# ---- design 1 ----
--- config.mk ---
export PLATFORM = sky130hd
export DESIGN_NAME = id_ex_stage_flat
export DESIGN_NICKNAME = d
export VERILOG_FILES = /design/src/rtl/id_ex_stage_if.sv /design/src/rtl/id_ex_stage.sv /design/src/flat_wrapper.sv
export SDC_FILE = /design/constraint.sdc
export NUM_CORES = 1
export LEC_CHECK = 0
export ABC_AREA = 1
export CAP_MARGIN = 20
export CORE_ASPECT_RATIO = 1.4
export CORE_MARGIN = 4
export CORE_UTILIZATION = 35
export CTS_BUF_LIST = sky130_fd_sc_hd__clkbuf_4 sky130_fd_sc_hd__clkbuf_8
export DETAILED_ROUTE_END_ITERATION = 8
export HOLD_SLACK_MARGIN = 0.03
export PLACE_DENSITY_LB_ADDON = 0.15
export SLEW_MARGIN = 20
export SYNTH_ARGS = -nofsm -noshare
export SYNTH_HDL_FRONTEND = slang
export SYNTH_SLANG_ARGS = --single-unit
--- constraint.sdc ---
create_clock -name clk -period 3.7 [get_ports clk]
set_clock_uncertainty 0.15 [all_clocks]
set_input_delay 0.555 -clock clk [delete_from_list [all_inputs] [get_ports clk]]
set_output_delay 0.555 -clock clk [all_outputs]
set_load 0.01 [all_outputs]
--- src/rtl/id_ex_stage_if.sv ---
// Bundle of every id_ex_stage signal except clock and reset.
// master: the environment around the stage (IF/ID, register file, writeback, hazard control).
// slave : the stage itself.
interface id_ex_stage_if #(
    parameter int DW = 16,
    parameter int AW = 4
);
    // IF/ID side
    logic [15:0]   id_instr;
    logic          id_valid;

    // register-file read ports
    logic [AW-1:0] p0_addr;
    logic [AW-1:0] p1_addr;
    logic          re0;
    logic          re1;
    logic [DW-1:0] p0;
    logic [DW-1:0] p1;

    // writeback, shared with the register-file write port
    logic          wb_we;
    logic [AW-1:0] wb_addr;
    logic [DW-1:0] wb_data;

    // pipeline control
    logic          hold;
    logic          flush;
    logic          stall_out;

    // ID/EX register outputs
    logic          ex_valid;
    logic [3:0]    ex_op;
    logic [AW-1:0] ex_rd;
    logic          ex_we;
    logic [DW-1:0] ex_a;
    logic [DW-1:0] ex_b;
    logic [DW-1:0] ex_imm;
    logic [15:0]   haz_cnt;

    modport master (
        output id_instr, id_valid, p0, p1, wb_we, wb_addr, wb_data, hold, flush,
        input  p0_addr, p1_addr, re0, re1, stall_out,
        input  ex_valid, ex_op, ex_rd, ex_we, ex_a, ex_b, ex_imm, haz_cnt
    );

    modport slave (
        input  id_instr, id_valid, p0, p1, wb_we, wb_addr, wb_data, hold, flush,
        output p0_addr, p1_addr, re0, re1, stall_out,
        output ex_valid, ex_op, ex_rd, ex_we, ex_a, ex_b, ex_imm, haz_cnt
    );
endinterface

--- src/rtl/id_ex_stage.sv ---
// id_ex_stage: decode-to-execute pipeline stage.
// The stage decodes the IF/ID instruction into register-file read addresses, forwards
// same-cycle writeback data that the register file only exposes a cycle later, and turns
// a load followed directly by a user of the loaded register into one bubble plus an
// upstream stall. The ID/EX register feeds the ALU.
// Optional feature: define ID_EX_HAZ_CNT_EN to build a saturating count of load-use
// bubbles on haz_cnt. Without the macro, haz_cnt is tied to zero.
module id_ex_stage #(
    parameter int         DW    = 16,
    parameter int         AW    = 4,
    parameter logic [3:0] OP_LW = 4'h8,
    parameter logic [3:0] OP_SW = 4'h9
) (
    input  logic         clk,
    input  logic         rst_n,
    id_ex_stage_if.slave bus
);

    typedef struct packed {
        logic          valid;
        logic [3:0]    op;
        logic [AW-1:0] rd;
        logic          we;
        logic [DW-1:0] a;
        logic [DW-1:0] b;
        logic [DW-1:0] imm;
    } ex_t;

    logic [3:0]    dec_op;
    logic [AW-1:0] dec_rd;
    logic [AW-1:0] dec_rs;
    logic [AW-1:0] dec_rt;
    logic [AW-1:0] rd_addr0;
    logic [AW-1:0] rd_addr1;
    logic [DW-1:0] opnd_a;
    logic [DW-1:0] opnd_b;
    logic          hazard;
    logic          stall;
    ex_t           ex_q;
    ex_t           ex_d;
    ex_t           ex_cap;

    // Field split and read-port addressing; a store reads its data register through port 1.
    always_comb begin
        dec_op   = bus.id_instr[15:12];
        dec_rd   = AW'(bus.id_instr[11:8]);
        dec_rs   = AW'(bus.id_instr[7:4]);
        dec_rt   = AW'(bus.id_instr[3:0]);
        rd_addr0 = dec_rs;
        rd_addr1 = (dec_op == OP_SW) ? dec_rd : dec_rt;
    end

    assign bus.p0_addr = rd_addr0;
    assign bus.p1_addr = rd_addr1;
    assign bus.re0     = bus.id_valid;
    assign bus.re1     = bus.id_valid;

    // Forward the value being written this cycle; R0 is constant zero and is never forwarded.
    always_comb begin
        opnd_a = bus.p0;
        opnd_b = bus.p1;
        if (bus.wb_we && (bus.wb_addr != '0) && (bus.wb_addr == rd_addr0)) begin
            opnd_a = bus.wb_data;
        end
        if (bus.wb_we && (bus.wb_addr != '0) && (bus.wb_addr == rd_addr1)) begin
            opnd_b = bus.wb_data;
        end
    end

    // A load in EX cannot supply its result yet, so a reader of its destination must wait a cycle.
    always_comb begin
        hazard = bus.id_valid && ex_q.valid && (ex_q.op == OP_LW) && (ex_q.rd != '0) &&
                 ((ex_q.rd == rd_addr0) || (ex_q.rd == rd_addr1));
        stall  = hazard && !bus.flush && !bus.hold;
    end

    assign bus.stall_out = stall;

    // Decoded contents that the ID/EX register takes when the instruction advances normally.
    always_comb begin
        ex_cap       = '0;
        ex_cap.valid = 1'b1;
        ex_cap.op    = dec_op;
        ex_cap.rd    = dec_rd;
        ex_cap.we    = (dec_op != OP_SW) && (dec_rd != '0);
        ex_cap.a     = opnd_a;
        ex_cap.b     = opnd_b;
        ex_cap.imm   = {{(DW-8){bus.id_instr[7]}}, bus.id_instr[7:0]};
    end

    // Next ID/EX contents: flush beats hold, hold beats the hazard bubble; an empty slot is a bubble.
    always_comb begin
        ex_d = '0;
        if (bus.flush) begin
            ex_d = '0;
        end else if (bus.hold) begin
            ex_d = ex_q;
        end else if (hazard) begin
            ex_d = '0;
        end else if (bus.id_valid) begin
            ex_d = ex_cap;
        end
    end

    // ID/EX pipeline register; reset clears whatever was in flight.
    always_ff @(posedge clk or negedge rst_n) begin
        if (!rst_n) begin
            ex_q <= '0;
        end else begin
            ex_q <= ex_d;
        end
    end

    assign bus.ex_valid = ex_q.valid;
    assign bus.ex_op    = ex_q.op;
    assign bus.ex_rd    = ex_q.rd;
    assign bus.ex_we    = ex_q.we;
    assign bus.ex_a     = ex_q.a;
    assign bus.ex_b     = ex_q.b;
    assign bus.ex_imm   = ex_q.imm;

`ifdef ID_EX_HAZ_CNT_EN
    logic [15:0] haz_cnt_q;

    // Count load-use bubbles actually inserted; sticks at all-ones, cleared only by reset.
    always_ff @(posedge clk or negedge rst_n) begin
        if (!rst_n) begin
            haz_cnt_q <= 16'h0000;
        end else if (stall && (haz_cnt_q != 16'hFFFF)) begin
            haz_cnt_q <= haz_cnt_q + 16'd1;
        end
    end

    assign bus.haz_cnt = haz_cnt_q;
`else
    assign bus.haz_cnt = 16'h0000;
`endif

endmodule

--- src/flat_wrapper.sv ---
// flat-port wrapper written by rule: the top's interface ports become plain ports
module id_ex_stage_flat 
#(
    parameter int         DW    = 16,
    parameter int         AW    = 4,
    parameter logic [3:0] OP_LW = 4'h8,
    parameter logic [3:0] OP_SW = 4'h9
)
  (clk, rst_n, bus_id_instr, bus_id_valid, bus_p0, bus_p1, bus_wb_we, bus_wb_addr, bus_wb_data, bus_hold, bus_flush, bus_p0_addr, bus_p1_addr, bus_re0, bus_re1, bus_stall_out, bus_ex_valid, bus_ex_op, bus_ex_rd, bus_ex_we, bus_ex_a, bus_ex_b, bus_ex_imm, bus_haz_cnt);
  id_ex_stage_if #(.DW(DW), .AW(AW)) bus_i ();
  input  logic clk;
  input  logic rst_n;
  input wire logic [$bits(bus_i.id_instr)-1:0] bus_id_instr;
  input wire logic [$bits(bus_i.id_valid)-1:0] bus_id_valid;
  input wire logic [$bits(bus_i.p0)-1:0] bus_p0;
  input wire logic [$bits(bus_i.p1)-1:0] bus_p1;
  input wire logic [$bits(bus_i.wb_we)-1:0] bus_wb_we;
  input wire logic [$bits(bus_i.wb_addr)-1:0] bus_wb_addr;
  input wire logic [$bits(bus_i.wb_data)-1:0] bus_wb_data;
  input wire logic [$bits(bus_i.hold)-1:0] bus_hold;
  input wire logic [$bits(bus_i.flush)-1:0] bus_flush;
  output wire logic [$bits(bus_i.p0_addr)-1:0] bus_p0_addr;
  output wire logic [$bits(bus_i.p1_addr)-1:0] bus_p1_addr;
  output wire logic [$bits(bus_i.re0)-1:0] bus_re0;
  output wire logic [$bits(bus_i.re1)-1:0] bus_re1;
  output wire logic [$bits(bus_i.stall_out)-1:0] bus_stall_out;
  output wire logic [$bits(bus_i.ex_valid)-1:0] bus_ex_valid;
  output wire logic [$bits(bus_i.ex_op)-1:0] bus_ex_op;
  output wire logic [$bits(bus_i.ex_rd)-1:0] bus_ex_rd;
  output wire logic [$bits(bus_i.ex_we)-1:0] bus_ex_we;
  output wire logic [$bits(bus_i.ex_a)-1:0] bus_ex_a;
  output wire logic [$bits(bus_i.ex_b)-1:0] bus_ex_b;
  output wire logic [$bits(bus_i.ex_imm)-1:0] bus_ex_imm;
  output wire logic [$bits(bus_i.haz_cnt)-1:0] bus_haz_cnt;
  assign bus_i.id_instr = bus_id_instr;
  assign bus_i.id_valid = bus_id_valid;
  assign bus_i.p0 = bus_p0;
  assign bus_i.p1 = bus_p1;
  assign bus_i.wb_we = bus_wb_we;
  assign bus_i.wb_addr = bus_wb_addr;
  assign bus_i.wb_data = bus_wb_data;
  assign bus_i.hold = bus_hold;
  assign bus_i.flush = bus_flush;
  assign bus_p0_addr = bus_i.p0_addr;
  assign bus_p1_addr = bus_i.p1_addr;
  assign bus_re0 = bus_i.re0;
  assign bus_re1 = bus_i.re1;
  assign bus_stall_out = bus_i.stall_out;
  assign bus_ex_valid = bus_i.ex_valid;
  assign bus_ex_op = bus_i.ex_op;
  assign bus_ex_rd = bus_i.ex_rd;
  assign bus_ex_we = bus_i.ex_we;
  assign bus_ex_a = bus_i.ex_a;
  assign bus_ex_b = bus_i.ex_b;
  assign bus_ex_imm = bus_i.ex_imm;
  assign bus_haz_cnt = bus_i.haz_cnt;
  id_ex_stage #(.DW(DW), .AW(AW), .OP_LW(OP_LW), .OP_SW(OP_SW)) u_core (.clk(clk), .rst_n(rst_n), .bus(bus_i));
endmodule
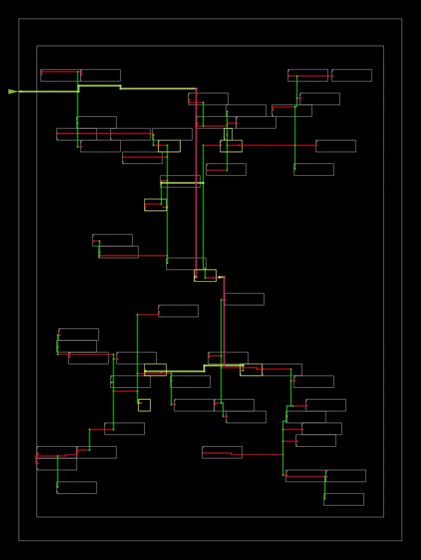
Design 1: clock wiring as the flow saved it
flop count: 50
Num Clock Sinks: 50
Worst-Skew Late Latency: 0.30 ns
clkbuf count: 7

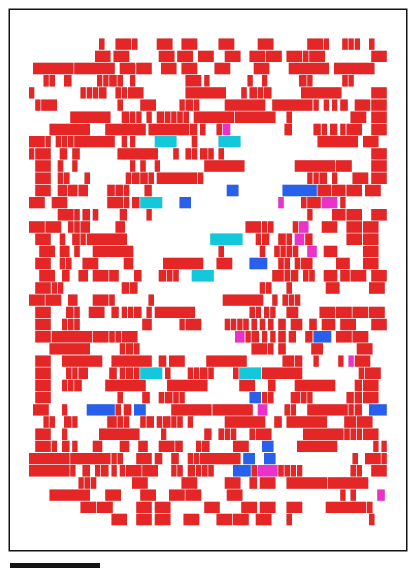
Design 1: sizing map
Bar = 20 µm.
x3 and x4: drawn in blue, cells 13, share 2.3%, most used buf_4. x6 and larger: drawn in cyan, cells 7, share 1.3%, most used clkbuf_8. x2: drawn in magenta, cells 11, share 2.0%, most used nand2_2. x1 and smaller: drawn in red, cells 527, share 94%, most used nand2_1.

==> results_dict.tcl <==
# place-and-route summary
set metrics [dict create \
    status "complete, no violations" \
    finalHoldWorstSlack_ns 0.164 \
    yosysSeqAreaShare_pct 39.5 \
    critPathKind "in -> out" \
    mostFrequentLayoutCell "nand2_1" \
    seq_share_pct 27.3 \
    pg_clk_uw 337 \
    power.switching_uw 362 \
    final_cell_mix "nand2_1 (196), clkdlybuf4s50_1 (141), nand3_1 (73), dfrtp_1 (50), nand4_1 (17)" \
    io_pins 159 \
    intPower_uw 891 \
    cp_common_cell "nand2_1" \
    crit_path_cell_trace "clkdlybuf4s50_1 -> nor2_4 -> nand2_4 -> nand2_1 -> nand2_1 -> nand2_1 -> nand2_1 -> nor2_1 -> nand2_1 -> nand2_1 -> nand2_2 -> nor3_1 -> clkdlybuf4s50_1" \
    routed_wl_mm 10.4 \
    post_cts_buffers 0 \
    max_slew_margin_pct 49.4 \
    synth.comb.largest_family "simple AND/OR/NAND/NOR gates" \
    ys_sh_mux_pct 0 \
    cts_hold_buffers 0 \
    synth_flops 50 \
    crit_path_end "bus_stall_out" \
    chipWidth_um 88.4 \
]
routing by layer:
metal  part of all wire, %  up-vias  track usage, %
met1                    38     1472            24.4
met4                   1.1        0            5.58
met3                   8.2        8            4.02
li1                      -     1612               -
met2                    53      133            34.2
met5                     0        -               0
sequential cells by signal, indices dropped and copies added (netlist names):
register / flops
u_core.bus.ex_rd: 4
u_core.bus.ex_we: 1
u_core.bus.ex_b: 16
u_core.bus.ex_a: 16
u_core.bus.ex_op: 4
u_core.bus.ex_valid: 1
u_core.bus.ex_imm: 8
cells in the mapped netlist, drive strengths merged:
cell | n | share of area [%]
a31oi | 1 | 0.67
buf | 41 | 9.6
clkbuf | 11 | 1.3
conb | 1 | 0.12
dfrtp | 50 | 40
inv | 13 | 1.5
nand2 | 202 | 25
nand3 | 74 | 12
nand3b | 7 | 1.7
nand4 | 17 | 3.4
nor2 | 8 | 1.9
nor3 | 3 | 0.63
nor3b | 1 | 0.24
nor4 | 1 | 0.20
o41ai | 1 | 0.28
xnor2 | 6 | 1.7
xor2 | 2 | 0.55

# ---- design 2 ----
Design 2, sizing map:
Bar = 50 µm.
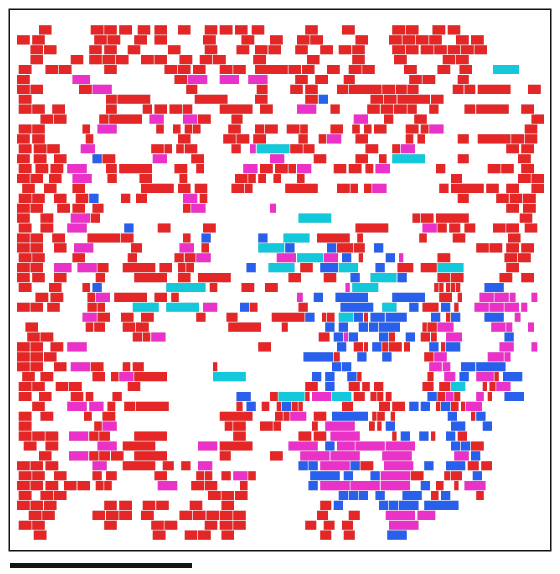
[config.mk]
export PLATFORM = sky130hd
export DESIGN_NAME = cdb_arbiter
export DESIGN_NICKNAME = d
export VERILOG_FILES = /design/src/rtl/cpu_pkg.sv /design/src/rtl/rr_picker.sv /design/src/rtl/cdb_arbiter.sv
export SDC_FILE = /design/constraint.sdc
export NUM_CORES = 1
export LEC_CHECK = 0
export CAP_MARGIN = 25
export CORE_MARGIN = 1.5
export CORE_UTILIZATION = 24
export CTS_CLUSTER_DIAMETER = 40
export DETAILED_ROUTE_END_ITERATION = 6
export PLACE_DENSITY_LB_ADDON = 0.05
export SYNTH_ARGS = -nofsm -noshare
export SYNTH_HDL_FRONTEND = slang
export SYNTH_SLANG_ARGS = --single-unit
[constraint.sdc]
create_clock -name clk -period 3.92 [get_ports clk]
set_input_delay 0.588 -clock clk [delete_from_list [all_inputs] [get_ports clk]]
set_output_delay 0.588 -clock clk [all_outputs]
set_load 0.01 [all_outputs]
[src/rtl/cpu_pkg.sv]
// rtl/cpu_pkg.sv - shared flag indices and FU result record for the core
package cpu_pkg;

    localparam int FLAG_BRANCH = 0;
    localparam int FLAG_WB     = 1;

    localparam int RES_ROBID_W = 4;
    localparam int RES_WBS_W   = 8;
    localparam int RES_FLAG_W  = 8;
    localparam int RES_DATA_W  = 8;

    typedef struct packed {
        logic [RES_ROBID_W-1:0] robid;
        logic [RES_WBS_W-1:0]   wbs;
        logic [RES_FLAG_W-1:0]  flags;
        logic [RES_DATA_W-1:0]  value;
    } fu_result_t;

endpackage

[src/rtl/rr_picker.sv]
// rtl/rr_picker.sv - combinational round-robin picker, first request at or above ptr wins
module rr_picker #(
    parameter int N     = 8,
    parameter int PTR_W = $clog2(N)
) (
    input  logic [N-1:0]     req_i,
    input  logic [PTR_W-1:0] ptr_i,
    output logic [N-1:0]     grant_o,
    output logic [PTR_W-1:0] winner_o,
    output logic             valid_o
);

    always_comb begin
        int idx;
        grant_o  = '0;
        winner_o = '0;
        valid_o  = 1'b0;
        idx      = 0;
        for (int i = 0; i < N; i++) begin
            // Explicit modulo keeps the wrap correct when N is not a power of two.
            idx = (int'(ptr_i) + i) % N;
            if (!valid_o && req_i[idx[PTR_W-1:0]]) begin
                valid_o                   = 1'b1;
                grant_o[idx[PTR_W-1:0]]   = 1'b1;
                winner_o                  = idx[PTR_W-1:0];
            end
        end
    end

endmodule

[src/rtl/cdb_arbiter.sv]
// rtl/cdb_arbiter.sv - round-robin arbiter feeding the registered CDB/ROB result slot
module cdb_arbiter
    import cpu_pkg::*;
#(
    parameter int FU_COUNT = 8,
    parameter int DATA_W   = 8,
    parameter int TAG_W    = 4,
    parameter int ROBID_W  = 4,
    parameter int FLAG_W   = 8
) (
    input  logic                              clk,
    input  logic                              rst,
    input  logic [FU_COUNT-1:0]               fu_valid,
    input  logic [FU_COUNT-1:0][ROBID_W-1:0]  fu_robid,
    input  logic [FU_COUNT-1:0][7:0]          fu_wbs,
    input  logic [FU_COUNT-1:0][FLAG_W-1:0]   fu_flags,
    input  logic [FU_COUNT-1:0][DATA_W-1:0]   fu_value,
    output logic [FU_COUNT-1:0]               fu_ready,
    input  logic                              rob_ready,
    input  logic                              flush,
    output logic                              rob_transmit,
    output logic [ROBID_W-1:0]                rob_id,
    output logic [FLAG_W-1:0]                 rob_flags,
    output logic [7:0]                        rob_wbs,
    output logic [DATA_W-1:0]                 rob_value,
    output logic                              cdb_transmit,
    output logic [TAG_W-1:0]                  cdb_id,
    output logic [DATA_W-1:0]                 cdb_val
);

    localparam int PTR_W = $clog2(FU_COUNT);

    logic [PTR_W-1:0]   ptr_q, ptr_d;
    logic               tx_q, tx_d;
    logic [ROBID_W-1:0] robid_q, robid_d;
    logic [FLAG_W-1:0]  flags_q, flags_d;
    logic [7:0]         wbs_q, wbs_d;
    logic [DATA_W-1:0]  value_q, value_d;

    logic                slot_free;
    logic                grant_en;
    logic [FU_COUNT-1:0] grant;
    logic [PTR_W-1:0]    winner;
    logic                any_grant;

    // Reset gates the grant so fu_ready is low while rst is asserted.
    assign slot_free = !tx_q || rob_ready;
    assign grant_en  = rst && slot_free && !flush;

    rr_picker #(
        .N     (FU_COUNT),
        .PTR_W (PTR_W)
    ) u_picker (
        .req_i    (fu_valid & {FU_COUNT{grant_en}}),
        .ptr_i    (ptr_q),
        .grant_o  (grant),
        .winner_o (winner),
        .valid_o  (any_grant)
    );

    assign fu_ready = grant;

    always_comb begin
        ptr_d   = ptr_q;
        tx_d    = tx_q;
        robid_d = robid_q;
        flags_d = flags_q;
        wbs_d   = wbs_q;
        value_d = value_q;
        // An empty slot carries all-zero fields so downstream OR-merging stays safe.
        if (flush || (slot_free && !any_grant)) begin
            tx_d    = 1'b0;
            robid_d = '0;
            flags_d = '0;
            wbs_d   = '0;
            value_d = '0;
        end else if (any_grant) begin
            tx_d    = 1'b1;
            robid_d = fu_robid[winner];
            flags_d = fu_flags[winner];
            wbs_d   = fu_wbs[winner];
            value_d = fu_value[winner];
            if (winner == PTR_W'(FU_COUNT - 1)) begin
                ptr_d = '0;
            end else begin
                ptr_d = winner + 1'b1;
            end
        end
    end

    always_ff @(posedge clk or negedge rst) begin
        if (!rst) begin
            ptr_q   <= '0;
            tx_q    <= 1'b0;
            robid_q <= '0;
            flags_q <= '0;
            wbs_q   <= '0;
            value_q <= '0;
        end else begin
            ptr_q   <= ptr_d;
            tx_q    <= tx_d;
            robid_q <= robid_d;
            flags_q <= flags_d;
            wbs_q   <= wbs_d;
            value_q <= value_d;
        end
    end

    assign rob_transmit = tx_q;
    assign rob_id       = robid_q;
    assign rob_flags    = flags_q;
    assign rob_wbs      = wbs_q;
    assign rob_value    = value_q;
    assign cdb_transmit = tx_q && flags_q[FLAG_WB];
    assign cdb_id       = wbs_q[TAG_W-1:0];
    assign cdb_val      = value_q;

endmodule

==> results_dict.tcl <==
# place-and-route summary
set metrics [dict create \
    cp_slowest_cell "mux4_2" \
    post-place-ws_ns -0.442 \
    power.leakage_uw 0.00366 \
    hold_path_class "in -> async" \
    intPower_uw 4120 \
    met1_length_mm 9.46 \
    period_used_pct 96.1 \
    cts_sinks 32 \
    yosys_warnings 0 \
    nets 1080 \
    pg_clk_uw 459 \
    synthCells 522 \
    grt_pass1_vias 6050 \
    synthAdderAreaFrac_pct 1.73 \
    status "complete, no violations" \
    synth.top_cells.by_area "mux2i_1 (19%), dfrtp_1 (16%), mux2_2 (10%)" \
    setup.worst_path.start_class "input port" \
    r2r_slack_ns 0.18 \
    power.switching_uw 3370 \
    vias 5737 \
    wl_per_cell_um 20.6 \
    synth_top_flop_cell "dfrtp_1" \
    grt-ovfl-total 0 \
    yosysSeqAreaShare_pct 15.8 \
    wl_met2_mm 11.6 \
    worstPathArrival_ns 3.18 \
    io_pins 286 \
    synth_flops 32 \
    finalHoldWorstSlack_ns 0.161 \
    crit_path_cell_trace "dlygate4sd2_1 -> buf_4 -> mux4_2 -> mux2_4 -> buf_4 -> nand3_2 -> nor4_2 -> buf_4 -> a222oi_1 -> nand2_1 -> buf_4 -> mux2_2 -> buf_2" \
    p_comb_uw 6430 \
    layout-drive-gt1-share_pct 27.6 \
    routed_wl_mm 22.9 \
    place_congestion 0.827 \
    postPlaceCellArea_um2 8580 \
    switching_share_pct 45.0 \
    tns_ns 0 \
    slew_violations 0 \
    p_per_area_nw_per_um2 831 \
    placementRows 52 \
    ys_async_sr_fraction_pct 100 \
    dr.max_layer_used "met4" \
    sequentialPower_uw 601 \
    cts_buffers 5 \
    final_core_util_pct 44.0 \
    use_met1_pct 25.2 \
    first_iter_violations 239 \
    max_slew_margin_pct 42.1 \
    ctsResizeCount 42 \
    port_buffers 285 \
    cp-end-kind "primary output" \
    cp_max_fo 4 \
    first_pass_iters 4 \
    tritoncts "built" \
    top_usage_layer "met2" \
    clkTransAtPathRegs_ns 0.05 \
    dieArea_um2 22000 \
    r2r_start "ptr_q[0]$_DFFE_PN0P_" \
    ys_sh_mux_pct 36.6 \
    power_uw 7490 \
    comb_area_um2 4020 \
    yosys_cells 522 \
    slowest_delay_ns 0.44 \
    hpwl_mm 17.9 \
]
About 'sizing map' of design 2:
x3 and x4: drawn in blue, cells 103, share 12%, most used buf_4. x6 and larger: drawn in cyan, cells 21, share 2.5%, most used buf_12. x2: drawn in magenta, cells 107, share 13%, most used mux2_2. x1 and smaller: drawn in red, cells 607, share 72%, most used clkdlybuf4s50_1.
Layout area overhead: 78.0%
final worst setup slack: 0.152 ns
Finished Cell Area: 9020 µm²
number of non-clock buffers: 379

-- layout make-up --
| class | instances | share of cell area (%) |
|---|---|---|
| Sequential cell | 32 | 8.88 |
| Inverter | 8 | 0.347 |
| Tap cell | 270 | 3.75 |
| Timing Repair Buffer | 379 | 40.5 |
| Clock inverter | 2 | 0.389 |
| Antenna cell | 2 | 0.0555 |
| Clock buffer | 6 | 1.43 |
| Multi-Input combinational cell | 411 | 44.6 |
-- cell usage in the layout (no fill, tap or decap), drive strengths merged, types with 3 or more instances in the layout --
| cell | instances |
|---|---|
| nand4 | 57 |
| o21ai | 5 |
| buf | 96 |
| xor2 | 3 |
| a221oi | 29 |
| a22o | 29 |
| mux2 | 46 |
| nor3 | 6 |
| nor2b | 4 |
| inv | 7 |
| o211ai | 30 |
| mux4 | 16 |
| nor2 | 11 |
| mux2i | 97 |
| dlygate4sd2 | 8 |
| a222oi | 4 |
| ha | 7 |
| nand2 | 19 |
| a21oi | 6 |
| clkbuf | 13 |
| nand2b | 4 |
| clkdlybuf4s50 | 268 |
| nand3 | 6 |
| dfrtp | 32 |

# ---- design 3 ----
===== src/rtl/traffic_pkg.sv =====
// Shared types and next-phase selection for the multi-phase traffic controller.
// ST_FLICKER exists only when TRAFFIC_FLICKER_EN is defined.
package traffic_pkg;

    typedef enum logic [1:0] {
        OFF    = 2'b00,
        RED    = 2'b01,
        YELLOW = 2'b10,
        GREEN  = 2'b11
    } lamp_t;

    typedef enum logic [2:0] {
        ST_OFF     = 3'd0,
        ST_ALL_RED = 3'd1,
        ST_GREEN   = 3'd2,
`ifdef TRAFFIC_FLICKER_EN
        ST_FLICKER = 3'd3,
`endif
        ST_YELLOW  = 3'd4
    } ctrl_state_t;

    localparam int MAX_PHASES = 8;

    // First requesting index above cur (wrapping, cur itself last); plain round robin when idle.
    function automatic logic [2:0] next_phase(input logic [MAX_PHASES-1:0] req,
                                              input logic [2:0]            cur,
                                              input int                    n);
        logic [2:0] sel;
        logic       found;
        int         idx;
        sel   = (int'(cur) >= n - 1) ? 3'd0 : cur + 3'd1;
        found = 1'b0;
        for (int i = 1; i <= MAX_PHASES; i++) begin
            idx = (int'(cur) + i) % n;
            if (i <= n && !found && req[3'(idx)]) begin
                sel   = 3'(idx);
                found = 1'b1;
            end
        end
        return sel;
    endfunction

endpackage


===== src/rtl/multi_phase_traffic_ctrl_phase_timer.sv =====
// Tick-driven down-counter; loads duration-1 on state entry, expires on a tick at zero.
module phase_timer #(
    parameter int TW = 6
) (
    input  logic          clk,
    input  logic          reset_n,
    input  logic          load,
    input  logic [TW-1:0] load_val,
    input  logic          tick,
    input  logic          clear,
    output logic          expire,
    output logic [TW-1:0] count
);

    always_ff @(posedge clk or negedge reset_n) begin
        if (!reset_n) begin
            count <= '0;
        end else if (clear) begin
            count <= '0;
        end else if (load) begin
            count <= load_val;
        end else if (tick && count != '0) begin
            count <= count - TW'(1);
        end
    end

    assign expire = tick && (count == '0);

endmodule


===== src/rtl/multi_phase_traffic_ctrl.sv =====
// N-phase intersection controller: all-red, green, optional flicker, yellow per served phase.
// Flicker is compiled in only when TRAFFIC_FLICKER_EN is defined.
module multi_phase_traffic_ctrl
    import traffic_pkg::*;
#(
    parameter int            N_PHASES      = 4,
    parameter int            TW            = 6,
    parameter logic [TW-1:0] GREEN_DUR     = TW'(30),
    parameter logic [TW-1:0] YELLOW_DUR    = TW'(3),
    parameter logic [TW-1:0] RED_CLEAR     = TW'(2),
    parameter logic [TW-1:0] FLICKER_TICKS = TW'(4)
) (
    input  logic                        clk,
    input  logic                        reset_n,
    input  logic                        start,
    input  logic                        stop,
    input  logic                        tick,
    input  logic [N_PHASES-1:0]         req,
    output logic [2*N_PHASES-1:0]       L_out,
    output logic [$clog2(N_PHASES)-1:0] active_phase,
    output logic                        phase_done,
    output logic                        busy
);

    localparam int AW = $clog2(N_PHASES);

`ifdef TRAFFIC_FLICKER_EN
    localparam bit FLICKER_ON = 1'b1;
`else
    localparam bit FLICKER_ON = 1'b0;
`endif

    // Zero-length durations behave as one tick.
    localparam logic [TW-1:0] G_EFF   = (GREEN_DUR == '0) ? TW'(1) : GREEN_DUR;
    localparam logic [TW-1:0] Y_TICKS = (YELLOW_DUR == '0) ? TW'(1) : YELLOW_DUR;
    localparam logic [TW-1:0] R_TICKS = (RED_CLEAR == '0) ? TW'(1) : RED_CLEAR;
    localparam logic [TW-1:0] G_TICKS = !FLICKER_ON ? G_EFF :
                                        (FLICKER_TICKS >= G_EFF) ? TW'(1) : G_EFF - FLICKER_TICKS;
`ifdef TRAFFIC_FLICKER_EN
    localparam logic [TW-1:0] F_TICKS = (FLICKER_TICKS >= G_EFF) ? G_EFF - TW'(1) : FLICKER_TICKS;
`endif

    ctrl_state_t   state, state_next;
    logic          expire;
    logic          load;
    logic [TW-1:0] load_val;
    logic [TW-1:0] count;
    logic          first_serve;
    logic [2:0]    sel_base;
    lamp_t         served;

    phase_timer #(.TW(TW)) u_timer (
        .clk      (clk),
        .reset_n  (reset_n),
        .load     (load),
        .load_val (load_val),
        .tick     (tick),
        .clear    (stop),
        .expire   (expire),
        .count    (count)
    );

    always_ff @(posedge clk or negedge reset_n) begin
        if (!reset_n) begin
            state <= ST_OFF;
        end else begin
            state <= state_next;
        end
    end

    always_comb begin
        state_next = state;
        if (stop) begin
            state_next = ST_OFF;
        end else begin
            case (state)
                ST_OFF:     if (start)  state_next = ST_ALL_RED;
                ST_ALL_RED: if (expire) state_next = ST_GREEN;
`ifdef TRAFFIC_FLICKER_EN
                ST_GREEN:   if (expire) state_next = (F_TICKS != '0) ? ST_FLICKER : ST_YELLOW;
                ST_FLICKER: if (expire) state_next = ST_YELLOW;
`else
                ST_GREEN:   if (expire) state_next = ST_YELLOW;
`endif
                ST_YELLOW:  if (expire) state_next = ST_ALL_RED;
                default:    state_next = ST_OFF;
            endcase
        end
    end

    // Timer reloads on every entry into a timed state.
    always_comb begin
        load = (state_next != state) && (state_next != ST_OFF);
        case (state_next)
            ST_ALL_RED: load_val = R_TICKS - TW'(1);
            ST_GREEN:   load_val = G_TICKS - TW'(1);
`ifdef TRAFFIC_FLICKER_EN
            ST_FLICKER: load_val = F_TICKS - TW'(1);
`endif
            ST_YELLOW:  load_val = Y_TICKS - TW'(1);
            default:    load_val = '0;
        endcase
    end

    // After OFF, selection starts from the last phase so idle demand lands on phase 0.
    assign sel_base = first_serve ? 3'(N_PHASES - 1) : 3'(active_phase);

    always_ff @(posedge clk or negedge reset_n) begin
        if (!reset_n) begin
            active_phase <= '0;
            first_serve  <= 1'b1;
            phase_done   <= 1'b0;
        end else begin
            phase_done <= (state == ST_YELLOW) && (state_next == ST_ALL_RED);
            if (stop) begin
                active_phase <= '0;
                first_serve  <= 1'b1;
            end else if (state == ST_ALL_RED && expire) begin
                active_phase <= AW'(next_phase(8'(req), sel_base, N_PHASES));
                first_serve  <= 1'b0;
            end
        end
    end

`ifdef TRAFFIC_FLICKER_EN
    logic [TW-1:0] fl_elapsed;
    assign fl_elapsed = F_TICKS - TW'(1) - count;
`else
    logic unused_count;
    assign unused_count = ^count;
`endif

    always_comb begin
        case (state)
            ST_GREEN:   served = GREEN;
            ST_YELLOW:  served = YELLOW;
`ifdef TRAFFIC_FLICKER_EN
            ST_FLICKER: served = fl_elapsed[0] ? GREEN : OFF;
`endif
            default:    served = RED;
        endcase
        L_out = '0;
        for (int k = 0; k < N_PHASES; k++) begin
            case (state)
                ST_OFF:     L_out[2*k +: 2] = OFF;
                ST_ALL_RED: L_out[2*k +: 2] = RED;
                default:    L_out[2*k +: 2] = (k == int'(active_phase)) ? served : RED;
            endcase
        end
        busy = (state != ST_OFF);
    end

endmodule

===== config.mk =====
export PLATFORM = sky130hd
export DESIGN_NAME = multi_phase_traffic_ctrl
export DESIGN_NICKNAME = d
export VERILOG_FILES = /design/src/rtl/traffic_pkg.sv /design/src/rtl/multi_phase_traffic_ctrl_phase_timer.sv /design/src/rtl/multi_phase_traffic_ctrl.sv
export SDC_FILE = /design/constraint.sdc
export NUM_CORES = 1
export LEC_CHECK = 0
export ABC_AREA = 1
export ABC_CLOCK_PERIOD_IN_PS = 3800
export CAP_MARGIN = 40
export CORE_MARGIN = 2
export CORE_UTILIZATION = 45
export DETAILED_ROUTE_END_ITERATION = 12
export HOLD_SLACK_MARGIN = 0.06
export PLACE_DENSITY = 0.75
export SETUP_SLACK_MARGIN = 0.1
export SYNTH_ARGS = -nofsm -noshare
export SYNTH_HDL_FRONTEND = slang
export SYNTH_SLANG_ARGS = --single-unit

===== constraint.sdc =====
create_clock -name clk -period 3.8 [get_ports clk]
set_clock_uncertainty 0.05 [all_clocks]
set_input_delay 0.38 -clock clk [delete_from_list [all_inputs] [get_ports clk]]
set_output_delay 0.38 -clock clk [all_outputs]
set_load 0.01 [all_outputs]

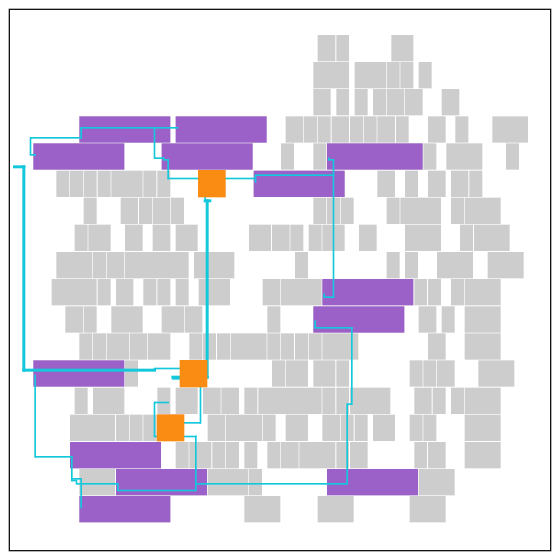
Design 3: clock distribution
clock-net drivers: drawn in orange, count 3. flip-flops: drawn in purple, count 13. clock wires: drawn in cyan, length 209 µm.
There are 4 routed clock nets.

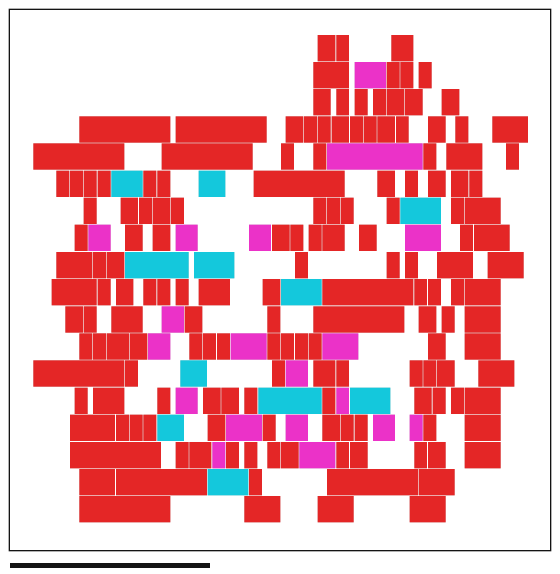
Design 3: sizing map
Bar = 20 µm.
x3 and x4: drawn in cyan, cells 11, share 5.7%. x1 and smaller: drawn in red, cells 162, share 84%, most used nand2_1. x2: drawn in magenta, cells 19, share 9.9%, most used nand2_2.

==> results_dict.tcl <==
# place-and-route summary
set metrics [dict create \
    status "complete, no violations" \
    startpoint "state[1]$_DFF_PN0_" \
    setup_ws_ns 1.41 \
    antenna_cells 0 \
    power.share.clock_pct 11.1 \
    fp_nets 180 \
    power.leakage_uw 0.000726 \
    drc 0 \
    final_cell_mix "nand2_1 (53), clkdlybuf4s50_1 (20), inv_1 (17), nand3_1 (17), nor2_1 (13)" \
    worstPathArrival_ns 1.96 \
    switching_share_pct 48.0 \
    synth.cell_area_um2 1130 \
    yosysSeqAreaShare_pct 28.9 \
    tns_ns 0 \
    fin_area_um2 1390 \
    synth.top_cells.by_area "dfrtp_1 (27%), nand2_1 (18%), nand3_1 (7.5%)" \
    cts_sinks 13 \
    ir_drop_mv 0.500 \
    io_pins 21 \
    worst_pin_slew_ns 0.593 \
    synthAdderAreaFrac_pct 2.21 \
    yosys_warnings 0 \
    dieArea_um2 2930 \
    cp_slowest_cell "clkdlybuf4s50_1" \
    r2r_slack_ns 1.79 \
    viasPerCell 5.19 \
    hold_viol 0 \
    edf_count 0 \
    first_iter_violations 36 \
    die_h_um 54.1 \
    layout-drive-gt1-share_pct 15.6 \
    rsz0062_at_grt "no" \
    port_buffers 20 \
    crit_path_cell_trace "nor2_4 -> nand2_2 -> inv_1 -> nor2_1 -> nor3_1 -> clkdlybuf4s50_1" \
    wl_per_cell_um 11.7 \
    setup.worst_path.start_class "flop" \
    placementRows 18 \
    nets 204 \
    setup_viol 0 \
    cp-end-kind "primary output" \
    core_area_um2 2430 \
    period_used_pct 62.9 \
]
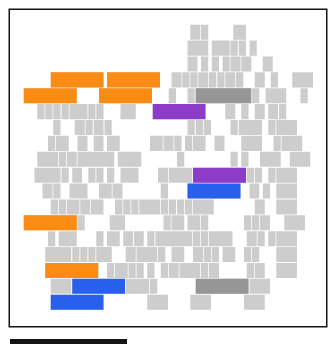
Design 3: where the registers sit
Bar = 20 µm. Other sequential cells in the stronger grey, the rest of the logic in the fainter grey.
`u_timer.count`: drawn in orange, placed flops 6. `state`: drawn in blue, placed flops 3. `active_phase`: drawn in purple, placed flops 2.
Another 2 sequential cells are not coloured.

==> metal layers <==
layer  part of all wire [%]  up-vias  global-route usage (%)
li1                       -      589                       -
met5                      0        -                       0
met1                     44      524                    24.7
met4                    1.6        0                    10.0
met2                     49       33                    36.5
met3                    5.7        6                    1.94
==> area by class of cell <==
| type | instances | area (µm²) |
|---|---|---|
| sequential | 13 | 327 |
| tap | 30 | 37.5 |
| clock buffer | 4 | 26.3 |
| timing repair buffer | 20 | 200 |
| multi-input combinational | 133 | 712 |
| fill | 233 | 1040 |
| inverter | 22 | 87.6 |
==> cell families after synthesis <==
family	Yosys count
AOI/OAI and AO/OA	18
xor gates and xnor gates	3
adders and majority gates	2
buffers and inverters	23
DFF	13
and+or+nand+nor	110
==> flip-flops by register name, indices dropped and copies added (netlist names) <==
signal and flops:
active_phase 2, first_serve 1, phase_done 1, state 3, u_timer.count 6
==> critical path: cells and delay by family (launching register included) <==
| kind | cells | cell delay, ns |
|---|---|---|
| buffers and inverters | 2 | 0.65 |
| AND/OR/NAND/NOR | 4 | 0.55 |
| flip-flops | 1 | 0.47 |

# ---- design 4 ----
$ cat config.mk
export PLATFORM = sky130hd
export DESIGN_NAME = ram_copier
export DESIGN_NICKNAME = d
export VERILOG_FILES = /design/src/rtl/ram_pkg.sv /design/src/rtl/ram_copier.sv
export SDC_FILE = /design/constraint.sdc
export NUM_CORES = 1
export LEC_CHECK = 0
export ABC_AREA = 1
export CAP_MARGIN = 20
export CORE_MARGIN = 2
export CORE_UTILIZATION = 58
export CTS_BUF_LIST = sky130_fd_sc_hd__clkbuf_4
export CTS_CLUSTER_SIZE = 40
export DETAILED_ROUTE_END_ITERATION = 8
export GPL_ROUTABILITY_DRIVEN = 0
export GPL_TIMING_DRIVEN = 0
export PLACE_DENSITY = 0.89
export SYNTH_ARGS = -nofsm -noshare
export SYNTH_HDL_FRONTEND = slang
export SYNTH_SLANG_ARGS = --single-unit
$ cat constraint.sdc
create_clock -name clk -period 4.28 [get_ports clk]
set_clock_uncertainty 0.05 [all_clocks]
set_input_delay 1.07 -clock clk [delete_from_list [all_inputs] [get_ports clk]]
set_output_delay 1.07 -clock clk [all_outputs]
set_load 0.02 [all_outputs]
$ cat src/rtl/ram_pkg.sv
// Shared FSM encoding and operation-mode constants for the RAM copy/fill engine.
// No logic here; imported by ram_copier and anything that decodes its state.
package ram_pkg;

  typedef enum logic [1:0] {
    IDLE = 2'd0,
    RD   = 2'd1,
    WR   = 2'd2,
    FIN  = 2'd3
  } state_t;

  localparam logic MODE_COPY = 1'b0;
  localparam logic MODE_FILL = 1'b1;

endpackage

$ cat src/rtl/ram_copier.sv
// Copies (2 cycles/word, read then write) or fills (1 cycle/word) an ascending RAM range; done pulses
// one cycle after the last write. No backpressure: start is ignored while busy, inputs latched once.
module ram_copier
  import ram_pkg::*;
#(
  parameter int ADDR_WIDTH = 8,
  parameter int DATA_WIDTH = 16
) (
  input  logic                  clk,
  input  logic                  rst_n,
  input  logic                  start,
  input  logic                  mode,
  input  logic [ADDR_WIDTH-1:0] src,
  input  logic [ADDR_WIDTH-1:0] dst,
  input  logic [ADDR_WIDTH:0]   len,
  input  logic [DATA_WIDTH-1:0] pattern,
  output logic                  busy,
  output logic                  done,
  output logic [ADDR_WIDTH-1:0] ram_address,
  output logic [DATA_WIDTH-1:0] ram_in,
  output logic                  ram_load,
  input  logic [DATA_WIDTH-1:0] ram_out
);

  state_t                state;
  logic [ADDR_WIDTH-1:0] src_r;
  logic [ADDR_WIDTH-1:0] dst_r;
  logic [ADDR_WIDTH:0]   len_r;
  logic                  mode_r;
  logic [DATA_WIDTH-1:0] pattern_r;
  logic [ADDR_WIDTH:0]   count;
  logic [ADDR_WIDTH:0]   count_inc;

  assign count_inc = count + 1'b1;

  // In copy mode the word read during RD arrives on ram_out during WR and goes straight back out.
  assign ram_in = ram_load ? ((mode_r == MODE_FILL) ? pattern_r : ram_out) : '0;

  always_ff @(posedge clk or negedge rst_n) begin
    if (!rst_n) begin
      state       <= IDLE;
      src_r       <= '0;
      dst_r       <= '0;
      len_r       <= '0;
      mode_r      <= MODE_COPY;
      pattern_r   <= '0;
      count       <= '0;
      busy        <= 1'b0;
      done        <= 1'b0;
      ram_load    <= 1'b0;
      ram_address <= '0;
    end else begin
      case (state)
        IDLE: begin
          if (start) begin
            src_r     <= src;
            dst_r     <= dst;
            len_r     <= len;
            mode_r    <= mode;
            pattern_r <= pattern;
            count     <= '0;
            busy      <= 1'b1;
            if (len == '0) begin
              state <= FIN;
              done  <= 1'b1;
            end else if (mode == MODE_FILL) begin
              state       <= WR;
              ram_load    <= 1'b1;
              ram_address <= dst;
            end else begin
              state       <= RD;
              ram_address <= src;
            end
          end
        end
        RD: begin
          state       <= WR;
          ram_load    <= 1'b1;
          ram_address <= dst_r + count[ADDR_WIDTH-1:0];
        end
        WR: begin
          count <= count_inc;
          if (count_inc == len_r) begin
            state    <= FIN;
            ram_load <= 1'b0;
            done     <= 1'b1;
          end else if (mode_r == MODE_FILL) begin
            ram_address <= dst_r + count_inc[ADDR_WIDTH-1:0];
          end else begin
            state       <= RD;
            ram_load    <= 1'b0;
            ram_address <= src_r + count_inc[ADDR_WIDTH-1:0];
          end
        end
        FIN: begin
          state <= IDLE;
          busy  <= 1'b0;
          done  <= 1'b0;
        end
        default: begin
          state    <= IDLE;
          busy     <= 1'b0;
          done     <= 1'b0;
          ram_load <= 1'b0;
        end
      endcase
    end
  end

endmodule

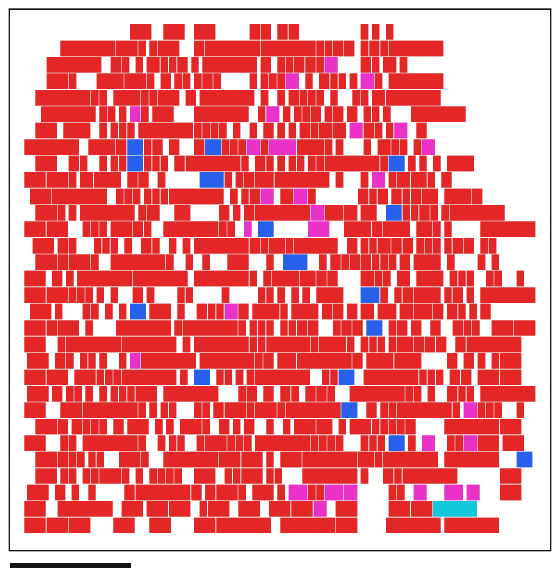
Design 4: sizing map
Bar = 20 µm.
x6 and larger: drawn in cyan, cells 1, share 0.14%, most used buf_12. x1 and smaller: drawn in red, cells 667, share 94%, most used nand2_1. x2: drawn in magenta, cells 28, share 3.9%, most used nand2_2. x3 and x4: drawn in blue, cells 16, share 2.2%, most used clkbuf_4.

==> results_dict.tcl <==
# place-and-route summary
set metrics [dict create \
    placementRows 31 \
    synth_flops 64 \
    ant_nets 0 \
    vias 4557 \
    viasPerCell 5.62 \
    fin_cells 811 \
    met1_length_mm 4.81 \
    cp_common_cell "nor2_1" \
    nFillCells 562 \
    ctsResizeCount 0 \
    synthCells 609 \
    n_clock_buffer 10 \
    postPlaceCellArea_um2 5210 \
    tritoncts "built" \
    use_met1_pct 38.2 \
    wl_met2_mm 5.84 \
    ys_sh_aoi_pct 12.7 \
    hold_viol 0 \
    mostFrequentLayoutCell "nand2_1" \
    rsz0062_at_grt "no" \
    cts_hold_buffers 0 \
    flops 64 \
    status "complete, no violations" \
    synth.comb.largest_family "simple AND/OR/NAND/NOR gates" \
    clockBufferDepth 2 \
    cp_slowest_cell "clkdlybuf4s50_1" \
    worst_skew_pair.late_latency_ns 0.43 \
    core_area_um2 7140 \
    fin_crit_ns 3.59 \
]
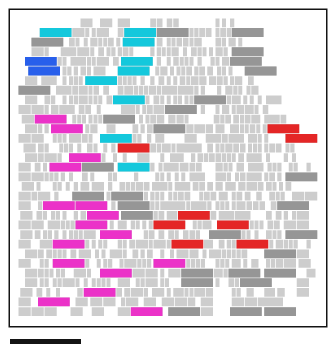
Design 4: where the registers sit
Bar = 20 µm. Other sequential cells in the stronger grey, the rest of the logic in the fainter grey.
`len_r`: drawn in cyan, placed flops 9, where top middle. `state`: drawn in blue, placed flops 2. `pattern_r`: drawn in magenta, placed flops 16. `dst_r`: drawn in red, placed flops 8.
Another 29 sequential cells are not coloured.

[kinds of logic after synthesis]
| logic type | count (synthesis) |
|---|---|
| mux | 1 |
| xor+xnor | 4 |
| fa+ha+maj | 22 |
| compound gates | 97 |
| flops | 64 |
| buf+inv | 88 |
| simple gates | 333 |
[flip-flops by register name, indices dropped and copies added (netlist names)]
register	cells
pattern_r	16
count	9
len_r	9
dst_r	8
ram_address	8
src_r	8
state	2
busy	1
done	1
mode_r	1
ram_load	1
[final timing paths]
check                                startpoint                    endpoint  slack (ns)  cells after the start
hold reg to reg            src_r[2]$_DFFE_PN0P_        src_r[2]$_DFFE_PN0P_        0.45                      2
max in group asynchronous                 rst_n        count[6]$_DFFE_PN0P_        2.94                      1
setup reg to reg             mode_r$_DFFE_PN0P_  ram_address[4]$_DFFE_PN0P_        1.37                     16
setup / recovery             mode_r$_DFFE_PN0P_                  ram_in[11]        0.69                      6
hold / removal             src_r[2]$_DFFE_PN0P_        src_r[2]$_DFFE_PN0P_        0.45                      2
min in group asynchronous                 rst_n        src_r[5]$_DFFE_PN0P_        0.67                      1

# ---- design 5 ----
Design 5, sizing map:
Bar = 50 µm.
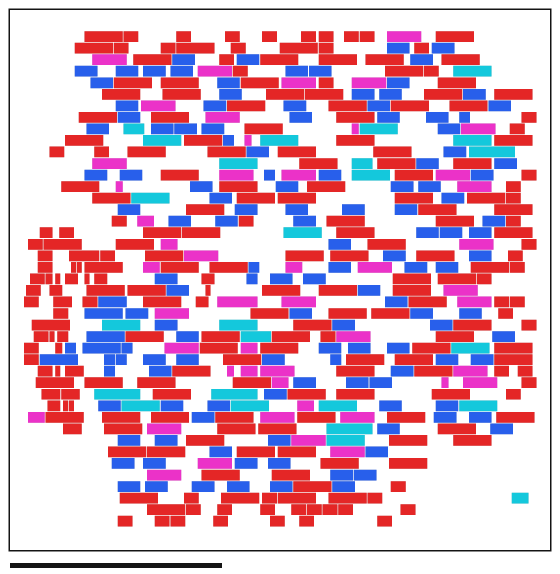
Design 5, clock distribution:
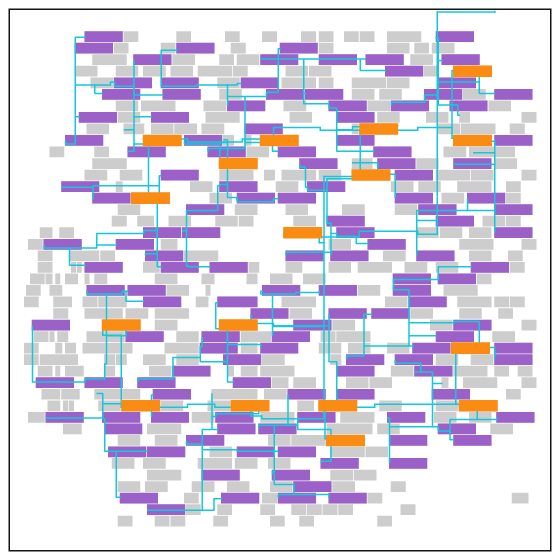
[config.mk]
export PLATFORM = sky130hd
export DESIGN_NAME = fifo_rx_handshake
export DESIGN_NICKNAME = d
export VERILOG_FILES = /design/src/rtl/fifo_rx_handshake.sv
export SDC_FILE = /design/constraint.sdc
export NUM_CORES = 1
export LEC_CHECK = 0
export ABC_CLOCK_PERIOD_IN_PS = 5000
export CAP_MARGIN = 10
export CORE_MARGIN = 3
export CORE_UTILIZATION = 45
export CTS_CLUSTER_SIZE = 8
export DETAILED_ROUTE_END_ITERATION = 10
export GPL_ROUTABILITY_DRIVEN = 0
export PLACE_DENSITY_LB_ADDON = 0.2
export SETUP_SLACK_MARGIN = 0.3
export SLEW_MARGIN = 20
export SYNTH_ARGS = -nofsm -noshare
export SYNTH_HDL_FRONTEND = slang
export SYNTH_SLANG_ARGS = --single-unit
[constraint.sdc]
create_clock -name clk -period 5 [get_ports clk]
set_input_delay 1.5 -clock clk [delete_from_list [all_inputs] [get_ports clk]]
set_output_delay 1.5 -clock clk [all_outputs]
set_load 0.005 [all_outputs]
[src/rtl/fifo_rx_handshake.sv]
`default_nettype none
// ============================================================================
// Module   : fifo_rx_handshake
// Brief    : RTS/CTS receive handshake feeding a power-of-two flit FIFO.
// Revision : 1.0 - initial release
// ============================================================================
module fifo_rx_handshake #(
  parameter int DATA_WIDTH = 32,
  parameter int DEPTH      = 4
) (
  input  logic                    clk,
  input  logic                    rst,
  input  logic [DATA_WIDTH-1:0]   RX,
  input  logic                    DRTS,
  output logic                    CTS,
  input  logic                    read_en,
  output logic [DATA_WIDTH-1:0]   Data_out,
  output logic                    empty,
  output logic                    full,
  output logic [$clog2(DEPTH):0]  count
);

  localparam int              ADDR_W   = $clog2(DEPTH);
  localparam logic [ADDR_W:0] FULL_CNT = DEPTH[ADDR_W:0];
  localparam logic [ADDR_W:0] ONE_CNT  = {{ADDR_W{1'b0}}, 1'b1};
  localparam logic [ADDR_W-1:0] ONE_PTR = {{(ADDR_W-1){1'b0}}, 1'b1};

  typedef enum logic [0:0] {
    IDLE = 1'b0,
    ACK  = 1'b1
  } state_t;

  state_t                  r_state;
  logic                    r_cts;
  logic [DATA_WIDTH-1:0]   r_mem [DEPTH];
  logic [ADDR_W-1:0]       r_wr_ptr;
  logic [ADDR_W-1:0]       r_rd_ptr;
  logic [ADDR_W:0]         r_count;

  logic                    w_accept;
  logic                    w_pop;
  logic                    w_empty;
  logic                    w_full;

  assign w_empty  = (r_count == '0);
  assign w_full   = (r_count == FULL_CNT);
  // r_cts blocks back-to-back accepts, limiting intake to one flit per two cycles
  assign w_accept = DRTS & ~r_cts & ~w_full;
  assign w_pop    = read_en & ~w_empty;

  always_ff @(posedge clk or negedge rst) begin
    if (!rst) begin
      r_state <= IDLE;
      r_cts   <= 1'b0;
    end else begin
      case (r_state)
        IDLE: begin
          if (w_accept) begin
            r_state <= ACK;
            r_cts   <= 1'b1;
          end
        end
        ACK: begin
          r_state <= IDLE;
          r_cts   <= 1'b0;
        end
        default: begin
          r_state <= IDLE;
          r_cts   <= 1'b0;
        end
      endcase
    end
  end

  always_ff @(posedge clk or negedge rst) begin
    if (!rst) begin
      for (int i = 0; i < DEPTH; i++) begin
        r_mem[i] <= '0;
      end
      r_wr_ptr <= '0;
      r_rd_ptr <= '0;
      r_count  <= '0;
    end else begin
      if (w_accept) begin
        r_mem[r_wr_ptr] <= RX;
        r_wr_ptr        <= r_wr_ptr + ONE_PTR;
      end
      if (w_pop) begin
        r_rd_ptr <= r_rd_ptr + ONE_PTR;
      end
      case ({w_accept, w_pop})
        2'b10:   r_count <= r_count + ONE_CNT;
        2'b01:   r_count <= r_count - ONE_CNT;
        default: r_count <= r_count;
      endcase
    end
  end

  assign CTS      = r_cts;
  assign Data_out = r_mem[r_rd_ptr];
  assign empty    = w_empty;
  assign full     = w_full;
  assign count    = r_count;

endmodule
`default_nettype wire
==> results_dict.tcl <==
# place-and-route summary
set metrics [dict create \
    layout-drive-gt1-share_pct 47.1 \
    p_per_area_nw_per_um2 366 \
    cts_hold_buffers 0 \
    final_cell_mix "dfrtp_1 (136), mux2_4 (120), clkdlybuf4s50_1 (72), mux4_2 (32), clkbuf_16 (17)" \
    synth.cell_area_um2 6620 \
    yosysSeqAreaShare_pct 51.8 \
    grt_pass1_vias 3698 \
    ys_area_um2 6620 \
    synthAdderAreaFrac_pct 1.25 \
    first_pass_iters 4 \
    crit_required_ns 3.50 \
    post_cts_buffers 0 \
    placementRows 43 \
    finalHoldWorstSlack_ns 0.431 \
    comb_area_um2 2930 \
    met1_length_mm 6.06 \
    drc 0 \
    dr.max_layer_used "met4" \
    slowest_delay_ns 0.69 \
    fin_cells 622 \
    syn_avg_cell_area_um2 18.8 \
    io_pins 74 \
    tns_ns 0 \
    setup_viol 0 \
    antenna_cells 0 \
    status "complete, no violations" \
    crit_path_cell_trace "buf_12 -> mux4_2 -> clkdlybuf4s50_1" \
    met2_usage_pct 24.3 \
    chipWidth_um 127 \
    worstPathArrival_ns 2.42 \
    yosys_cells 353 \
    top_cells_by_count "dfrtp_1 (137), mux2_4 (120), mux4_2 (32)" \
    route.met3.wl_um 471 \
    most_common_cell "dfrtp_1" \
    critPathBufInv 2 \
    ys_sh_aoi_pct 0.208 \
    synthCells 353 \
    cts-root-buf "clkbuf_16" \
    yosys_warnings 0 \
    ctsResizeCount 0 \
    r2r_slack_ns 2.60 \
    cts_sinks 137 \
    worst_r2r_path_depth 8 \
    ys_sh_mux_pct 39.8 \
    ir_drop_mv 0.240 \
    clkTransAtPathRegs_ns 0.06 \
    setup.worst_path.start_class "flop" \
    dp.cells 590 \
    grt_max_degree 107 \
    antenna_found_initial 0 \
    regArea_um2 3430 \
    fin_area_um2 8040 \
    slew_violations 0 \
    first_iter_violations 205 \
    tritoncts "built" \
    whs_path_depth 1 \
    min_to "r_state$_DFF_PN0_" \
    yosys.area.top_type "dfrtp_1" \
    xor_share_pct 0.794 \
    r2r_start "count[0]$_DFFE_PN0P_" \
    worst_skew_pair.late_latency_ns 0.42 \
    synth.top_cells.by_area "dfrtp_1 (52%), mux2_4 (27%), mux4_2 (11%)" \
    grt-ovfl-total 0 \
    ys_types 22 \
    nFillCells 1098 \
    synthSimpleGateAreaFrac_pct 1.25 \
    hold_start "r_state$_DFF_PN0_" \
]
## Picture notes: 'sizing map' of design 5
x2: drawn in magenta, cells 47, share 11%, most used mux4_2. x3 and x4: drawn in blue, cells 136, share 31%, most used mux2_4. x1 and smaller: drawn in red, cells 234, share 53%, most used dfrtp_1. x6 and larger: drawn in cyan, cells 25, share 5.7%, most used clkbuf_16.
Layout area overhead: 21.3%
final worst setup slack: 1.08 ns

## Picture notes: 'clock distribution' of design 5
clock-net drivers: drawn in orange, count 17. flip-flops: drawn in purple, count 137. clock wires: drawn in cyan, length 1750 µm.
There are 18 routed clock nets.
clock power share: 45.0%
Final Skew: 0.00767 ns

layout make-up:
cell class | count | area share [%]
multi-input combinational | 186 | 36.4
timing repair buffer | 81 | 10.0
tap | 180 | 2.80
sequential | 137 | 42.7
inverter | 6 | 0.280
clock inverter | 13 | 2.18
clock buffer | 19 | 5.64
worst max path at each step:
| stage | start | to | slack [ns] | depth (start not counted) |
|---|---|---|---|---|
| floorplan | r_rd_ptr[0]$_DFFE_PN0P_ | Data_out[16] | 2.17 | 3 |
| global placement | r_rd_ptr[0]$_DFFE_PN0P_ | Data_out[0] | 1.47 | 3 |
| detailed placement | r_rd_ptr[0]$_DFFE_PN0P_ | Data_out[8] | 1.48 | 3 |
| CTS | r_rd_ptr[0]$_DFFE_PN0P_ | Data_out[0] | 1.02 | 3 |
| global route | r_rd_ptr[0]$_DFFE_PN0P_ | Data_out[0] | 0.90 | 3 |
| finish | r_rd_ptr[0]$_DFFE_PN0P_ | Data_out[0] | 1.08 | 3 |
report_power, final:
group          switching [µW]  internal (µW)
Sequential               62.0           1130
Combinational             203            217
Clock                     468            855
registers in the layout, indices dropped and copies added, names as in the netlist:
name / flops
r_wr_ptr: 2
r_state: 1
count: 3
CTS: 1
r_rd_ptr: 2
r_mem: 128

# ---- design 6 ----
**src/rtl/mem_arb_pkg.sv**
```systemverilog
// mem_arb_pkg: shared types and defaults for the fetch/data memory arbiter.
//   arb_state_e : arbiter FSM states
//   arb_gnt_e   : which requester owns the in-flight transaction
package mem_arb_pkg;

  typedef enum logic [1:0] {
    IDLE = 2'd0,
    REQ  = 2'd1,
    WAIT = 2'd2,
    DONE = 2'd3
  } arb_state_e;

  typedef enum logic {
    GNT_I = 1'b0,
    GNT_D = 1'b1
  } arb_gnt_e;

  localparam int MAX_DATA_STREAK_DEF = 4;

  // Fetches carry no size code of their own; they always move a full word.
  localparam logic [2:0] FETCH_SIZE = 3'd2;

endpackage

```
**src/rtl/mem_arbiter.sv**
```systemverilog
// mem_arbiter: shares one memory port between instruction fetch (I) and
// data access (D), with at most one transaction in flight.
//   clk, rst                      : clock, synchronous active-high reset
//   iReq/iAddr/iKill              : fetch request, address, redirect kill
//   iRdata/iValid                 : fetch data, one-cycle completion pulse
//   dReq/dWen/dAddr/dWdata/dSize  : data request fields
//   dRdata/dValid                 : load data, one-cycle completion pulse
//   memReq/memWen/memAddr/memWdata/memSize : memory request (held until memReady)
//   memReady/memRvalid/memRdata   : memory accept, read data return
//   stall                         : some requester is still waiting
module mem_arbiter
  import mem_arb_pkg::*;
#(
  parameter int MAX_DATA_STREAK = MAX_DATA_STREAK_DEF
) (
  input  logic        clk,
  input  logic        rst,
  input  logic        iReq,
  input  logic [31:0] iAddr,
  input  logic        iKill,
  output logic [31:0] iRdata,
  output logic        iValid,
  input  logic        dReq,
  input  logic        dWen,
  input  logic [31:0] dAddr,
  input  logic [31:0] dWdata,
  input  logic [2:0]  dSize,
  output logic [31:0] dRdata,
  output logic        dValid,
  output logic        memReq,
  output logic        memWen,
  output logic [31:0] memAddr,
  output logic [31:0] memWdata,
  output logic [2:0]  memSize,
  input  logic        memReady,
  input  logic        memRvalid,
  input  logic [31:0] memRdata,
  output logic        stall
);

  // +2 keeps the counter at least one bit wide even for MAX_DATA_STREAK=0.
  localparam int SW = $clog2(MAX_DATA_STREAK + 2);
  localparam logic [SW-1:0] SMAX = SW'(MAX_DATA_STREAK);

  arb_state_e    state_q,  state_d;
  arb_gnt_e      gnt_q,    gnt_d;
  logic [SW-1:0] streak_q, streak_d;
  logic [31:0]   addr_q,   addr_d;
  logic [31:0]   wdata_q,  wdata_d;
  logic [2:0]    size_q,   size_d;
  logic          wen_q,    wen_d;
  logic          mreq_q,   mreq_d;
  logic [31:0]   irdata_q, irdata_d;
  logic [31:0]   drdata_q, drdata_d;
  logic          ivld_q,   ivld_d;
  logic          dvld_q,   dvld_d;
  logic          kill_q,   kill_d;

  logic is_i, i_dead;
  assign is_i   = (gnt_q == GNT_I);
  // A fetch is dead once a kill has been seen at any point since its grant.
  assign i_dead = is_i & (kill_q | iKill);

  always_comb begin
    state_d  = state_q;
    gnt_d    = gnt_q;
    streak_d = streak_q;
    addr_d   = addr_q;
    wdata_d  = wdata_q;
    size_d   = size_q;
    wen_d    = wen_q;
    mreq_d   = mreq_q;
    irdata_d = irdata_q;
    drdata_d = drdata_q;
    ivld_d   = 1'b0;
    dvld_d   = 1'b0;
    kill_d   = kill_q;
    unique case (state_q)
      IDLE: begin
        if (iReq || dReq) begin
          // Data wins unless fetch has been starved for a full streak.
          if (dReq && !(iReq && streak_q == SMAX)) begin
            gnt_d    = GNT_D;
            addr_d   = dAddr;
            wdata_d  = dWdata;
            size_d   = dSize;
            wen_d    = dWen;
            streak_d = (streak_q == SMAX) ? streak_q : streak_q + 1'b1;
          end else begin
            gnt_d    = GNT_I;
            addr_d   = iAddr;
            wdata_d  = '0;
            size_d   = FETCH_SIZE;
            wen_d    = 1'b0;
            streak_d = '0;
          end
          kill_d  = 1'b0;
          mreq_d  = 1'b1;
          state_d = REQ;
        end
      end
      REQ: begin
        kill_d = i_dead;
        if (memReady) begin
          mreq_d = 1'b0;
          if (wen_q) begin
            state_d = DONE;
            dvld_d  = !is_i;
            ivld_d  = is_i && !i_dead;
          end else begin
            state_d = WAIT;
          end
        end
      end
      WAIT: begin
        kill_d = i_dead;
        if (memRvalid) begin
          state_d = DONE;
          if (!is_i) begin
            drdata_d = memRdata;
            dvld_d   = 1'b1;
          end else if (!i_dead) begin
            irdata_d = memRdata;
            ivld_d   = 1'b1;
          end
        end
      end
      DONE: state_d = IDLE;
      default: state_d = IDLE;
    endcase
  end

  always_ff @(posedge clk) begin
    if (rst) begin
      state_q  <= IDLE;
      gnt_q    <= GNT_I;
      streak_q <= '0;
      addr_q   <= '0;
      wdata_q  <= '0;
      size_q   <= '0;
      wen_q    <= 1'b0;
      mreq_q   <= 1'b0;
      irdata_q <= '0;
      drdata_q <= '0;
      ivld_q   <= 1'b0;
      dvld_q   <= 1'b0;
      kill_q   <= 1'b0;
    end else begin
      state_q  <= state_d;
      gnt_q    <= gnt_d;
      streak_q <= streak_d;
      addr_q   <= addr_d;
      wdata_q  <= wdata_d;
      size_q   <= size_d;
      wen_q    <= wen_d;
      mreq_q   <= mreq_d;
      irdata_q <= irdata_d;
      drdata_q <= drdata_d;
      ivld_q   <= ivld_d;
      dvld_q   <= dvld_d;
      kill_q   <= kill_d;
    end
  end

  assign memReq   = mreq_q;
  assign memWen   = wen_q;
  assign memAddr  = addr_q;
  assign memWdata = wdata_q;
  assign memSize  = size_q;
  assign iRdata   = irdata_q;
  assign dRdata   = drdata_q;
  // A kill landing in the DONE cycle itself can only be honoured by masking.
  assign iValid   = ivld_q & ~iKill;
  assign dValid   = dvld_q;
  assign stall    = (iReq & ~iValid) | (dReq & ~dValid);

endmodule

```
**config.mk**
```make
export PLATFORM = sky130hd
export DESIGN_NAME = mem_arbiter
export DESIGN_NICKNAME = d
export VERILOG_FILES = /design/src/rtl/mem_arb_pkg.sv /design/src/rtl/mem_arbiter.sv
export SDC_FILE = /design/constraint.sdc
export NUM_CORES = 1
export LEC_CHECK = 0
export CORE_MARGIN = 2
export CORE_UTILIZATION = 40
export DETAILED_ROUTE_END_ITERATION = 12
export PLACE_DENSITY = 0.86
export SKIP_LAST_GASP = 1
export SLEW_MARGIN = 20
export SYNTH_ARGS = -nofsm -noshare
export SYNTH_HDL_FRONTEND = slang
export SYNTH_SLANG_ARGS = --single-unit
```
**constraint.sdc**
```tcl
create_clock -name clk -period 1.97 [get_ports clk]
set_input_delay 0.2955 -clock clk [delete_from_list [all_inputs] [get_ports clk]]
set_output_delay 0.2955 -clock clk [all_outputs]
set_load 0.02 [all_outputs]
```
==> results_dict.tcl <==
# place-and-route summary
set metrics [dict create \
    hold_path_class "in -> reg" \
    port_buffers 274 \
    place_congestion 0.836 \
    fin_crit_ns 1.85 \
    setup_viol 0 \
    grt_max_degree 51 \
    status "complete, no violations" \
    hold_viol 0 \
    cp_max_fo 2 \
    synthSimpleGateAreaFrac_pct 26.6 \
    yosysSeqAreaShare_pct 52.4 \
    startpoint "ivld_q$_SDFF_PP0_" \
    first_pass_iters 5 \
    placementRows 42 \
    die_h_um 121 \
    track_usage_pct 23.8 \
    chipWidth_um 121 \
    fin_cells 1106 \
    hpwl_mm 11.9 \
    synth.comb.largest_family "simple AND/OR/NAND/NOR gates" \
    cts_hold_buffers 0 \
    p_per_area_nw_per_um2 1210 \
    maxPowerGroup "combinational logic" \
    max_freq_mhz 541 \
    nFillCells 1045 \
    tool_warnings 30 \
    syn_to_final_growth_pct 66.3 \
    yosys_cells 661 \
    vias 5679 \
]
-- critical path, delay by kind of cell (launching register included) --
kind	cells	cell delay (ns)
buf+inv	1	0.68
simple gates	1	0.15
flops	1	0.30
-- state kept, by name (all words and copies together) (netlist names) --
name / count
streak_q: 3
state_q: 2
memWen: 1
iRdata: 32
memSize: 3
memReq: 1
memAddr: 32
gnt_q: 1
ivld_q: 1
dValid: 1
dRdata: 32
memWdata: 32
kill_q: 1
-- synthesized netlist by cell type (6+ instances only) --
cell type,instances,area share [%]
nor2_1,75,5.2
nand2_1,136,9.4
buf_2,24,2.2
nor4_1,29,3.3
clkbuf_1,25,1.7
a22oi_1,36,5.0
ha_1,6,1.4
dfxtp_1,142,52
nor3_1,65,6.0
inv_1,11,0.76
a21oi_1,71,6.5
-- final cells by class --
class / count / share of cell area (%)
multi-input cells: 452 / 25.1
well taps: 176 / 2.44
clock buffers: 20 / 4.84
repair buffers: 294 / 33.8
clock inverters: 11 / 1.86
inverters: 11 / 0.457
flip-flops and latches: 142 / 31.5
-- timing repair --
action	in CTS	in global routing
endpoints found under the setup margin	1	0
gates resized	1	0
endpoints found under the hold margin	0	0
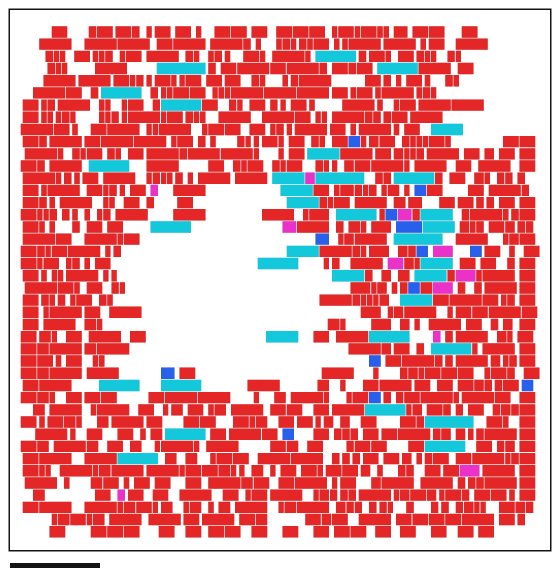
Design 6: sizing map
Bar = 20 µm.
x1 and smaller: drawn in red, cells 872, share 94%, most used clkdlybuf4s50_1. x6 and larger: drawn in cyan, cells 34, share 3.7%, most used clkbuf_16. x2: drawn in magenta, cells 11, share 1.2%, most used nor4_2. x3 and x4: drawn in blue, cells 13, share 1.4%, most used buf_4.
final worst setup slack: 0.123 ns
number of non-clock buffers: 294
Finished Cell Area: 9030 µm²

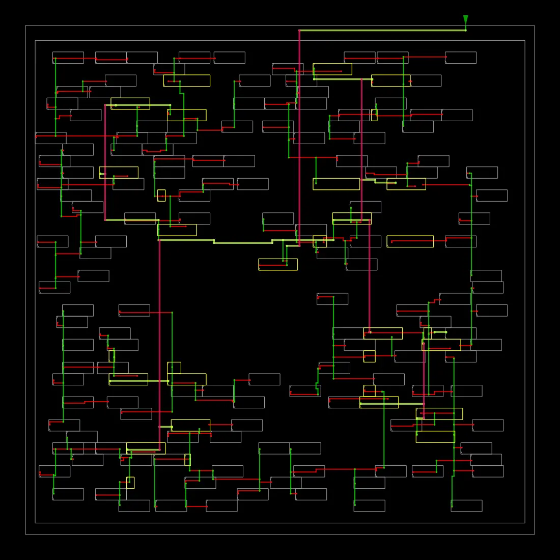
Design 6: clock wiring as the flow saved it
Num Clock Sinks: 142
clkbuf count: 20
flop count: 142
Worst-Skew Late Latency: 0.42 ns
clk pwr: 3310 µW


# ---- design 7 ----
[src/rtl/bp_update_scheduler_if.sv]
// Pipeline-facing bundle of the branch predictor update scheduler: E-stage resolutions in,
// redirect/flush and table write port out.
interface bp_update_scheduler_if #(
  parameter int XLEN     = 32,
  parameter int IDX_BITS = 8,
  parameter int QDEPTH   = 4
);
  logic                      resolve_valid;
  logic [XLEN-1:0]           resolve_pc;
  logic                      resolve_taken;
  logic [XLEN-1:0]           resolve_target;
  logic                      resolve_pred_taken;
  logic [1:0]                resolve_ctr;
  logic                      lookup_active;
  logic                      init_busy;
  logic                      flush_d;
  logic                      flush_e;
  logic                      redirect_valid;
  logic [XLEN-1:0]           redirect_pc;
  logic                      tbl_we;
  logic                      tbl_we_target;
  logic [IDX_BITS-1:0]       tbl_idx;
  logic [1:0]                tbl_ctr_wdata;
  logic [XLEN-1:0]           tbl_target_wdata;
  logic [$clog2(QDEPTH):0]   q_count;
  logic                      overflow;

  modport master (
    output resolve_valid, resolve_pc, resolve_taken, resolve_target,
           resolve_pred_taken, resolve_ctr, lookup_active,
    input  init_busy, flush_d, flush_e, redirect_valid, redirect_pc,
           tbl_we, tbl_we_target, tbl_idx, tbl_ctr_wdata, tbl_target_wdata,
           q_count, overflow
  );

  modport slave (
    input  resolve_valid, resolve_pc, resolve_taken, resolve_target,
           resolve_pred_taken, resolve_ctr, lookup_active,
    output init_busy, flush_d, flush_e, redirect_valid, redirect_pc,
           tbl_we, tbl_we_target, tbl_idx, tbl_ctr_wdata, tbl_target_wdata,
           q_count, overflow
  );
endinterface

[src/rtl/bp_update_scheduler.sv]
// Write-side owner of the 2-bit branch predictor table: clears it after reset, issues
// mispredict redirects, and drains queued counter/target updates on idle table cycles.
//   state   | meaning
//   ST_INIT | sweeping zeros into every table index, pipeline held
//   ST_RUN  | redirects live, update FIFO drains when lookup is idle
module bp_update_scheduler #(
  parameter int XLEN     = 32,
  parameter int IDX_BITS = 8,
  parameter int QDEPTH   = 4
) (
  input logic                  clk,
  input logic                  rst,
  bp_update_scheduler_if.slave bus
);
  localparam int PTR_W = $clog2(QDEPTH);
  localparam int CNT_W = PTR_W + 1;
  localparam logic [0:0] ST_INIT = 1'b0;
  localparam logic [0:0] ST_RUN  = 1'b1;

  typedef struct packed {
    logic [IDX_BITS-1:0] idx;
    logic [1:0]          ctr;
    logic                taken;
    logic [XLEN-1:0]     target;
  } entry_t;

  logic [0:0]          state_q, state_d;
  logic [IDX_BITS-1:0] sweep_q, sweep_d;
  logic [PTR_W-1:0]    wr_ptr_q, wr_ptr_d, rd_ptr_q, rd_ptr_d;
  logic [CNT_W-1:0]    count_q, count_d;
  logic                overflow_q, overflow_d;
  entry_t              fifo_q [QDEPTH];
  entry_t              fifo_d [QDEPTH];

  logic   run, init_wr, mispredict, full, push, pop;
  logic [1:0] new_ctr;
  entry_t head;

  always_comb begin
    run        = (state_q == ST_RUN) && !rst;
    init_wr    = (state_q == ST_INIT) && !rst;
    mispredict = run && bus.resolve_valid && (bus.resolve_taken != bus.resolve_pred_taken);
    full       = (count_q == CNT_W'(QDEPTH));
    pop        = run && (count_q != '0) && !bus.lookup_active;
    // A full FIFO still accepts the new entry when the head leaves in the same cycle.
    push       = run && bus.resolve_valid && (!full || pop);
    head       = fifo_q[rd_ptr_q];

    if (bus.resolve_taken)
      new_ctr = (bus.resolve_ctr == 2'b11) ? 2'b11 : bus.resolve_ctr + 2'd1;
    else
      new_ctr = (bus.resolve_ctr == 2'b00) ? 2'b00 : bus.resolve_ctr - 2'd1;

    state_d    = state_q;
    sweep_d    = sweep_q;
    wr_ptr_d   = wr_ptr_q;
    rd_ptr_d   = rd_ptr_q;
    count_d    = count_q;
    overflow_d = overflow_q;
    fifo_d     = fifo_q;

    if (state_q == ST_INIT) begin
      sweep_d = sweep_q + IDX_BITS'(1);
      if (sweep_q == '1)
        state_d = ST_RUN;
    end

    if (push) begin
      fifo_d[wr_ptr_q] = '{idx:    bus.resolve_pc[IDX_BITS+1:2],
                           ctr:    new_ctr,
                           taken:  bus.resolve_taken,
                           target: bus.resolve_target};
      wr_ptr_d = wr_ptr_q + PTR_W'(1);
    end
    if (pop)
      rd_ptr_d = rd_ptr_q + PTR_W'(1);
    if (run && bus.resolve_valid && !push)
      overflow_d = 1'b1;

    case ({push, pop})
      2'b10:   count_d = count_q + CNT_W'(1);
      2'b01:   count_d = count_q - CNT_W'(1);
      default: count_d = count_q;
    endcase

    bus.init_busy        = rst || (state_q == ST_INIT);
    bus.flush_d          = mispredict;
    bus.flush_e          = mispredict;
    bus.redirect_valid   = mispredict;
    bus.redirect_pc      = '0;
    if (mispredict)
      bus.redirect_pc = bus.resolve_taken ? bus.resolve_target
                                          : bus.resolve_pc + XLEN'(4);

    bus.tbl_we           = 1'b0;
    bus.tbl_we_target    = 1'b0;
    bus.tbl_idx          = '0;
    bus.tbl_ctr_wdata    = 2'b00;
    bus.tbl_target_wdata = '0;
    if (init_wr) begin
      bus.tbl_we        = 1'b1;
      bus.tbl_we_target = 1'b1;
      bus.tbl_idx       = sweep_q;
    end else if (pop) begin
      bus.tbl_we           = 1'b1;
      bus.tbl_we_target    = head.taken;
      bus.tbl_idx          = head.idx;
      bus.tbl_ctr_wdata    = head.ctr;
      bus.tbl_target_wdata = head.target;
    end

    bus.q_count  = rst ? '0 : count_q;
    bus.overflow = rst ? 1'b0 : overflow_q;
  end

  always_ff @(posedge clk) begin
    if (rst) begin
      state_q    <= ST_INIT;
      sweep_q    <= '0;
      wr_ptr_q   <= '0;
      rd_ptr_q   <= '0;
      count_q    <= '0;
      overflow_q <= 1'b0;
    end else begin
      state_q    <= state_d;
      sweep_q    <= sweep_d;
      wr_ptr_q   <= wr_ptr_d;
      rd_ptr_q   <= rd_ptr_d;
      count_q    <= count_d;
      overflow_q <= overflow_d;
    end
  end

  // Payload storage needs no reset: occupancy and pointers gate every read.
  always_ff @(posedge clk) begin
    fifo_q <= fifo_d;
  end
endmodule

[src/flat_wrapper.sv]
// flat-port wrapper written by rule: the top's interface ports become plain ports
module bp_update_scheduler_flat 
#(
  parameter int XLEN     = 32,
  parameter int IDX_BITS = 8,
  parameter int QDEPTH   = 4
)
  (clk, rst, bus_resolve_valid, bus_resolve_pc, bus_resolve_taken, bus_resolve_target, bus_resolve_pred_taken, bus_resolve_ctr, bus_lookup_active, bus_init_busy, bus_flush_d, bus_flush_e, bus_redirect_valid, bus_redirect_pc, bus_tbl_we, bus_tbl_we_target, bus_tbl_idx, bus_tbl_ctr_wdata, bus_tbl_target_wdata, bus_q_count, bus_overflow);
  bp_update_scheduler_if #(.XLEN(XLEN), .IDX_BITS(IDX_BITS), .QDEPTH(QDEPTH)) bus_i ();
  input logic clk;
  input logic rst;
  input wire logic [$bits(bus_i.resolve_valid)-1:0] bus_resolve_valid;
  input wire logic [$bits(bus_i.resolve_pc)-1:0] bus_resolve_pc;
  input wire logic [$bits(bus_i.resolve_taken)-1:0] bus_resolve_taken;
  input wire logic [$bits(bus_i.resolve_target)-1:0] bus_resolve_target;
  input wire logic [$bits(bus_i.resolve_pred_taken)-1:0] bus_resolve_pred_taken;
  input wire logic [$bits(bus_i.resolve_ctr)-1:0] bus_resolve_ctr;
  input wire logic [$bits(bus_i.lookup_active)-1:0] bus_lookup_active;
  output wire logic [$bits(bus_i.init_busy)-1:0] bus_init_busy;
  output wire logic [$bits(bus_i.flush_d)-1:0] bus_flush_d;
  output wire logic [$bits(bus_i.flush_e)-1:0] bus_flush_e;
  output wire logic [$bits(bus_i.redirect_valid)-1:0] bus_redirect_valid;
  output wire logic [$bits(bus_i.redirect_pc)-1:0] bus_redirect_pc;
  output wire logic [$bits(bus_i.tbl_we)-1:0] bus_tbl_we;
  output wire logic [$bits(bus_i.tbl_we_target)-1:0] bus_tbl_we_target;
  output wire logic [$bits(bus_i.tbl_idx)-1:0] bus_tbl_idx;
  output wire logic [$bits(bus_i.tbl_ctr_wdata)-1:0] bus_tbl_ctr_wdata;
  output wire logic [$bits(bus_i.tbl_target_wdata)-1:0] bus_tbl_target_wdata;
  output wire logic [$bits(bus_i.q_count)-1:0] bus_q_count;
  output wire logic [$bits(bus_i.overflow)-1:0] bus_overflow;
  assign bus_i.resolve_valid = bus_resolve_valid;
  assign bus_i.resolve_pc = bus_resolve_pc;
  assign bus_i.resolve_taken = bus_resolve_taken;
  assign bus_i.resolve_target = bus_resolve_target;
  assign bus_i.resolve_pred_taken = bus_resolve_pred_taken;
  assign bus_i.resolve_ctr = bus_resolve_ctr;
  assign bus_i.lookup_active = bus_lookup_active;
  assign bus_init_busy = bus_i.init_busy;
  assign bus_flush_d = bus_i.flush_d;
  assign bus_flush_e = bus_i.flush_e;
  assign bus_redirect_valid = bus_i.redirect_valid;
  assign bus_redirect_pc = bus_i.redirect_pc;
  assign bus_tbl_we = bus_i.tbl_we;
  assign bus_tbl_we_target = bus_i.tbl_we_target;
  assign bus_tbl_idx = bus_i.tbl_idx;
  assign bus_tbl_ctr_wdata = bus_i.tbl_ctr_wdata;
  assign bus_tbl_target_wdata = bus_i.tbl_target_wdata;
  assign bus_q_count = bus_i.q_count;
  assign bus_overflow = bus_i.overflow;
  bp_update_scheduler #(.XLEN(XLEN), .IDX_BITS(IDX_BITS), .QDEPTH(QDEPTH)) u_core (.clk(clk), .rst(rst), .bus(bus_i));
endmodule
[config.mk]
export PLATFORM = sky130hd
export DESIGN_NAME = bp_update_scheduler_flat
export DESIGN_NICKNAME = d
export VERILOG_FILES = /design/src/rtl/bp_update_scheduler_if.sv /design/src/rtl/bp_update_scheduler.sv /design/src/flat_wrapper.sv
export SDC_FILE = /design/constraint.sdc
export NUM_CORES = 1
export LEC_CHECK = 0
export ABC_AREA = 1
export CORE_AREA = 3 3 144 146
export CTS_CLUSTER_DIAMETER = 120
export DETAILED_ROUTE_END_ITERATION = 8
export DIE_AREA = 0 0 147 149
export PLACE_DENSITY_LB_ADDON = 0.25
export SYNTH_ARGS = -nofsm -noshare
export SYNTH_HDL_FRONTEND = slang
export SYNTH_SLANG_ARGS = --single-unit
[constraint.sdc]
create_clock -name clk -period 10.15 [get_ports clk]
set_clock_uncertainty 0.2 [all_clocks]
set_input_delay 2.03 -clock clk [delete_from_list [all_inputs] [get_ports clk]]
set_output_delay 2.03 -clock clk [all_outputs]
set_load 0.1 [all_outputs]
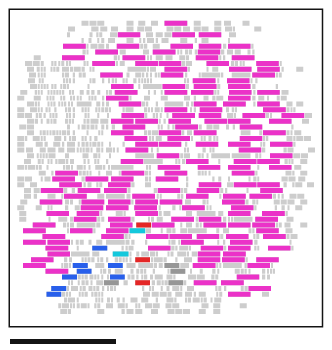
Design 7: where the registers sit
Bar = 50 µm. Other sequential cells in the stronger grey, the rest of the logic in the fainter grey.
`u_core.rd_ptr_q`: drawn in cyan, placed flops 2. `u_core.count_q`: drawn in red, placed flops 3. `u_core.sweep_q`: drawn in blue, placed flops 8, where bottom left. `u_core.fifo_q`: drawn in magenta, placed flops 172.

==> results_dict.tcl <==
# place-and-route summary
set metrics [dict create \
    status "complete, no violations" \
    synth.comb.largest_family "simple AND/OR/NAND/NOR gates" \
    crit_required_ns 7.92 \
    power_uw 1580 \
    seq_share_pct 47.9 \
    whs_path_depth 2 \
    routed_wl_mm 23.6 \
    yosys_cells 968 \
    dieArea_um2 21900 \
    worstPathArrival_ns 5.53 \
    ys_types 32 \
    nFillCells 1677 \
    worst_r2r_path_depth 12 \
    n_clock_buffer 18 \
    synthCells 968 \
    hpwl_mm 15.6 \
    postPlaceCellArea_um2 10900 \
    nets 1183 \
    setup_viol 0 \
    final_core_util_pct 58.8 \
    top_usage_layer "met2" \
    sequentialPower_uw 849 \
    fin_crit_ns 7.76 \
    cp-end-kind "primary output" \
    inv_count 79 \
    tns_ns 0 \
    grt_pass1_vias 6637 \
    p_comb_uw 89.0 \
    grt-ovfl-total 0 \
    initCoreUtil_pct 47.1 \
    cp_max_fo 21 \
    fin_cells 1381 \
    use_met1_pct 30.1 \
    cts_buffers 17 \
    worst_pin_slew_ns 1.04 \
    synthSimpleGateAreaFrac_pct 19.8 \
    first_pass_iters 5 \
    viasPerCell 5.18 \
    dp.cells 1349 \
    met3_usage_pct 4.01 \
    max_freq_mhz 129 \
    cp_common_cell "clkdlybuf4s50_1" \
    tool_warnings 29 \
    yosysSeqAreaShare_pct 59.9 \
    synth.cell_area_um2 9200 \
    yosys_warnings 0 \
    die_h_um 149 \
    comb-cell-share_pct 27.5 \
    bufAreaShareNonClock_pct 14.0 \
    crit_path_cell_trace "clkdlybuf4s50_1 -> inv_4 -> nand2_4 -> nor2_1 -> nand2_2 -> buf_4 -> inv_1 -> nand2_1 -> o21ai_0 -> clkdlybuf4s50_1" \
    power.share.clock_pct 40.6 \
    critPathBufInv 5 \
    r2r_slack_ns 6.94 \
    drc 0 \
    met1_length_mm 10.6 \
    antenna_cells 0 \
    crit_family "buffers and inverters" \
    chipWidth_um 147 \
    flops 189 \
    maxPowerGroup "sequential cells" \
    power.switching_uw 347 \
]
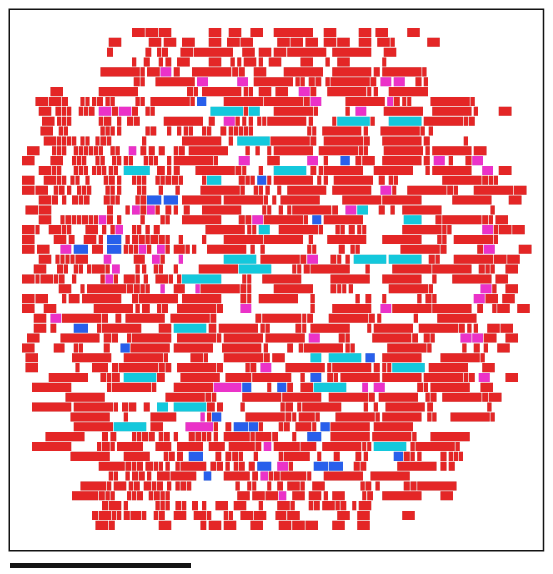
Design 7: sizing map
Bar = 50 µm.
x3 and x4: drawn in blue, cells 26, share 2.3%, most used nor2_4. x1 and smaller: drawn in red, cells 1007, share 90%, most used nor2_1. x6 and larger: drawn in cyan, cells 26, share 2.3%, most used clkbuf_16. x2: drawn in magenta, cells 57, share 5.1%, most used a21oi_2.

## state kept, by name, indices dropped and copies added, names as in the netlist
| signal | count |
|---|---|
| u_core.count_q | 3 |
| u_core.fifo_q | 172 |
| u_core.overflow_q | 1 |
| u_core.rd_ptr_q | 2 |
| u_core.state_q | 1 |
| u_core.sweep_q | 8 |
| u_core.wr_ptr_q | 2 |
## cells in the mapped netlist
master	number	area [µm²]
buf_4	6	45.0
inv_1	74	278
nand4_1	4	25.0
a31o_2	1	8.76
dfxtp_1	17	340
edfxtp_1	172	5160
inv_4	1	6.26
buf_2	19	95.1
nor2_1	248	931
nand3_2	2	20.0
o21ai_1	23	115
inv_2	4	15.0
nand2_1	128	480
xnor2_1	6	52.6
buf_1	1	3.75
clkbuf_1	16	60.1
buf_6	5	56.3
nor2_2	7	43.8
nand2_4	2	22.5
o22ai_1	9	56.3
nand3_1	32	160
and2_1	1	6.26
nor2_4	6	67.6
nor2_8	1	20.0
nand2_2	6	37.5
fa_1	1	20.0
a21oi_1	28	140
o21ai_0	104	521
nor3_1	2	10.0
ha_1	7	87.6
a21oi_2	32	280
xor2_1	3	26.3

# ---- design 8 ----
--- src/rtl/mult_share_ctrl_pkg.sv ---
// Shared types and helpers for the multiplier-sharing controller.
// Holds the FSM state encoding, default operand width and round-robin pointer arithmetic.
package mult_share_ctrl_pkg;

   localparam int DEF_W = 64;

   typedef enum logic [1:0] {
      ST_IDLE  = 2'd0,
      ST_ISSUE = 2'd1,
      ST_WAIT  = 2'd2,
      ST_RESP  = 2'd3
   } state_e;

   function automatic int rr_next(input int idx, input int n);
      return (idx + 1 >= n) ? 0 : idx + 1;
   endfunction

endpackage

--- src/rtl/mult_share_ctrl_if.sv ---
// Requester and multiplier signal bundle for mult_share_ctrl.
// slave = the controller, master = requesters plus the shared multiplier.
interface mult_share_ctrl_if
   import mult_share_ctrl_pkg::*;
#(
   parameter int W       = DEF_W,
   parameter int NUM_REQ = 4
);
   logic [NUM_REQ-1:0]   req_valid;
   logic [NUM_REQ*W-1:0] req_a;
   logic [NUM_REQ*W-1:0] req_b;
   logic [NUM_REQ-1:0]   req_grant;
   logic [NUM_REQ-1:0]   resp_valid;
   logic [2*W:0]         resp_result;
   logic                 resp_err;
   logic                 busy;
   logic [W-1:0]         mult_a;
   logic [W-1:0]         mult_b;
   logic                 mult_start;
   logic                 mult_ready;
   logic [2*W:0]         mult_result;

   modport slave (
      input  req_valid, req_a, req_b, mult_ready, mult_result,
      output req_grant, resp_valid, resp_result, resp_err, busy, mult_a, mult_b, mult_start
   );

   modport master (
      output req_valid, req_a, req_b, mult_ready, mult_result,
      input  req_grant, resp_valid, resp_result, resp_err, busy, mult_a, mult_b, mult_start
   );
endinterface

--- src/rtl/mult_share_ctrl_rr_priority_pick.sv ---
// Combinational round-robin pick: first set request bit at or above ptr_i, wrapping.
// Zero latency; any_o low means nothing to pick.
module rr_priority_pick
   import mult_share_ctrl_pkg::*;
#(
   parameter int N     = 4,
   parameter int IDX_W = $clog2(N)
)(
   input  logic [N-1:0]     req_i,
   input  logic [IDX_W-1:0] ptr_i,
   output logic [N-1:0]     pick_o,
   output logic [IDX_W-1:0] idx_o,
   output logic             any_o
);
   int               j;
   logic [IDX_W-1:0] jj;

   always_comb begin
      pick_o = '0;
      idx_o  = '0;
      any_o  = 1'b0;
      j      = 0;
      jj     = '0;
      for (int i = 0; i < N; i++) begin
         j = int'(ptr_i) + i;
         if (j >= N) j = j - N;
         jj = IDX_W'(j);
         if (!any_o && req_i[jj]) begin
            any_o      = 1'b1;
            pick_o[jj] = 1'b1;
            idx_o      = jj;
         end
      end
   end
endmodule

--- src/rtl/mult_share_ctrl.sv ---
// Round-robin sharing of one multiplier among NUM_REQ requesters, one operation in flight.
// Grant 1 cycle after selection, response >=3 cycles after grant; requesters hold valid until granted.
module mult_share_ctrl
   import mult_share_ctrl_pkg::*;
#(
   parameter int W       = DEF_W,
   parameter int NUM_REQ = 4,
   parameter int TIMEOUT = 255,
   parameter int CNT_W   = 8
)(
   input  logic             clk,
   input  logic             reset,
   mult_share_ctrl_if.slave bus
);
   localparam int IDX_W = $clog2(NUM_REQ);
   localparam int PW    = 2 * W + 1;

   state_e             state_q, state_d;
   logic [IDX_W-1:0]   owner_q, owner_d;
   logic [IDX_W-1:0]   ptr_q, ptr_d;
   logic [CNT_W-1:0]   wd_q, wd_d;
   logic               first_q, first_d;
   logic [W-1:0]       a_q, a_d;
   logic [W-1:0]       b_q, b_d;
   logic [PW-1:0]      res_q, res_d;
   logic               err_q, err_d;

   logic [NUM_REQ-1:0] pick_oh;
   logic [IDX_W-1:0]   pick_idx;
   logic               pick_any;
   logic [NUM_REQ-1:0] owner_oh;

   rr_priority_pick #(
      .N     (NUM_REQ),
      .IDX_W (IDX_W)
   ) u_pick (
      .req_i  (bus.req_valid),
      .ptr_i  (ptr_q),
      .pick_o (pick_oh),
      .idx_o  (pick_idx),
      .any_o  (pick_any)
   );

   always_ff @(posedge clk or posedge reset) begin
      if (reset) begin
         state_q <= ST_IDLE;
         owner_q <= '0;
         ptr_q   <= '0;
         wd_q    <= '0;
         first_q <= 1'b0;
         a_q     <= '0;
         b_q     <= '0;
         res_q   <= '0;
         err_q   <= 1'b0;
      end else begin
         state_q <= state_d;
         owner_q <= owner_d;
         ptr_q   <= ptr_d;
         wd_q    <= wd_d;
         first_q <= first_d;
         a_q     <= a_d;
         b_q     <= b_d;
         res_q   <= res_d;
         err_q   <= err_d;
      end
   end

   always_comb begin
      state_d = state_q;
      owner_d = owner_q;
      ptr_d   = ptr_q;
      wd_d    = wd_q;
      first_d = first_q;
      a_d     = a_q;
      b_d     = b_q;
      res_d   = res_q;
      err_d   = err_q;
      case (state_q)
         ST_IDLE: begin
            if (pick_any) begin
               owner_d = pick_idx;
               a_d     = bus.req_a[int'(pick_idx)*W +: W];
               b_d     = bus.req_b[int'(pick_idx)*W +: W];
               state_d = ST_ISSUE;
            end
         end
         ST_ISSUE: begin
            wd_d    = '0;
            first_d = 1'b1;
            state_d = ST_WAIT;
         end
         ST_WAIT: begin
            // A ready left over from the previous operation is ignored in the first WAIT cycle.
            first_d = 1'b0;
            if (!first_q && bus.mult_ready) begin
               res_d   = bus.mult_result;
               err_d   = 1'b0;
               state_d = ST_RESP;
            end else begin
               wd_d = wd_q + CNT_W'(1);
               if (TIMEOUT != 0 && wd_d == CNT_W'(TIMEOUT)) begin
                  res_d   = '0;
                  err_d   = 1'b1;
                  state_d = ST_RESP;
               end
            end
         end
         ST_RESP: begin
            ptr_d   = IDX_W'(rr_next(int'(owner_q), NUM_REQ));
            state_d = ST_IDLE;
         end
         default: state_d = ST_IDLE;
      endcase
   end

   assign owner_oh        = NUM_REQ'(1) << owner_q;
   assign bus.req_grant   = (state_q == ST_ISSUE) ? owner_oh : '0;
   assign bus.resp_valid  = (state_q == ST_RESP)  ? owner_oh : '0;
   assign bus.mult_start  = (state_q == ST_ISSUE);
   assign bus.busy        = (state_q != ST_IDLE);
   assign bus.mult_a      = a_q;
   assign bus.mult_b      = b_q;
   assign bus.resp_result = res_q;
   assign bus.resp_err    = err_q;
endmodule

--- src/flat_wrapper.sv ---
// flat-port wrapper written by rule: the top's interface ports become plain ports
module mult_share_ctrl_flat import mult_share_ctrl_pkg::*;
#(
   parameter int W       = DEF_W,
   parameter int NUM_REQ = 4,
   parameter int TIMEOUT = 255,
   parameter int CNT_W   = 8
)
  (clk, reset, bus_req_valid, bus_req_a, bus_req_b, bus_mult_ready, bus_mult_result, bus_req_grant, bus_resp_valid, bus_resp_result, bus_resp_err, bus_busy, bus_mult_a, bus_mult_b, bus_mult_start);
  mult_share_ctrl_if #(.W(W), .NUM_REQ(NUM_REQ)) bus_i ();
  input  logic clk;
  input  logic reset;
  input wire logic [$bits(bus_i.req_valid)-1:0] bus_req_valid;
  input wire logic [$bits(bus_i.req_a)-1:0] bus_req_a;
  input wire logic [$bits(bus_i.req_b)-1:0] bus_req_b;
  input wire logic [$bits(bus_i.mult_ready)-1:0] bus_mult_ready;
  input wire logic [$bits(bus_i.mult_result)-1:0] bus_mult_result;
  output wire logic [$bits(bus_i.req_grant)-1:0] bus_req_grant;
  output wire logic [$bits(bus_i.resp_valid)-1:0] bus_resp_valid;
  output wire logic [$bits(bus_i.resp_result)-1:0] bus_resp_result;
  output wire logic [$bits(bus_i.resp_err)-1:0] bus_resp_err;
  output wire logic [$bits(bus_i.busy)-1:0] bus_busy;
  output wire logic [$bits(bus_i.mult_a)-1:0] bus_mult_a;
  output wire logic [$bits(bus_i.mult_b)-1:0] bus_mult_b;
  output wire logic [$bits(bus_i.mult_start)-1:0] bus_mult_start;
  assign bus_i.req_valid = bus_req_valid;
  assign bus_i.req_a = bus_req_a;
  assign bus_i.req_b = bus_req_b;
  assign bus_i.mult_ready = bus_mult_ready;
  assign bus_i.mult_result = bus_mult_result;
  assign bus_req_grant = bus_i.req_grant;
  assign bus_resp_valid = bus_i.resp_valid;
  assign bus_resp_result = bus_i.resp_result;
  assign bus_resp_err = bus_i.resp_err;
  assign bus_busy = bus_i.busy;
  assign bus_mult_a = bus_i.mult_a;
  assign bus_mult_b = bus_i.mult_b;
  assign bus_mult_start = bus_i.mult_start;
  mult_share_ctrl #(.W(W), .NUM_REQ(NUM_REQ), .TIMEOUT(TIMEOUT), .CNT_W(CNT_W)) u_core (.clk(clk), .reset(reset), .bus(bus_i));
endmodule
--- config.mk ---
export PLATFORM = sky130hd
export DESIGN_NAME = mult_share_ctrl_flat
export DESIGN_NICKNAME = d
export VERILOG_FILES = /design/src/rtl/mult_share_ctrl_pkg.sv /design/src/rtl/mult_share_ctrl_if.sv /design/src/rtl/mult_share_ctrl_rr_priority_pick.sv /design/src/rtl/mult_share_ctrl.sv /design/src/flat_wrapper.sv
export SDC_FILE = /design/constraint.sdc
export NUM_CORES = 1
export LEC_CHECK = 0
export ABC_AREA = 1
export CAP_MARGIN = 40
export CORE_AREA = 2 2 354 356
export CTS_CLUSTER_DIAMETER = 100
export DETAILED_ROUTE_END_ITERATION = 10
export DIE_AREA = 0 0 356 358
export MAX_ROUTING_LAYER = met4
export PLACE_DENSITY_LB_ADDON = 0.08
export SLEW_MARGIN = 20
export SYNTH_ARGS = -nofsm -noshare
export SYNTH_HDL_FRONTEND = slang
export SYNTH_HIERARCHICAL = 1
export SYNTH_SLANG_ARGS = --single-unit
--- constraint.sdc ---
create_clock -name clk -period 8.75 [get_ports clk]
set_input_delay 1.75 -clock clk [delete_from_list [all_inputs] [get_ports clk]]
set_output_delay 1.75 -clock clk [all_outputs]
set_load 0.01 [all_outputs]
==> results_dict.tcl <==
# place-and-route summary
set metrics [dict create \
    chipWidth_um 356 \
    comb-cell-share_pct 25.0 \
    regArea_um2 6830 \
    inv_count 37 \
    cts_sinks 273 \
    fin_cells 4551 \
    grt_max_degree 166 \
    finalHoldWorstSlack_ns 0.467 \
    viasPerCell 3.75 \
    power.switching_uw 5460 \
    mostFrequentLayoutCell "clkdlybuf4s50_1" \
    power_uw 11300 \
    met2_usage_pct 25.1 \
    buffers 934 \
    layout-drive-gt1-share_pct 3.97 \
    status "complete, no violations" \
    clk_share_pct 5.59 \
    die_h_um 358 \
    setup.worst_path.start_class "input port" \
    syn_to_final_growth_pct 88.0 \
    slew_violations 0 \
    comb_area_um2 6730 \
    antenna_cells 44 \
]
[final timing paths]
check	end	from	depth (start not counted)	slack [ns]
max reg2reg	u_core/bus.mult_a[33]$_DFFE_PP0P_	u_core/ptr_q[0]$_DFFE_PP0P_	12	4.25
min in group asynchronous	u_core/bus.resp_result[55]$_DFFE_PP0P_	reset	2	1.57
min	u_core/bus.resp_result[8]$_DFFE_PP0P_	u_core/bus.resp_result[8]$_DFFE_PP0P_	2	0.47
max in group asynchronous	u_core/bus.resp_result[43]$_DFFE_PP0P_	reset	3	5.84
min reg2reg	u_core/bus.resp_result[8]$_DFFE_PP0P_	u_core/bus.resp_result[8]$_DFFE_PP0P_	2	0.47
max	u_core/bus.mult_a[33]$_DFFE_PP0P_	bus_req_valid[1]	12	3.62
[sequential cells by signal, summed over array words and instances (netlist names)]
signal,cells
u_core/wd_q,8
u_core/bus.resp_err,1
u_core/bus.mult_b,64
u_core/owner_q,2
u_core/state_q,2
u_core/bus.resp_result,129
u_core/ptr_q,2
u_core/bus.mult_a,64
u_core/first_q,1
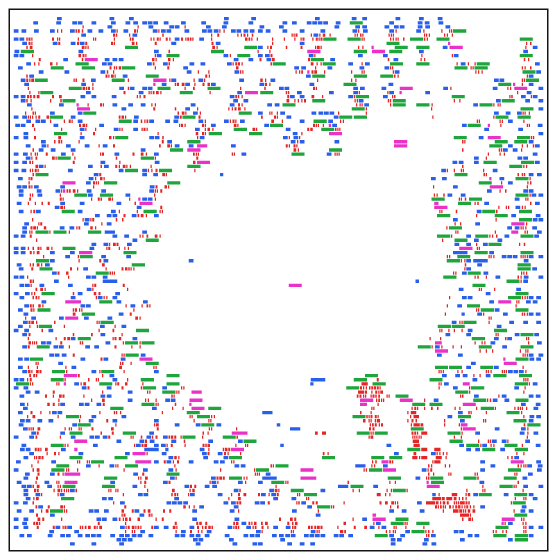
Design 8: placement by cell class
clock drivers and dummy loads: drawn in magenta, cells 78, share of their area 6.1%. remaining logic cells: drawn in red, cells 1585, share of their area 28%. sequential cells: drawn in green, cells 273, share of their area 28%. remaining buffers and delay cells: drawn in blue, cells 934, share of their area 38%.

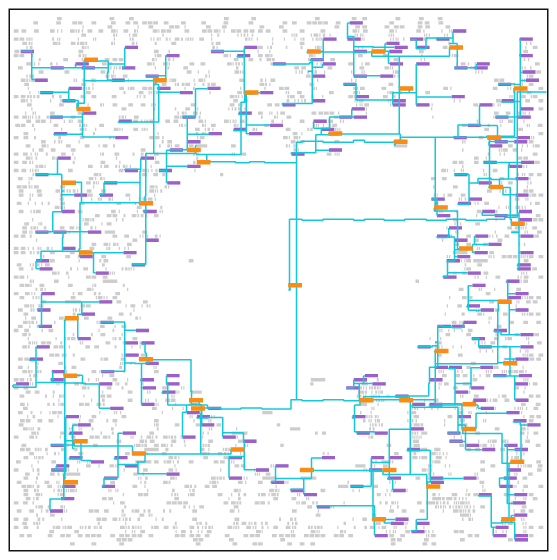
Design 8: clock distribution
clock-net drivers: drawn in orange, count 44. flip-flops: drawn in purple, count 273. clock wires: drawn in cyan, length 6550 µm.
There are 45 routed clock nets.
Worst-Skew Late Latency: 0.61 ns
clock power share: 16.5%
Final Skew: 0.0224 ns
clk pwr: 1870 µW


# ---- design 9 ----
### src/rtl/x7dn_word_unpacker.sv
// x7dn_word_unpacker: buffers 15-bit words and emits each as three 5-bit beats, LSB beat first.
module x7dn_word_unpacker #(
  parameter int DEPTH  = 4,
  parameter int BEAT_W = 5
) (
  input  logic                      clk,
  input  logic                      rst_n,
  input  logic                      in_valid,
  output logic                      in_ready,
  input  logic [3*BEAT_W-1:0]       in_data,
  output logic                      out_valid,
  input  logic                      out_ready,
  output logic [BEAT_W-1:0]         out_data,
  output logic [1:0]                out_idx,
  output logic                      out_last,
  output logic                      out_par,
  output logic [7:0]                word_cnt,
  output logic [$clog2(DEPTH):0]    level
);
  localparam int AW = $clog2(DEPTH);
  localparam int LW = AW + 1;
  typedef enum logic [1:0] {IDX0, IDX1, IDX2} state_t;
  state_t state;
  logic [3*BEAT_W-1:0] mem [DEPTH];
  logic [3*BEAT_W-1:0] head;
  logic [AW-1:0] wptr, rptr;
  logic push, beat, pop;
  assign in_ready  = level != LW'(DEPTH);
  assign out_valid = level != '0;
  assign push      = in_valid && in_ready;
  assign beat      = out_valid && out_ready;
  assign pop       = beat && state == IDX2;
  assign head      = mem[rptr];
  assign out_idx   = state;
  assign out_last  = state == IDX2;
  assign out_data  = state == IDX0 ? head[BEAT_W-1:0] :
                     state == IDX1 ? head[2*BEAT_W-1:BEAT_W] : head[3*BEAT_W-1:2*BEAT_W];
  assign out_par   = ^out_data;
  // Storage is never reset; it is only observed while out_valid is high.
  always_ff @(posedge clk)
    if (push) mem[wptr] <= in_data;
  always_ff @(posedge clk or negedge rst_n)
    if (!rst_n) begin
      state    <= IDX0;
      wptr     <= '0;
      rptr     <= '0;
      level    <= '0;
      word_cnt <= '0;
    end else begin
      if (push) wptr <= wptr + 1'b1;
      if (pop) begin
        rptr     <= rptr + 1'b1;
        word_cnt <= word_cnt + 8'd1;
      end
      if (beat) state <= state == IDX0 ? IDX1 : state == IDX1 ? IDX2 : IDX0;
      level <= level + LW'(push) - LW'(pop);
    end
endmodule

### config.mk
export PLATFORM = sky130hd
export DESIGN_NAME = x7dn_word_unpacker
export DESIGN_NICKNAME = d
export VERILOG_FILES = /design/src/rtl/x7dn_word_unpacker.sv
export SDC_FILE = /design/constraint.sdc
export NUM_CORES = 1
export LEC_CHECK = 0
export CORE_ASPECT_RATIO = 0.7
export CORE_MARGIN = 3
export CORE_UTILIZATION = 45
export DETAILED_ROUTE_END_ITERATION = 16
export GPL_TIMING_DRIVEN = 0
export PLACE_DENSITY = 0.7
export SYNTH_ARGS = -nofsm -noshare
export SYNTH_HDL_FRONTEND = slang
export SYNTH_SLANG_ARGS = --single-unit
### constraint.sdc
create_clock -name clk -period 2.3 [get_ports clk]
set_input_delay 0.345 -clock clk [delete_from_list [all_inputs] [get_ports clk]]
set_output_delay 0.345 -clock clk [all_outputs]
set_load 0.01 [all_outputs]
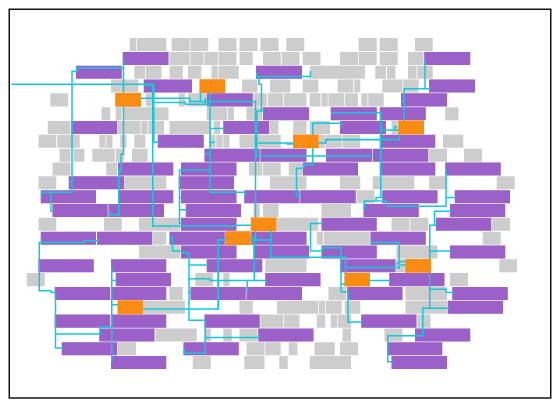
Design 9: clock distribution
clock-net drivers: drawn in orange, count 9. flip-flops: drawn in purple, count 77. clock wires: drawn in cyan, length 845 µm.
There are 10 routed clock nets.

==> results_dict.tcl <==
# place-and-route summary
set metrics [dict create \
    pg_clk_uw 959 \
    r2r_end "level[2]$_DFF_PN0_" \
    seq_share_pct 54.8 \
    place_congestion 0.766 \
    syn_avg_cell_area_um2 18.1 \
    r2r_start "level[1]$_DFF_PN0_" \
    hold_path_class "in -> async" \
    synthSimpleGateAreaFrac_pct 4.59 \
    switching_share_pct 31.7 \
    ys_sh_mux_pct 13.4 \
    inv_count 6 \
    setup_ws_ns -0.422 \
    combPwrFrac_pct 46.3 \
    dp.cells 306 \
    io_pins 41 \
    fin_cells 338 \
    fin_crit_ns 2.72 \
    yosysSeqAreaShare_pct 70.4 \
    status "finished, violations left" \
    die_h_um 76.2 \
    flops 77 \
    met2_usage_pct 21.7 \
    violations "negative setup slack" \
    setup.worst_path.start_class "flop" \
    track_usage_pct 15.7 \
    max_slew_margin_pct 45.6 \
    worst_r2r_path_depth 9 \
    ys_types 26 \
    cap_violations 0 \
    grt_pass1_vias 1721 \
    nFillCells 508 \
    layout-drive-gt1-share_pct 28.7 \
    hold_viol 0 \
    buffers 63 \
    post-place-ws_ns -0.487 \
    setup_viol 3 \
    first_iter_violations 95 \
    slew_violations 0 \
]
==> synthesized netlist by cell type, drive strengths merged <==
master  count  area (µm²)
nand2      15        56.3
and3        7        43.8
nor2b       1        6.26
nand3       2        10.0
and2        1        6.26
edfxtp     60        1800
fa          1        20.0
mux4       13         293
xnor3       1        22.5
dfrtp      17         425
inv         6        22.5
and4        1        8.76
mux2        2        22.5
o21ai       6        41.3
mux2i      11         110
xnor2      10        87.6
or3         1        6.26
xor2        4        35.0
buf         5        42.5
ha          7        87.6
nor2        2        7.51
clkbuf      2        7.51
==> worst reg2reg max path: cells and delay by family, from the launching register on <==
kind	cells	cell delay (ns)
adders and majority gates	3	0.76
and+or+nand+nor	2	0.56
DFF	1	0.43
xor gates and xnor gates	2	0.28
buffers and inverters	2	0.10
==> registers in the layout (all words and copies together) (netlist names) <==
| signal | cells |
|---|---|
| level | 3 |
| wptr | 2 |
| rptr | 2 |
| mem | 60 |
| word_cnt | 8 |
| out_idx | 2 |
==> what timing repair did <==
| action | CTS | global route |
|---|---|---|
| pin swaps | 3 | 8 |
| gates resized | 32 | 14 |
| gates cloned | 1 | 1 |
| setup buffers | 10 | 5 |
| endpoints found under the setup margin | 8 | 7 |

# ---- design 10 ----
`config.mk`:
```
export PLATFORM = sky130hd
export DESIGN_NAME = sobel_scheduler
export DESIGN_NICKNAME = d
export VERILOG_FILES = /design/src/rtl/sobel_scheduler_pkg.sv /design/src/rtl/sobel_addr_gen.sv /design/src/rtl/sobel_scheduler.sv
export SDC_FILE = /design/constraint.sdc
export NUM_CORES = 1
export LEC_CHECK = 0
export ABC_AREA = 0
export CORE_ASPECT_RATIO = 1.1
export CORE_UTILIZATION = 62
export CTS_CLUSTER_SIZE = 25
export DETAILED_ROUTE_END_ITERATION = 10
export GPL_TIMING_DRIVEN = 0
export HOLD_SLACK_MARGIN = 0.1
export PLACE_DENSITY = 0.84
export SYNTH_ARGS = -nofsm -noshare
export SYNTH_HDL_FRONTEND = slang
export SYNTH_SLANG_ARGS = --single-unit
```
`constraint.sdc`:
```
create_clock -name clk_i -period 6.7 [get_ports clk_i]
set_input_delay 1.005 -clock clk_i [delete_from_list [all_inputs] [get_ports clk_i]]
set_output_delay 1.005 -clock clk_i [all_outputs]
set_load 0.02 [all_outputs]
```
`src/rtl/sobel_scheduler_pkg.sv`:
```
// Shared parameters for the sobel frame scheduler: widths, window size and FSM state codes.
package sobel_scheduler_pkg;

    localparam int unsigned PIXEL_WIDTH_OUT     = 8;
    localparam int unsigned MAX_RESOLUTION_BITS = 8;
    localparam int unsigned MEM_ADDR_BITS_DEF   = 16;
    localparam int unsigned WINDOW_ROWS         = 3;
    localparam int unsigned RES_CNT_BITS        = 2 * MAX_RESOLUTION_BITS;
    localparam int unsigned ROW_IDX_BITS        = 2;
    localparam int unsigned STATE_BITS          = 3;

    localparam logic [STATE_BITS-1:0] ST_IDLE      = 3'd0;
    localparam logic [STATE_BITS-1:0] ST_CHECK     = 3'd1;
    localparam logic [STATE_BITS-1:0] ST_STRIP_GAP = 3'd2;
    localparam logic [STATE_BITS-1:0] ST_FETCH     = 3'd3;
    localparam logic [STATE_BITS-1:0] ST_WAIT_ACK  = 3'd4;
    localparam logic [STATE_BITS-1:0] ST_PUSH      = 3'd5;
    localparam logic [STATE_BITS-1:0] ST_DRAIN     = 3'd6;
    localparam logic [STATE_BITS-1:0] ST_DONE      = 3'd7;

    // A frame needs at least one full 3x3 window in both directions.
    function automatic logic cfg_valid(input logic [MAX_RESOLUTION_BITS-1:0] w,
                                       input logic [MAX_RESOLUTION_BITS-1:0] h);
        return (w >= MAX_RESOLUTION_BITS'(WINDOW_ROWS)) &&
               (h >= MAX_RESOLUTION_BITS'(WINDOW_ROWS));
    endfunction

endpackage

```
`src/rtl/sobel_addr_gen.sv`:
```
// Strip/column/row walker producing row-major pixel addresses with adders only.
module sobel_addr_gen
    import sobel_scheduler_pkg::*;
#(
    parameter int unsigned MEM_ADDR_BITS = MEM_ADDR_BITS_DEF
) (
    input  logic                           clk_i,
    input  logic                           nreset_i,
    input  logic                           init_i,
    input  logic                           advance_i,
    input  logic [MAX_RESOLUTION_BITS-1:0] width_i,
    input  logic [MAX_RESOLUTION_BITS-1:0] height_i,
    output logic [MEM_ADDR_BITS-1:0]       addr_c,
    output logic                           last_strip_o,
    output logic                           last_frame_o
);

    logic [ROW_IDX_BITS-1:0]        row_q, row_d;
    logic [MAX_RESOLUTION_BITS-1:0] col_q, col_d;
    logic [MAX_RESOLUTION_BITS-1:0] strip_q, strip_d;
    logic [MEM_ADDR_BITS-1:0]       strip_base_q, strip_base_d;
    logic [MEM_ADDR_BITS-1:0]       col_addr_q, col_addr_d;
    logic [MEM_ADDR_BITS-1:0]       row_off_q, row_off_d;
    logic                           last_strip_q, last_strip_d;
    logic                           last_frame_q, last_frame_d;

    logic [MEM_ADDR_BITS-1:0] width_ext;
    logic                     col_end;
    logic                     row_end;
    logic                     strip_end;

    assign width_ext = MEM_ADDR_BITS'(width_i);
    assign row_end   = (row_q == ROW_IDX_BITS'(WINDOW_ROWS - 1));
    assign col_end   = (col_q == width_i - MAX_RESOLUTION_BITS'(1));
    assign strip_end = row_end && col_end;
    assign addr_c    = col_addr_q + row_off_q;

    // Last-pixel flags describe the pixel just consumed, so they survive the advance.
    always_comb begin
        row_d        = row_q;
        col_d        = col_q;
        strip_d      = strip_q;
        strip_base_d = strip_base_q;
        col_addr_d   = col_addr_q;
        row_off_d    = row_off_q;
        last_strip_d = last_strip_q;
        last_frame_d = last_frame_q;
        if (init_i) begin
            row_d        = '0;
            col_d        = '0;
            strip_d      = '0;
            strip_base_d = '0;
            col_addr_d   = '0;
            row_off_d    = '0;
            last_strip_d = 1'b0;
            last_frame_d = 1'b0;
        end else if (advance_i) begin
            last_strip_d = strip_end;
            last_frame_d = strip_end &&
                           (strip_q == height_i - MAX_RESOLUTION_BITS'(WINDOW_ROWS));
            if (!row_end) begin
                row_d     = row_q + ROW_IDX_BITS'(1);
                row_off_d = row_off_q + width_ext;
            end else begin
                row_d     = '0;
                row_off_d = '0;
                if (!col_end) begin
                    col_d      = col_q + MAX_RESOLUTION_BITS'(1);
                    col_addr_d = col_addr_q + MEM_ADDR_BITS'(1);
                end else begin
                    col_d        = '0;
                    strip_d      = strip_q + MAX_RESOLUTION_BITS'(1);
                    strip_base_d = strip_base_q + width_ext;
                    col_addr_d   = strip_base_q + width_ext;
                end
            end
        end
    end

    always_ff @(posedge clk_i or negedge nreset_i) begin
        if (!nreset_i) begin
            row_q        <= '0;
            col_q        <= '0;
            strip_q      <= '0;
            strip_base_q <= '0;
            col_addr_q   <= '0;
            row_off_q    <= '0;
            last_strip_q <= 1'b0;
            last_frame_q <= 1'b0;
        end else begin
            row_q        <= row_d;
            col_q        <= col_d;
            strip_q      <= strip_d;
            strip_base_q <= strip_base_d;
            col_addr_q   <= col_addr_d;
            row_off_q    <= row_off_d;
            last_strip_q <= last_strip_d;
            last_frame_q <= last_frame_d;
        end
    end

    assign last_strip_o = last_strip_q;
    assign last_frame_o = last_frame_q;

endmodule

```
`src/rtl/sobel_scheduler.sv`:
```
// Frame scheduler: walks a frame in 3-row strips, fetches pixels from memory and
// streams them to the sobel window controller, then waits for all results.
module sobel_scheduler
    import sobel_scheduler_pkg::*;
#(
    parameter int unsigned MEM_ADDR_BITS = MEM_ADDR_BITS_DEF
) (
    input  logic                           clk_i,
    input  logic                           nreset_i,
    input  logic                           start_i,
    input  logic                           abort_i,
    input  logic [MAX_RESOLUTION_BITS-1:0] cfg_width_i,
    input  logic [MAX_RESOLUTION_BITS-1:0] cfg_height_i,
    output logic                           mem_req_o,
    output logic [MEM_ADDR_BITS-1:0]       mem_addr_o,
    input  logic                           mem_ack_i,
    input  logic [PIXEL_WIDTH_OUT-1:0]     mem_data_i,
    output logic                           start_sobel_o,
    output logic                           px_rdy_o,
    output logic [PIXEL_WIDTH_OUT-1:0]     px_o,
    input  logic                           sobel_rdy_i,
    output logic                           busy_o,
    output logic                           done_o,
    output logic                           cfg_err_o
);

    logic [STATE_BITS-1:0]          state_q, state_d;
    logic                           gap_q, gap_d;
    logic [MAX_RESOLUTION_BITS-1:0] cfg_width_q, cfg_width_d;
    logic [MAX_RESOLUTION_BITS-1:0] cfg_height_q, cfg_height_d;
    logic [RES_CNT_BITS-1:0]        expected_q, expected_d;
    logic [RES_CNT_BITS-1:0]        res_cnt_q, res_cnt_d;
    logic                           mem_req_q, mem_req_d;
    logic [MEM_ADDR_BITS-1:0]       mem_addr_q, mem_addr_d;
    logic                           start_sobel_q, start_sobel_d;
    logic                           px_rdy_q, px_rdy_d;
    logic [PIXEL_WIDTH_OUT-1:0]     px_q, px_d;
    logic                           busy_q, busy_d;
    logic                           done_q, done_d;
    logic                           cfg_err_q, cfg_err_d;

    logic                     gen_init_c;
    logic                     gen_adv_c;
    logic [MEM_ADDR_BITS-1:0] gen_addr_c;
    logic                     gen_last_strip;
    logic                     gen_last_frame;

    sobel_addr_gen #(
        .MEM_ADDR_BITS(MEM_ADDR_BITS)
    ) u_addr_gen (
        .clk_i       (clk_i),
        .nreset_i    (nreset_i),
        .init_i      (gen_init_c),
        .advance_i   (gen_adv_c),
        .width_i     (cfg_width_q),
        .height_i    (cfg_height_q),
        .addr_c      (gen_addr_c),
        .last_strip_o(gen_last_strip),
        .last_frame_o(gen_last_frame)
    );

    // Next-state and registered-output logic; outputs follow the next state.
    always_comb begin
        state_d      = state_q;
        gap_d        = gap_q;
        cfg_width_d  = cfg_width_q;
        cfg_height_d = cfg_height_q;
        expected_d   = expected_q;
        res_cnt_d    = res_cnt_q;
        px_d         = px_q;
        cfg_err_d    = cfg_err_q;
        gen_init_c   = 1'b0;
        gen_adv_c    = 1'b0;

        if (busy_q && sobel_rdy_i && (res_cnt_q < expected_q)) begin
            res_cnt_d = res_cnt_q + RES_CNT_BITS'(1);
        end

        if (abort_i) begin
            state_d = ST_IDLE;
            px_d    = '0;
        end else begin
            case (state_q)
                ST_IDLE: begin
                    if (start_i) begin
                        state_d      = ST_CHECK;
                        cfg_width_d  = cfg_width_i;
                        cfg_height_d = cfg_height_i;
                        cfg_err_d    = 1'b0;
                        res_cnt_d    = '0;
                        expected_d   = '0;
                        gen_init_c   = 1'b1;
                    end
                end
                ST_CHECK: begin
                    if (!cfg_valid(cfg_width_q, cfg_height_q)) begin
                        state_d   = ST_DONE;
                        cfg_err_d = 1'b1;
                    end else begin
                        state_d    = ST_STRIP_GAP;
                        gap_d      = 1'b0;
                        expected_d =
                            RES_CNT_BITS'(cfg_height_q - MAX_RESOLUTION_BITS'(WINDOW_ROWS - 1)) *
                            RES_CNT_BITS'(cfg_width_q - MAX_RESOLUTION_BITS'(WINDOW_ROWS - 1));
                    end
                end
                ST_STRIP_GAP: begin
                    if (gap_q) begin
                        state_d = ST_FETCH;
                    end else begin
                        gap_d = 1'b1;
                    end
                end
                // The request is already on the bus in FETCH, so a same-cycle ack is honoured.
                ST_FETCH, ST_WAIT_ACK: begin
                    if (mem_ack_i) begin
                        state_d   = ST_PUSH;
                        px_d      = mem_data_i;
                        gen_adv_c = 1'b1;
                    end else begin
                        state_d = ST_WAIT_ACK;
                    end
                end
                ST_PUSH: begin
                    if (gen_last_frame) begin
                        state_d = ST_DRAIN;
                    end else if (gen_last_strip) begin
                        state_d = ST_STRIP_GAP;
                        gap_d   = 1'b0;
                    end else begin
                        state_d = ST_FETCH;
                    end
                end
                ST_DRAIN: begin
                    if (res_cnt_q == expected_q) begin
                        state_d = ST_DONE;
                    end
                end
                ST_DONE: begin
                    state_d = ST_IDLE;
                end
                default: begin
                    state_d = ST_IDLE;
                end
            endcase
        end

        mem_req_d     = (state_d == ST_FETCH) || (state_d == ST_WAIT_ACK);
        mem_addr_d    = mem_req_d ? gen_addr_c : '0;
        px_rdy_d      = (state_d == ST_PUSH);
        start_sobel_d = (state_d == ST_FETCH) || (state_d == ST_WAIT_ACK) ||
                        (state_d == ST_PUSH)  || (state_d == ST_DRAIN);
        busy_d        = (state_d != ST_IDLE) && (state_d != ST_DONE);
        done_d        = (state_d == ST_DONE);
    end

    always_ff @(posedge clk_i or negedge nreset_i) begin
        if (!nreset_i) begin
            state_q       <= ST_IDLE;
            gap_q         <= 1'b0;
            cfg_width_q   <= '0;
            cfg_height_q  <= '0;
            expected_q    <= '0;
            res_cnt_q     <= '0;
            mem_req_q     <= 1'b0;
            mem_addr_q    <= '0;
            start_sobel_q <= 1'b0;
            px_rdy_q      <= 1'b0;
            px_q          <= '0;
            busy_q        <= 1'b0;
            done_q        <= 1'b0;
            cfg_err_q     <= 1'b0;
        end else begin
            state_q       <= state_d;
            gap_q         <= gap_d;
            cfg_width_q   <= cfg_width_d;
            cfg_height_q  <= cfg_height_d;
            expected_q    <= expected_d;
            res_cnt_q     <= res_cnt_d;
            mem_req_q     <= mem_req_d;
            mem_addr_q    <= mem_addr_d;
            start_sobel_q <= start_sobel_d;
            px_rdy_q      <= px_rdy_d;
            px_q          <= px_d;
            busy_q        <= busy_d;
            done_q        <= done_d;
            cfg_err_q     <= cfg_err_d;
        end
    end

    assign mem_req_o     = mem_req_q;
    assign mem_addr_o    = mem_addr_q;
    assign start_sobel_o = start_sobel_q;
    assign px_rdy_o      = px_rdy_q;
    assign px_o          = px_q;
    assign busy_o        = busy_q;
    assign done_o        = done_q;
    assign cfg_err_o     = cfg_err_q;

endmodule

```
==> results_dict.tcl <==
# place-and-route summary
set metrics [dict create \
    status "complete, no violations" \
    crit_path_cell_trace "buf_2 -> or3_1 -> or3_1 -> and2_1 -> or2_2 -> fa_1 -> fa_1 -> inv_1 -> fa_1 -> fa_1 -> inv_1 -> fa_1 -> inv_1 -> ha_1 -> o21ai_0 -> a21oi_1 -> o41ai_2 -> o21ai_0 -> xor2_1 -> o21ai_1" \
    most_common_cell "dfrtp_1" \
    synth_top_area_share_pct 31.4 \
    initCoreUtil_pct 64.2 \
    setup_viol 0 \
    cts_buffers 17 \
    nets 1576 \
    hold_start "expected_q[7]$_DFFE_PN0P_" \
    grt_pass1_vias 10200 \
    xor_share_pct 7.08 \
    cp_slowest_cell "fa_1" \
    first_iter_violations 843 \
    first_pass_iters 6 \
    fin_area_um2 13500 \
    critPathBufInv 4 \
    tool_warnings 28 \
    hold_viol 0 \
    chipWidth_um 134 \
    setup.worst_path.start_class "flop" \
    grt-ovfl-total 0 \
    synthAdderAreaFrac_pct 20.5 \
    crit_path_end "expected_q[15]$_DFFE_PN0P_" \
    period_used_pct 94.9 \
    dieArea_um2 19800 \
    critPathKind "reg -> reg" \
    postPlaceCellArea_um2 12900 \
    fin_crit_ns 6.36 \
    worst_skew_pair.late_latency_ns 0.44 \
    syn_avg_cell_area_um2 9.10 \
    ys_sh_aoi_pct 14.1 \
    yosys_warnings 0 \
    synthCells 1312 \
    synth_flops 150 \
    cap_violations 0 \
    post-place-ws_ns -0.0827 \
    max_freq_mhz 157 \
    fin_cells 1646 \
    yosysSeqAreaShare_pct 31.4 \
    ys_area_um2 11900 \
    hold_path_class "reg -> reg" \
    whs_path_depth 2 \
    ctsResizeCount 2 \
    min_to "expected_q[7]$_DFFE_PN0P_" \
    comb_area_um2 7560 \
    yosys.area.top_type "dfrtp_1" \
    startpoint "cfg_width_q[3]$_DFFE_PN0P_" \
]
cell usage in the layout, fill, tap and decap left out, drive strengths merged, types with 41 or more instances in the layout:
master,instances
dfrtp,150
fa,66
a21oi,46
clkbuf,51
nand3,41
nor2,122
clkdlybuf4s50,58
o21ai,66
xnor2,59
ha,90
inv,113
nand2,133
layer usage:
layer	GRT usage [%]	wire, µm
met3	4.87	1650
met5	0	0
met4	16.0	1290
met2	54.0	14600
met1	39.0	12100
final cells by class:
| class | instances | share of cell area [%] |
|---|---|---|
| Clock buffer | 22 | 3.43 |
| Timing Repair Buffer | 61 | 4.64 |
| Clock inverter | 10 | 1.25 |
| Tap cell | 243 | 2.25 |
| Buffer | 48 | 1.59 |
| Sequential cell | 150 | 27.8 |
| Multi-Input combinational cell | 999 | 55.9 |
| Inverter | 113 | 3.14 |
tightest hold or removal path: stages (launching register included):
cell and delay [ns]:
dfrtp_1 0.34, nand2_1 0.05, o41ai_1 0.05
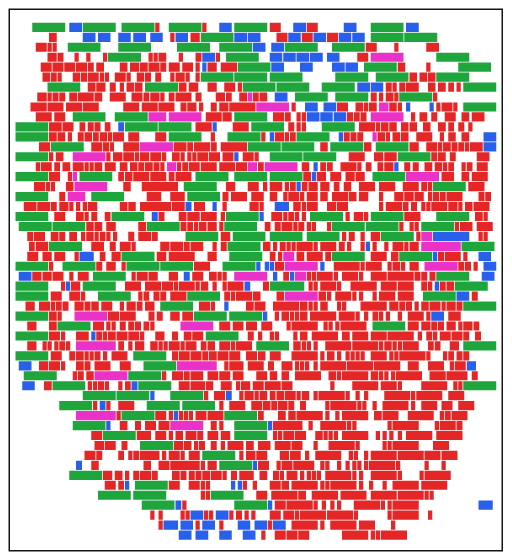
Design 10: placement by cell class
remaining buffers and delay cells: drawn in blue, cells 109, share of their area 6.4%. sequential cells: drawn in green, cells 150, share of their area 28%. remaining logic cells: drawn in red, cells 1112, share of their area 60%. clock drivers and dummy loads: drawn in magenta, cells 32, share of their area 4.8%.
fraction of area in registers: 27.8%
core footprint: 18600 µm²
FP Rows: 52



==> notes/layouts.md <==
Pictures saved along the way, in no particular order.

Clock wiring as the flow saved it.
Plate I
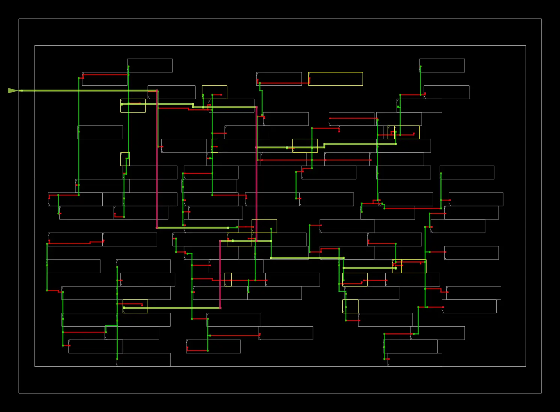
Plate II
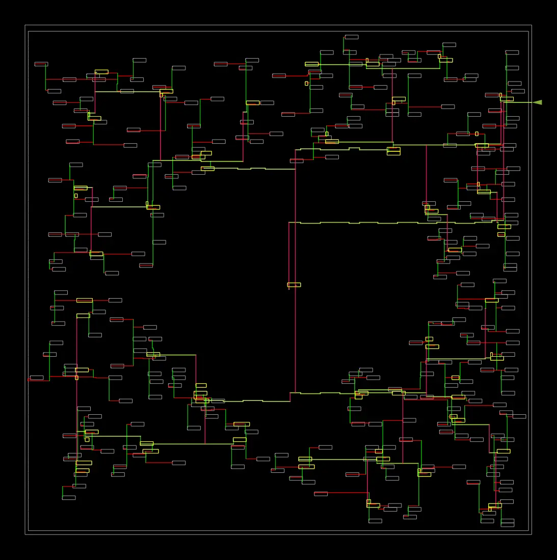
Plate III
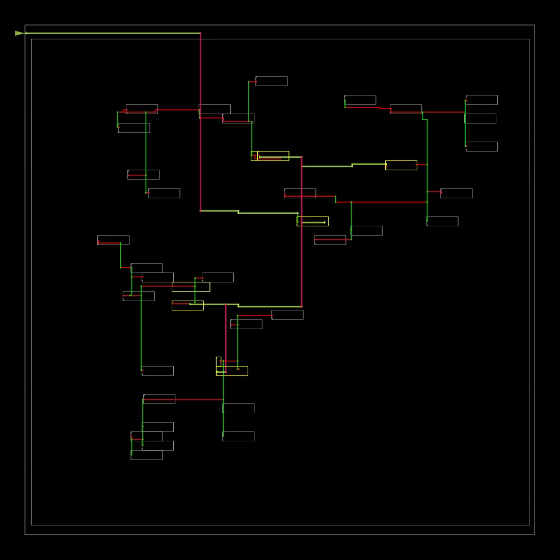
Plate IV
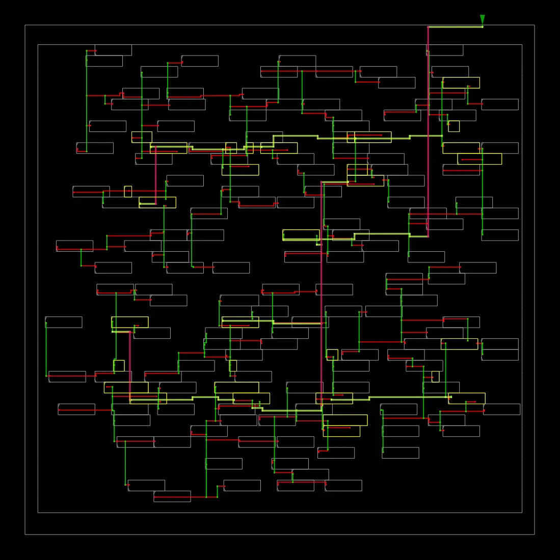
Plate V
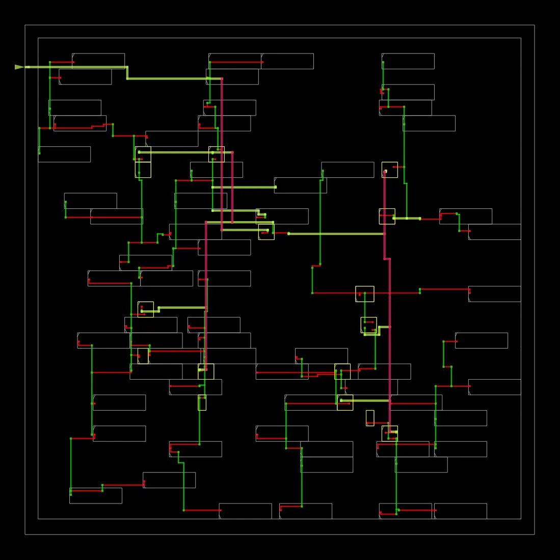
Plate VI
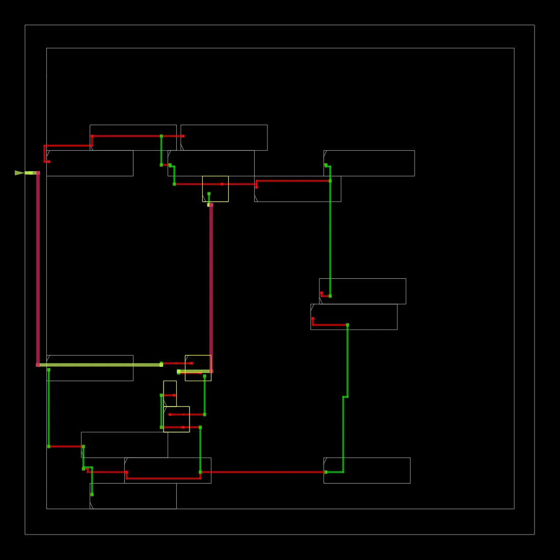
- Plate II = design 8
- Plate IV = design 5
- Plate I = design 9
- Plate V = design 4
- Plate VI = design 3
- Plate III = design 2


==> gallery <==
Clock distribution.
panel A
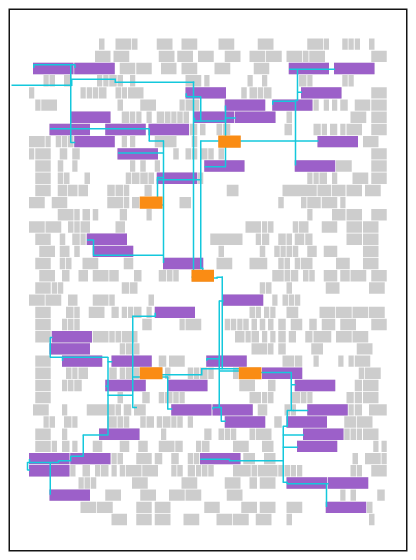
panel B
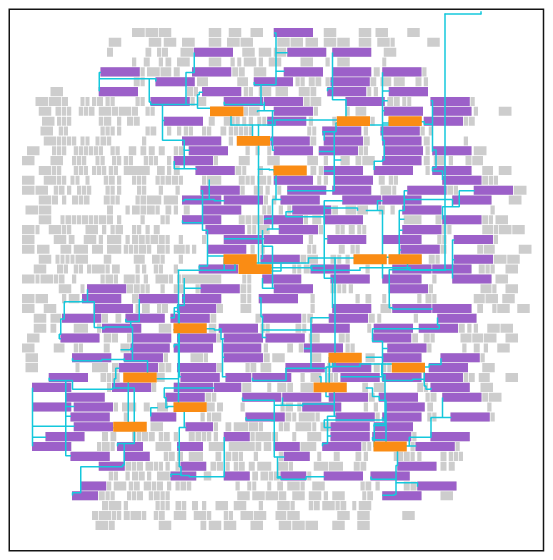
panel C
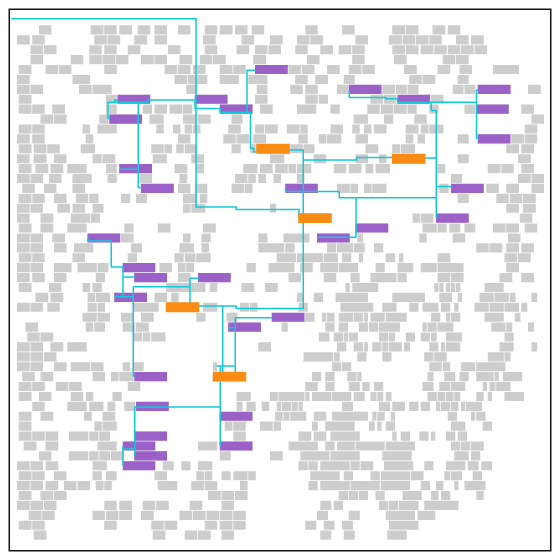
panel D
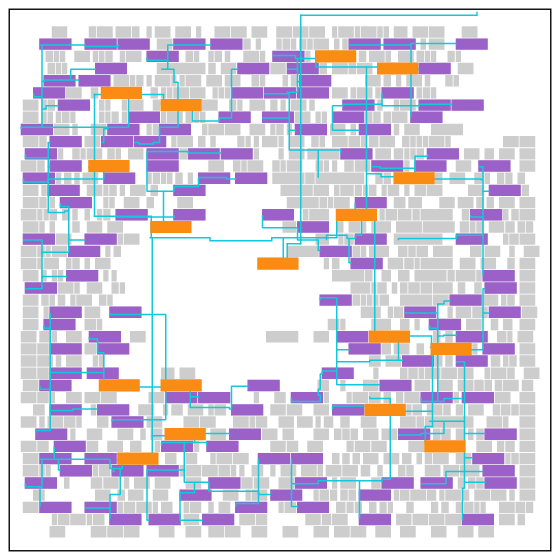
panel E
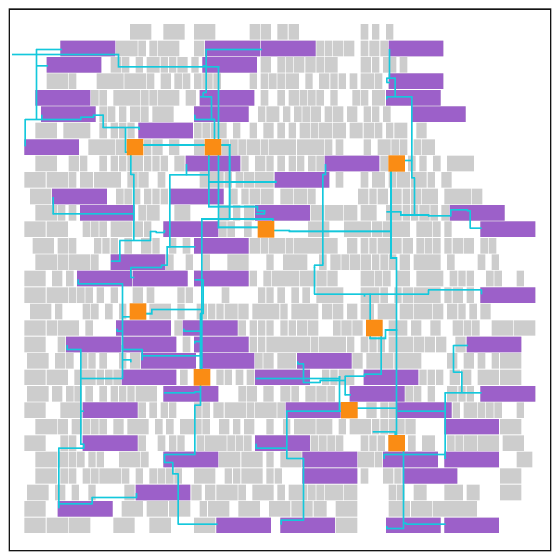
panel F
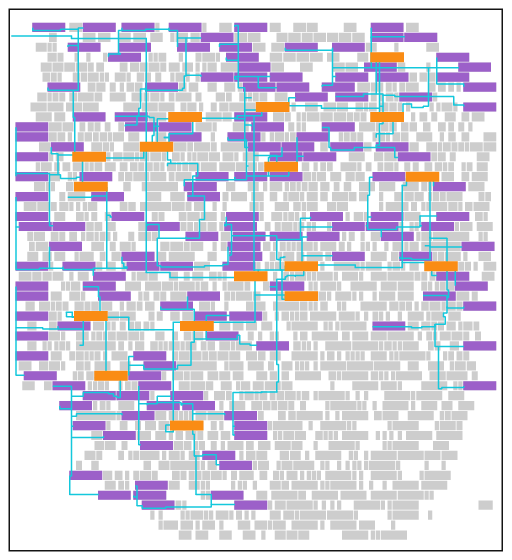
| from | picture |
|---|---|
| design 7 | panel B |
| design 4 | panel E |
| design 10 | panel F |
| design 2 | panel C |
| design 1 | panel A |
| design 6 | panel D |

Key to panel F:
clock-net drivers: drawn in orange, count 17. clock wires: drawn in cyan, length 2120 µm. flip-flops: drawn in purple, count 150.
There are 18 routed clock nets. Position of the flops: spread over the die.

No activity file was given, so power comes from the tool's default toggle rates.
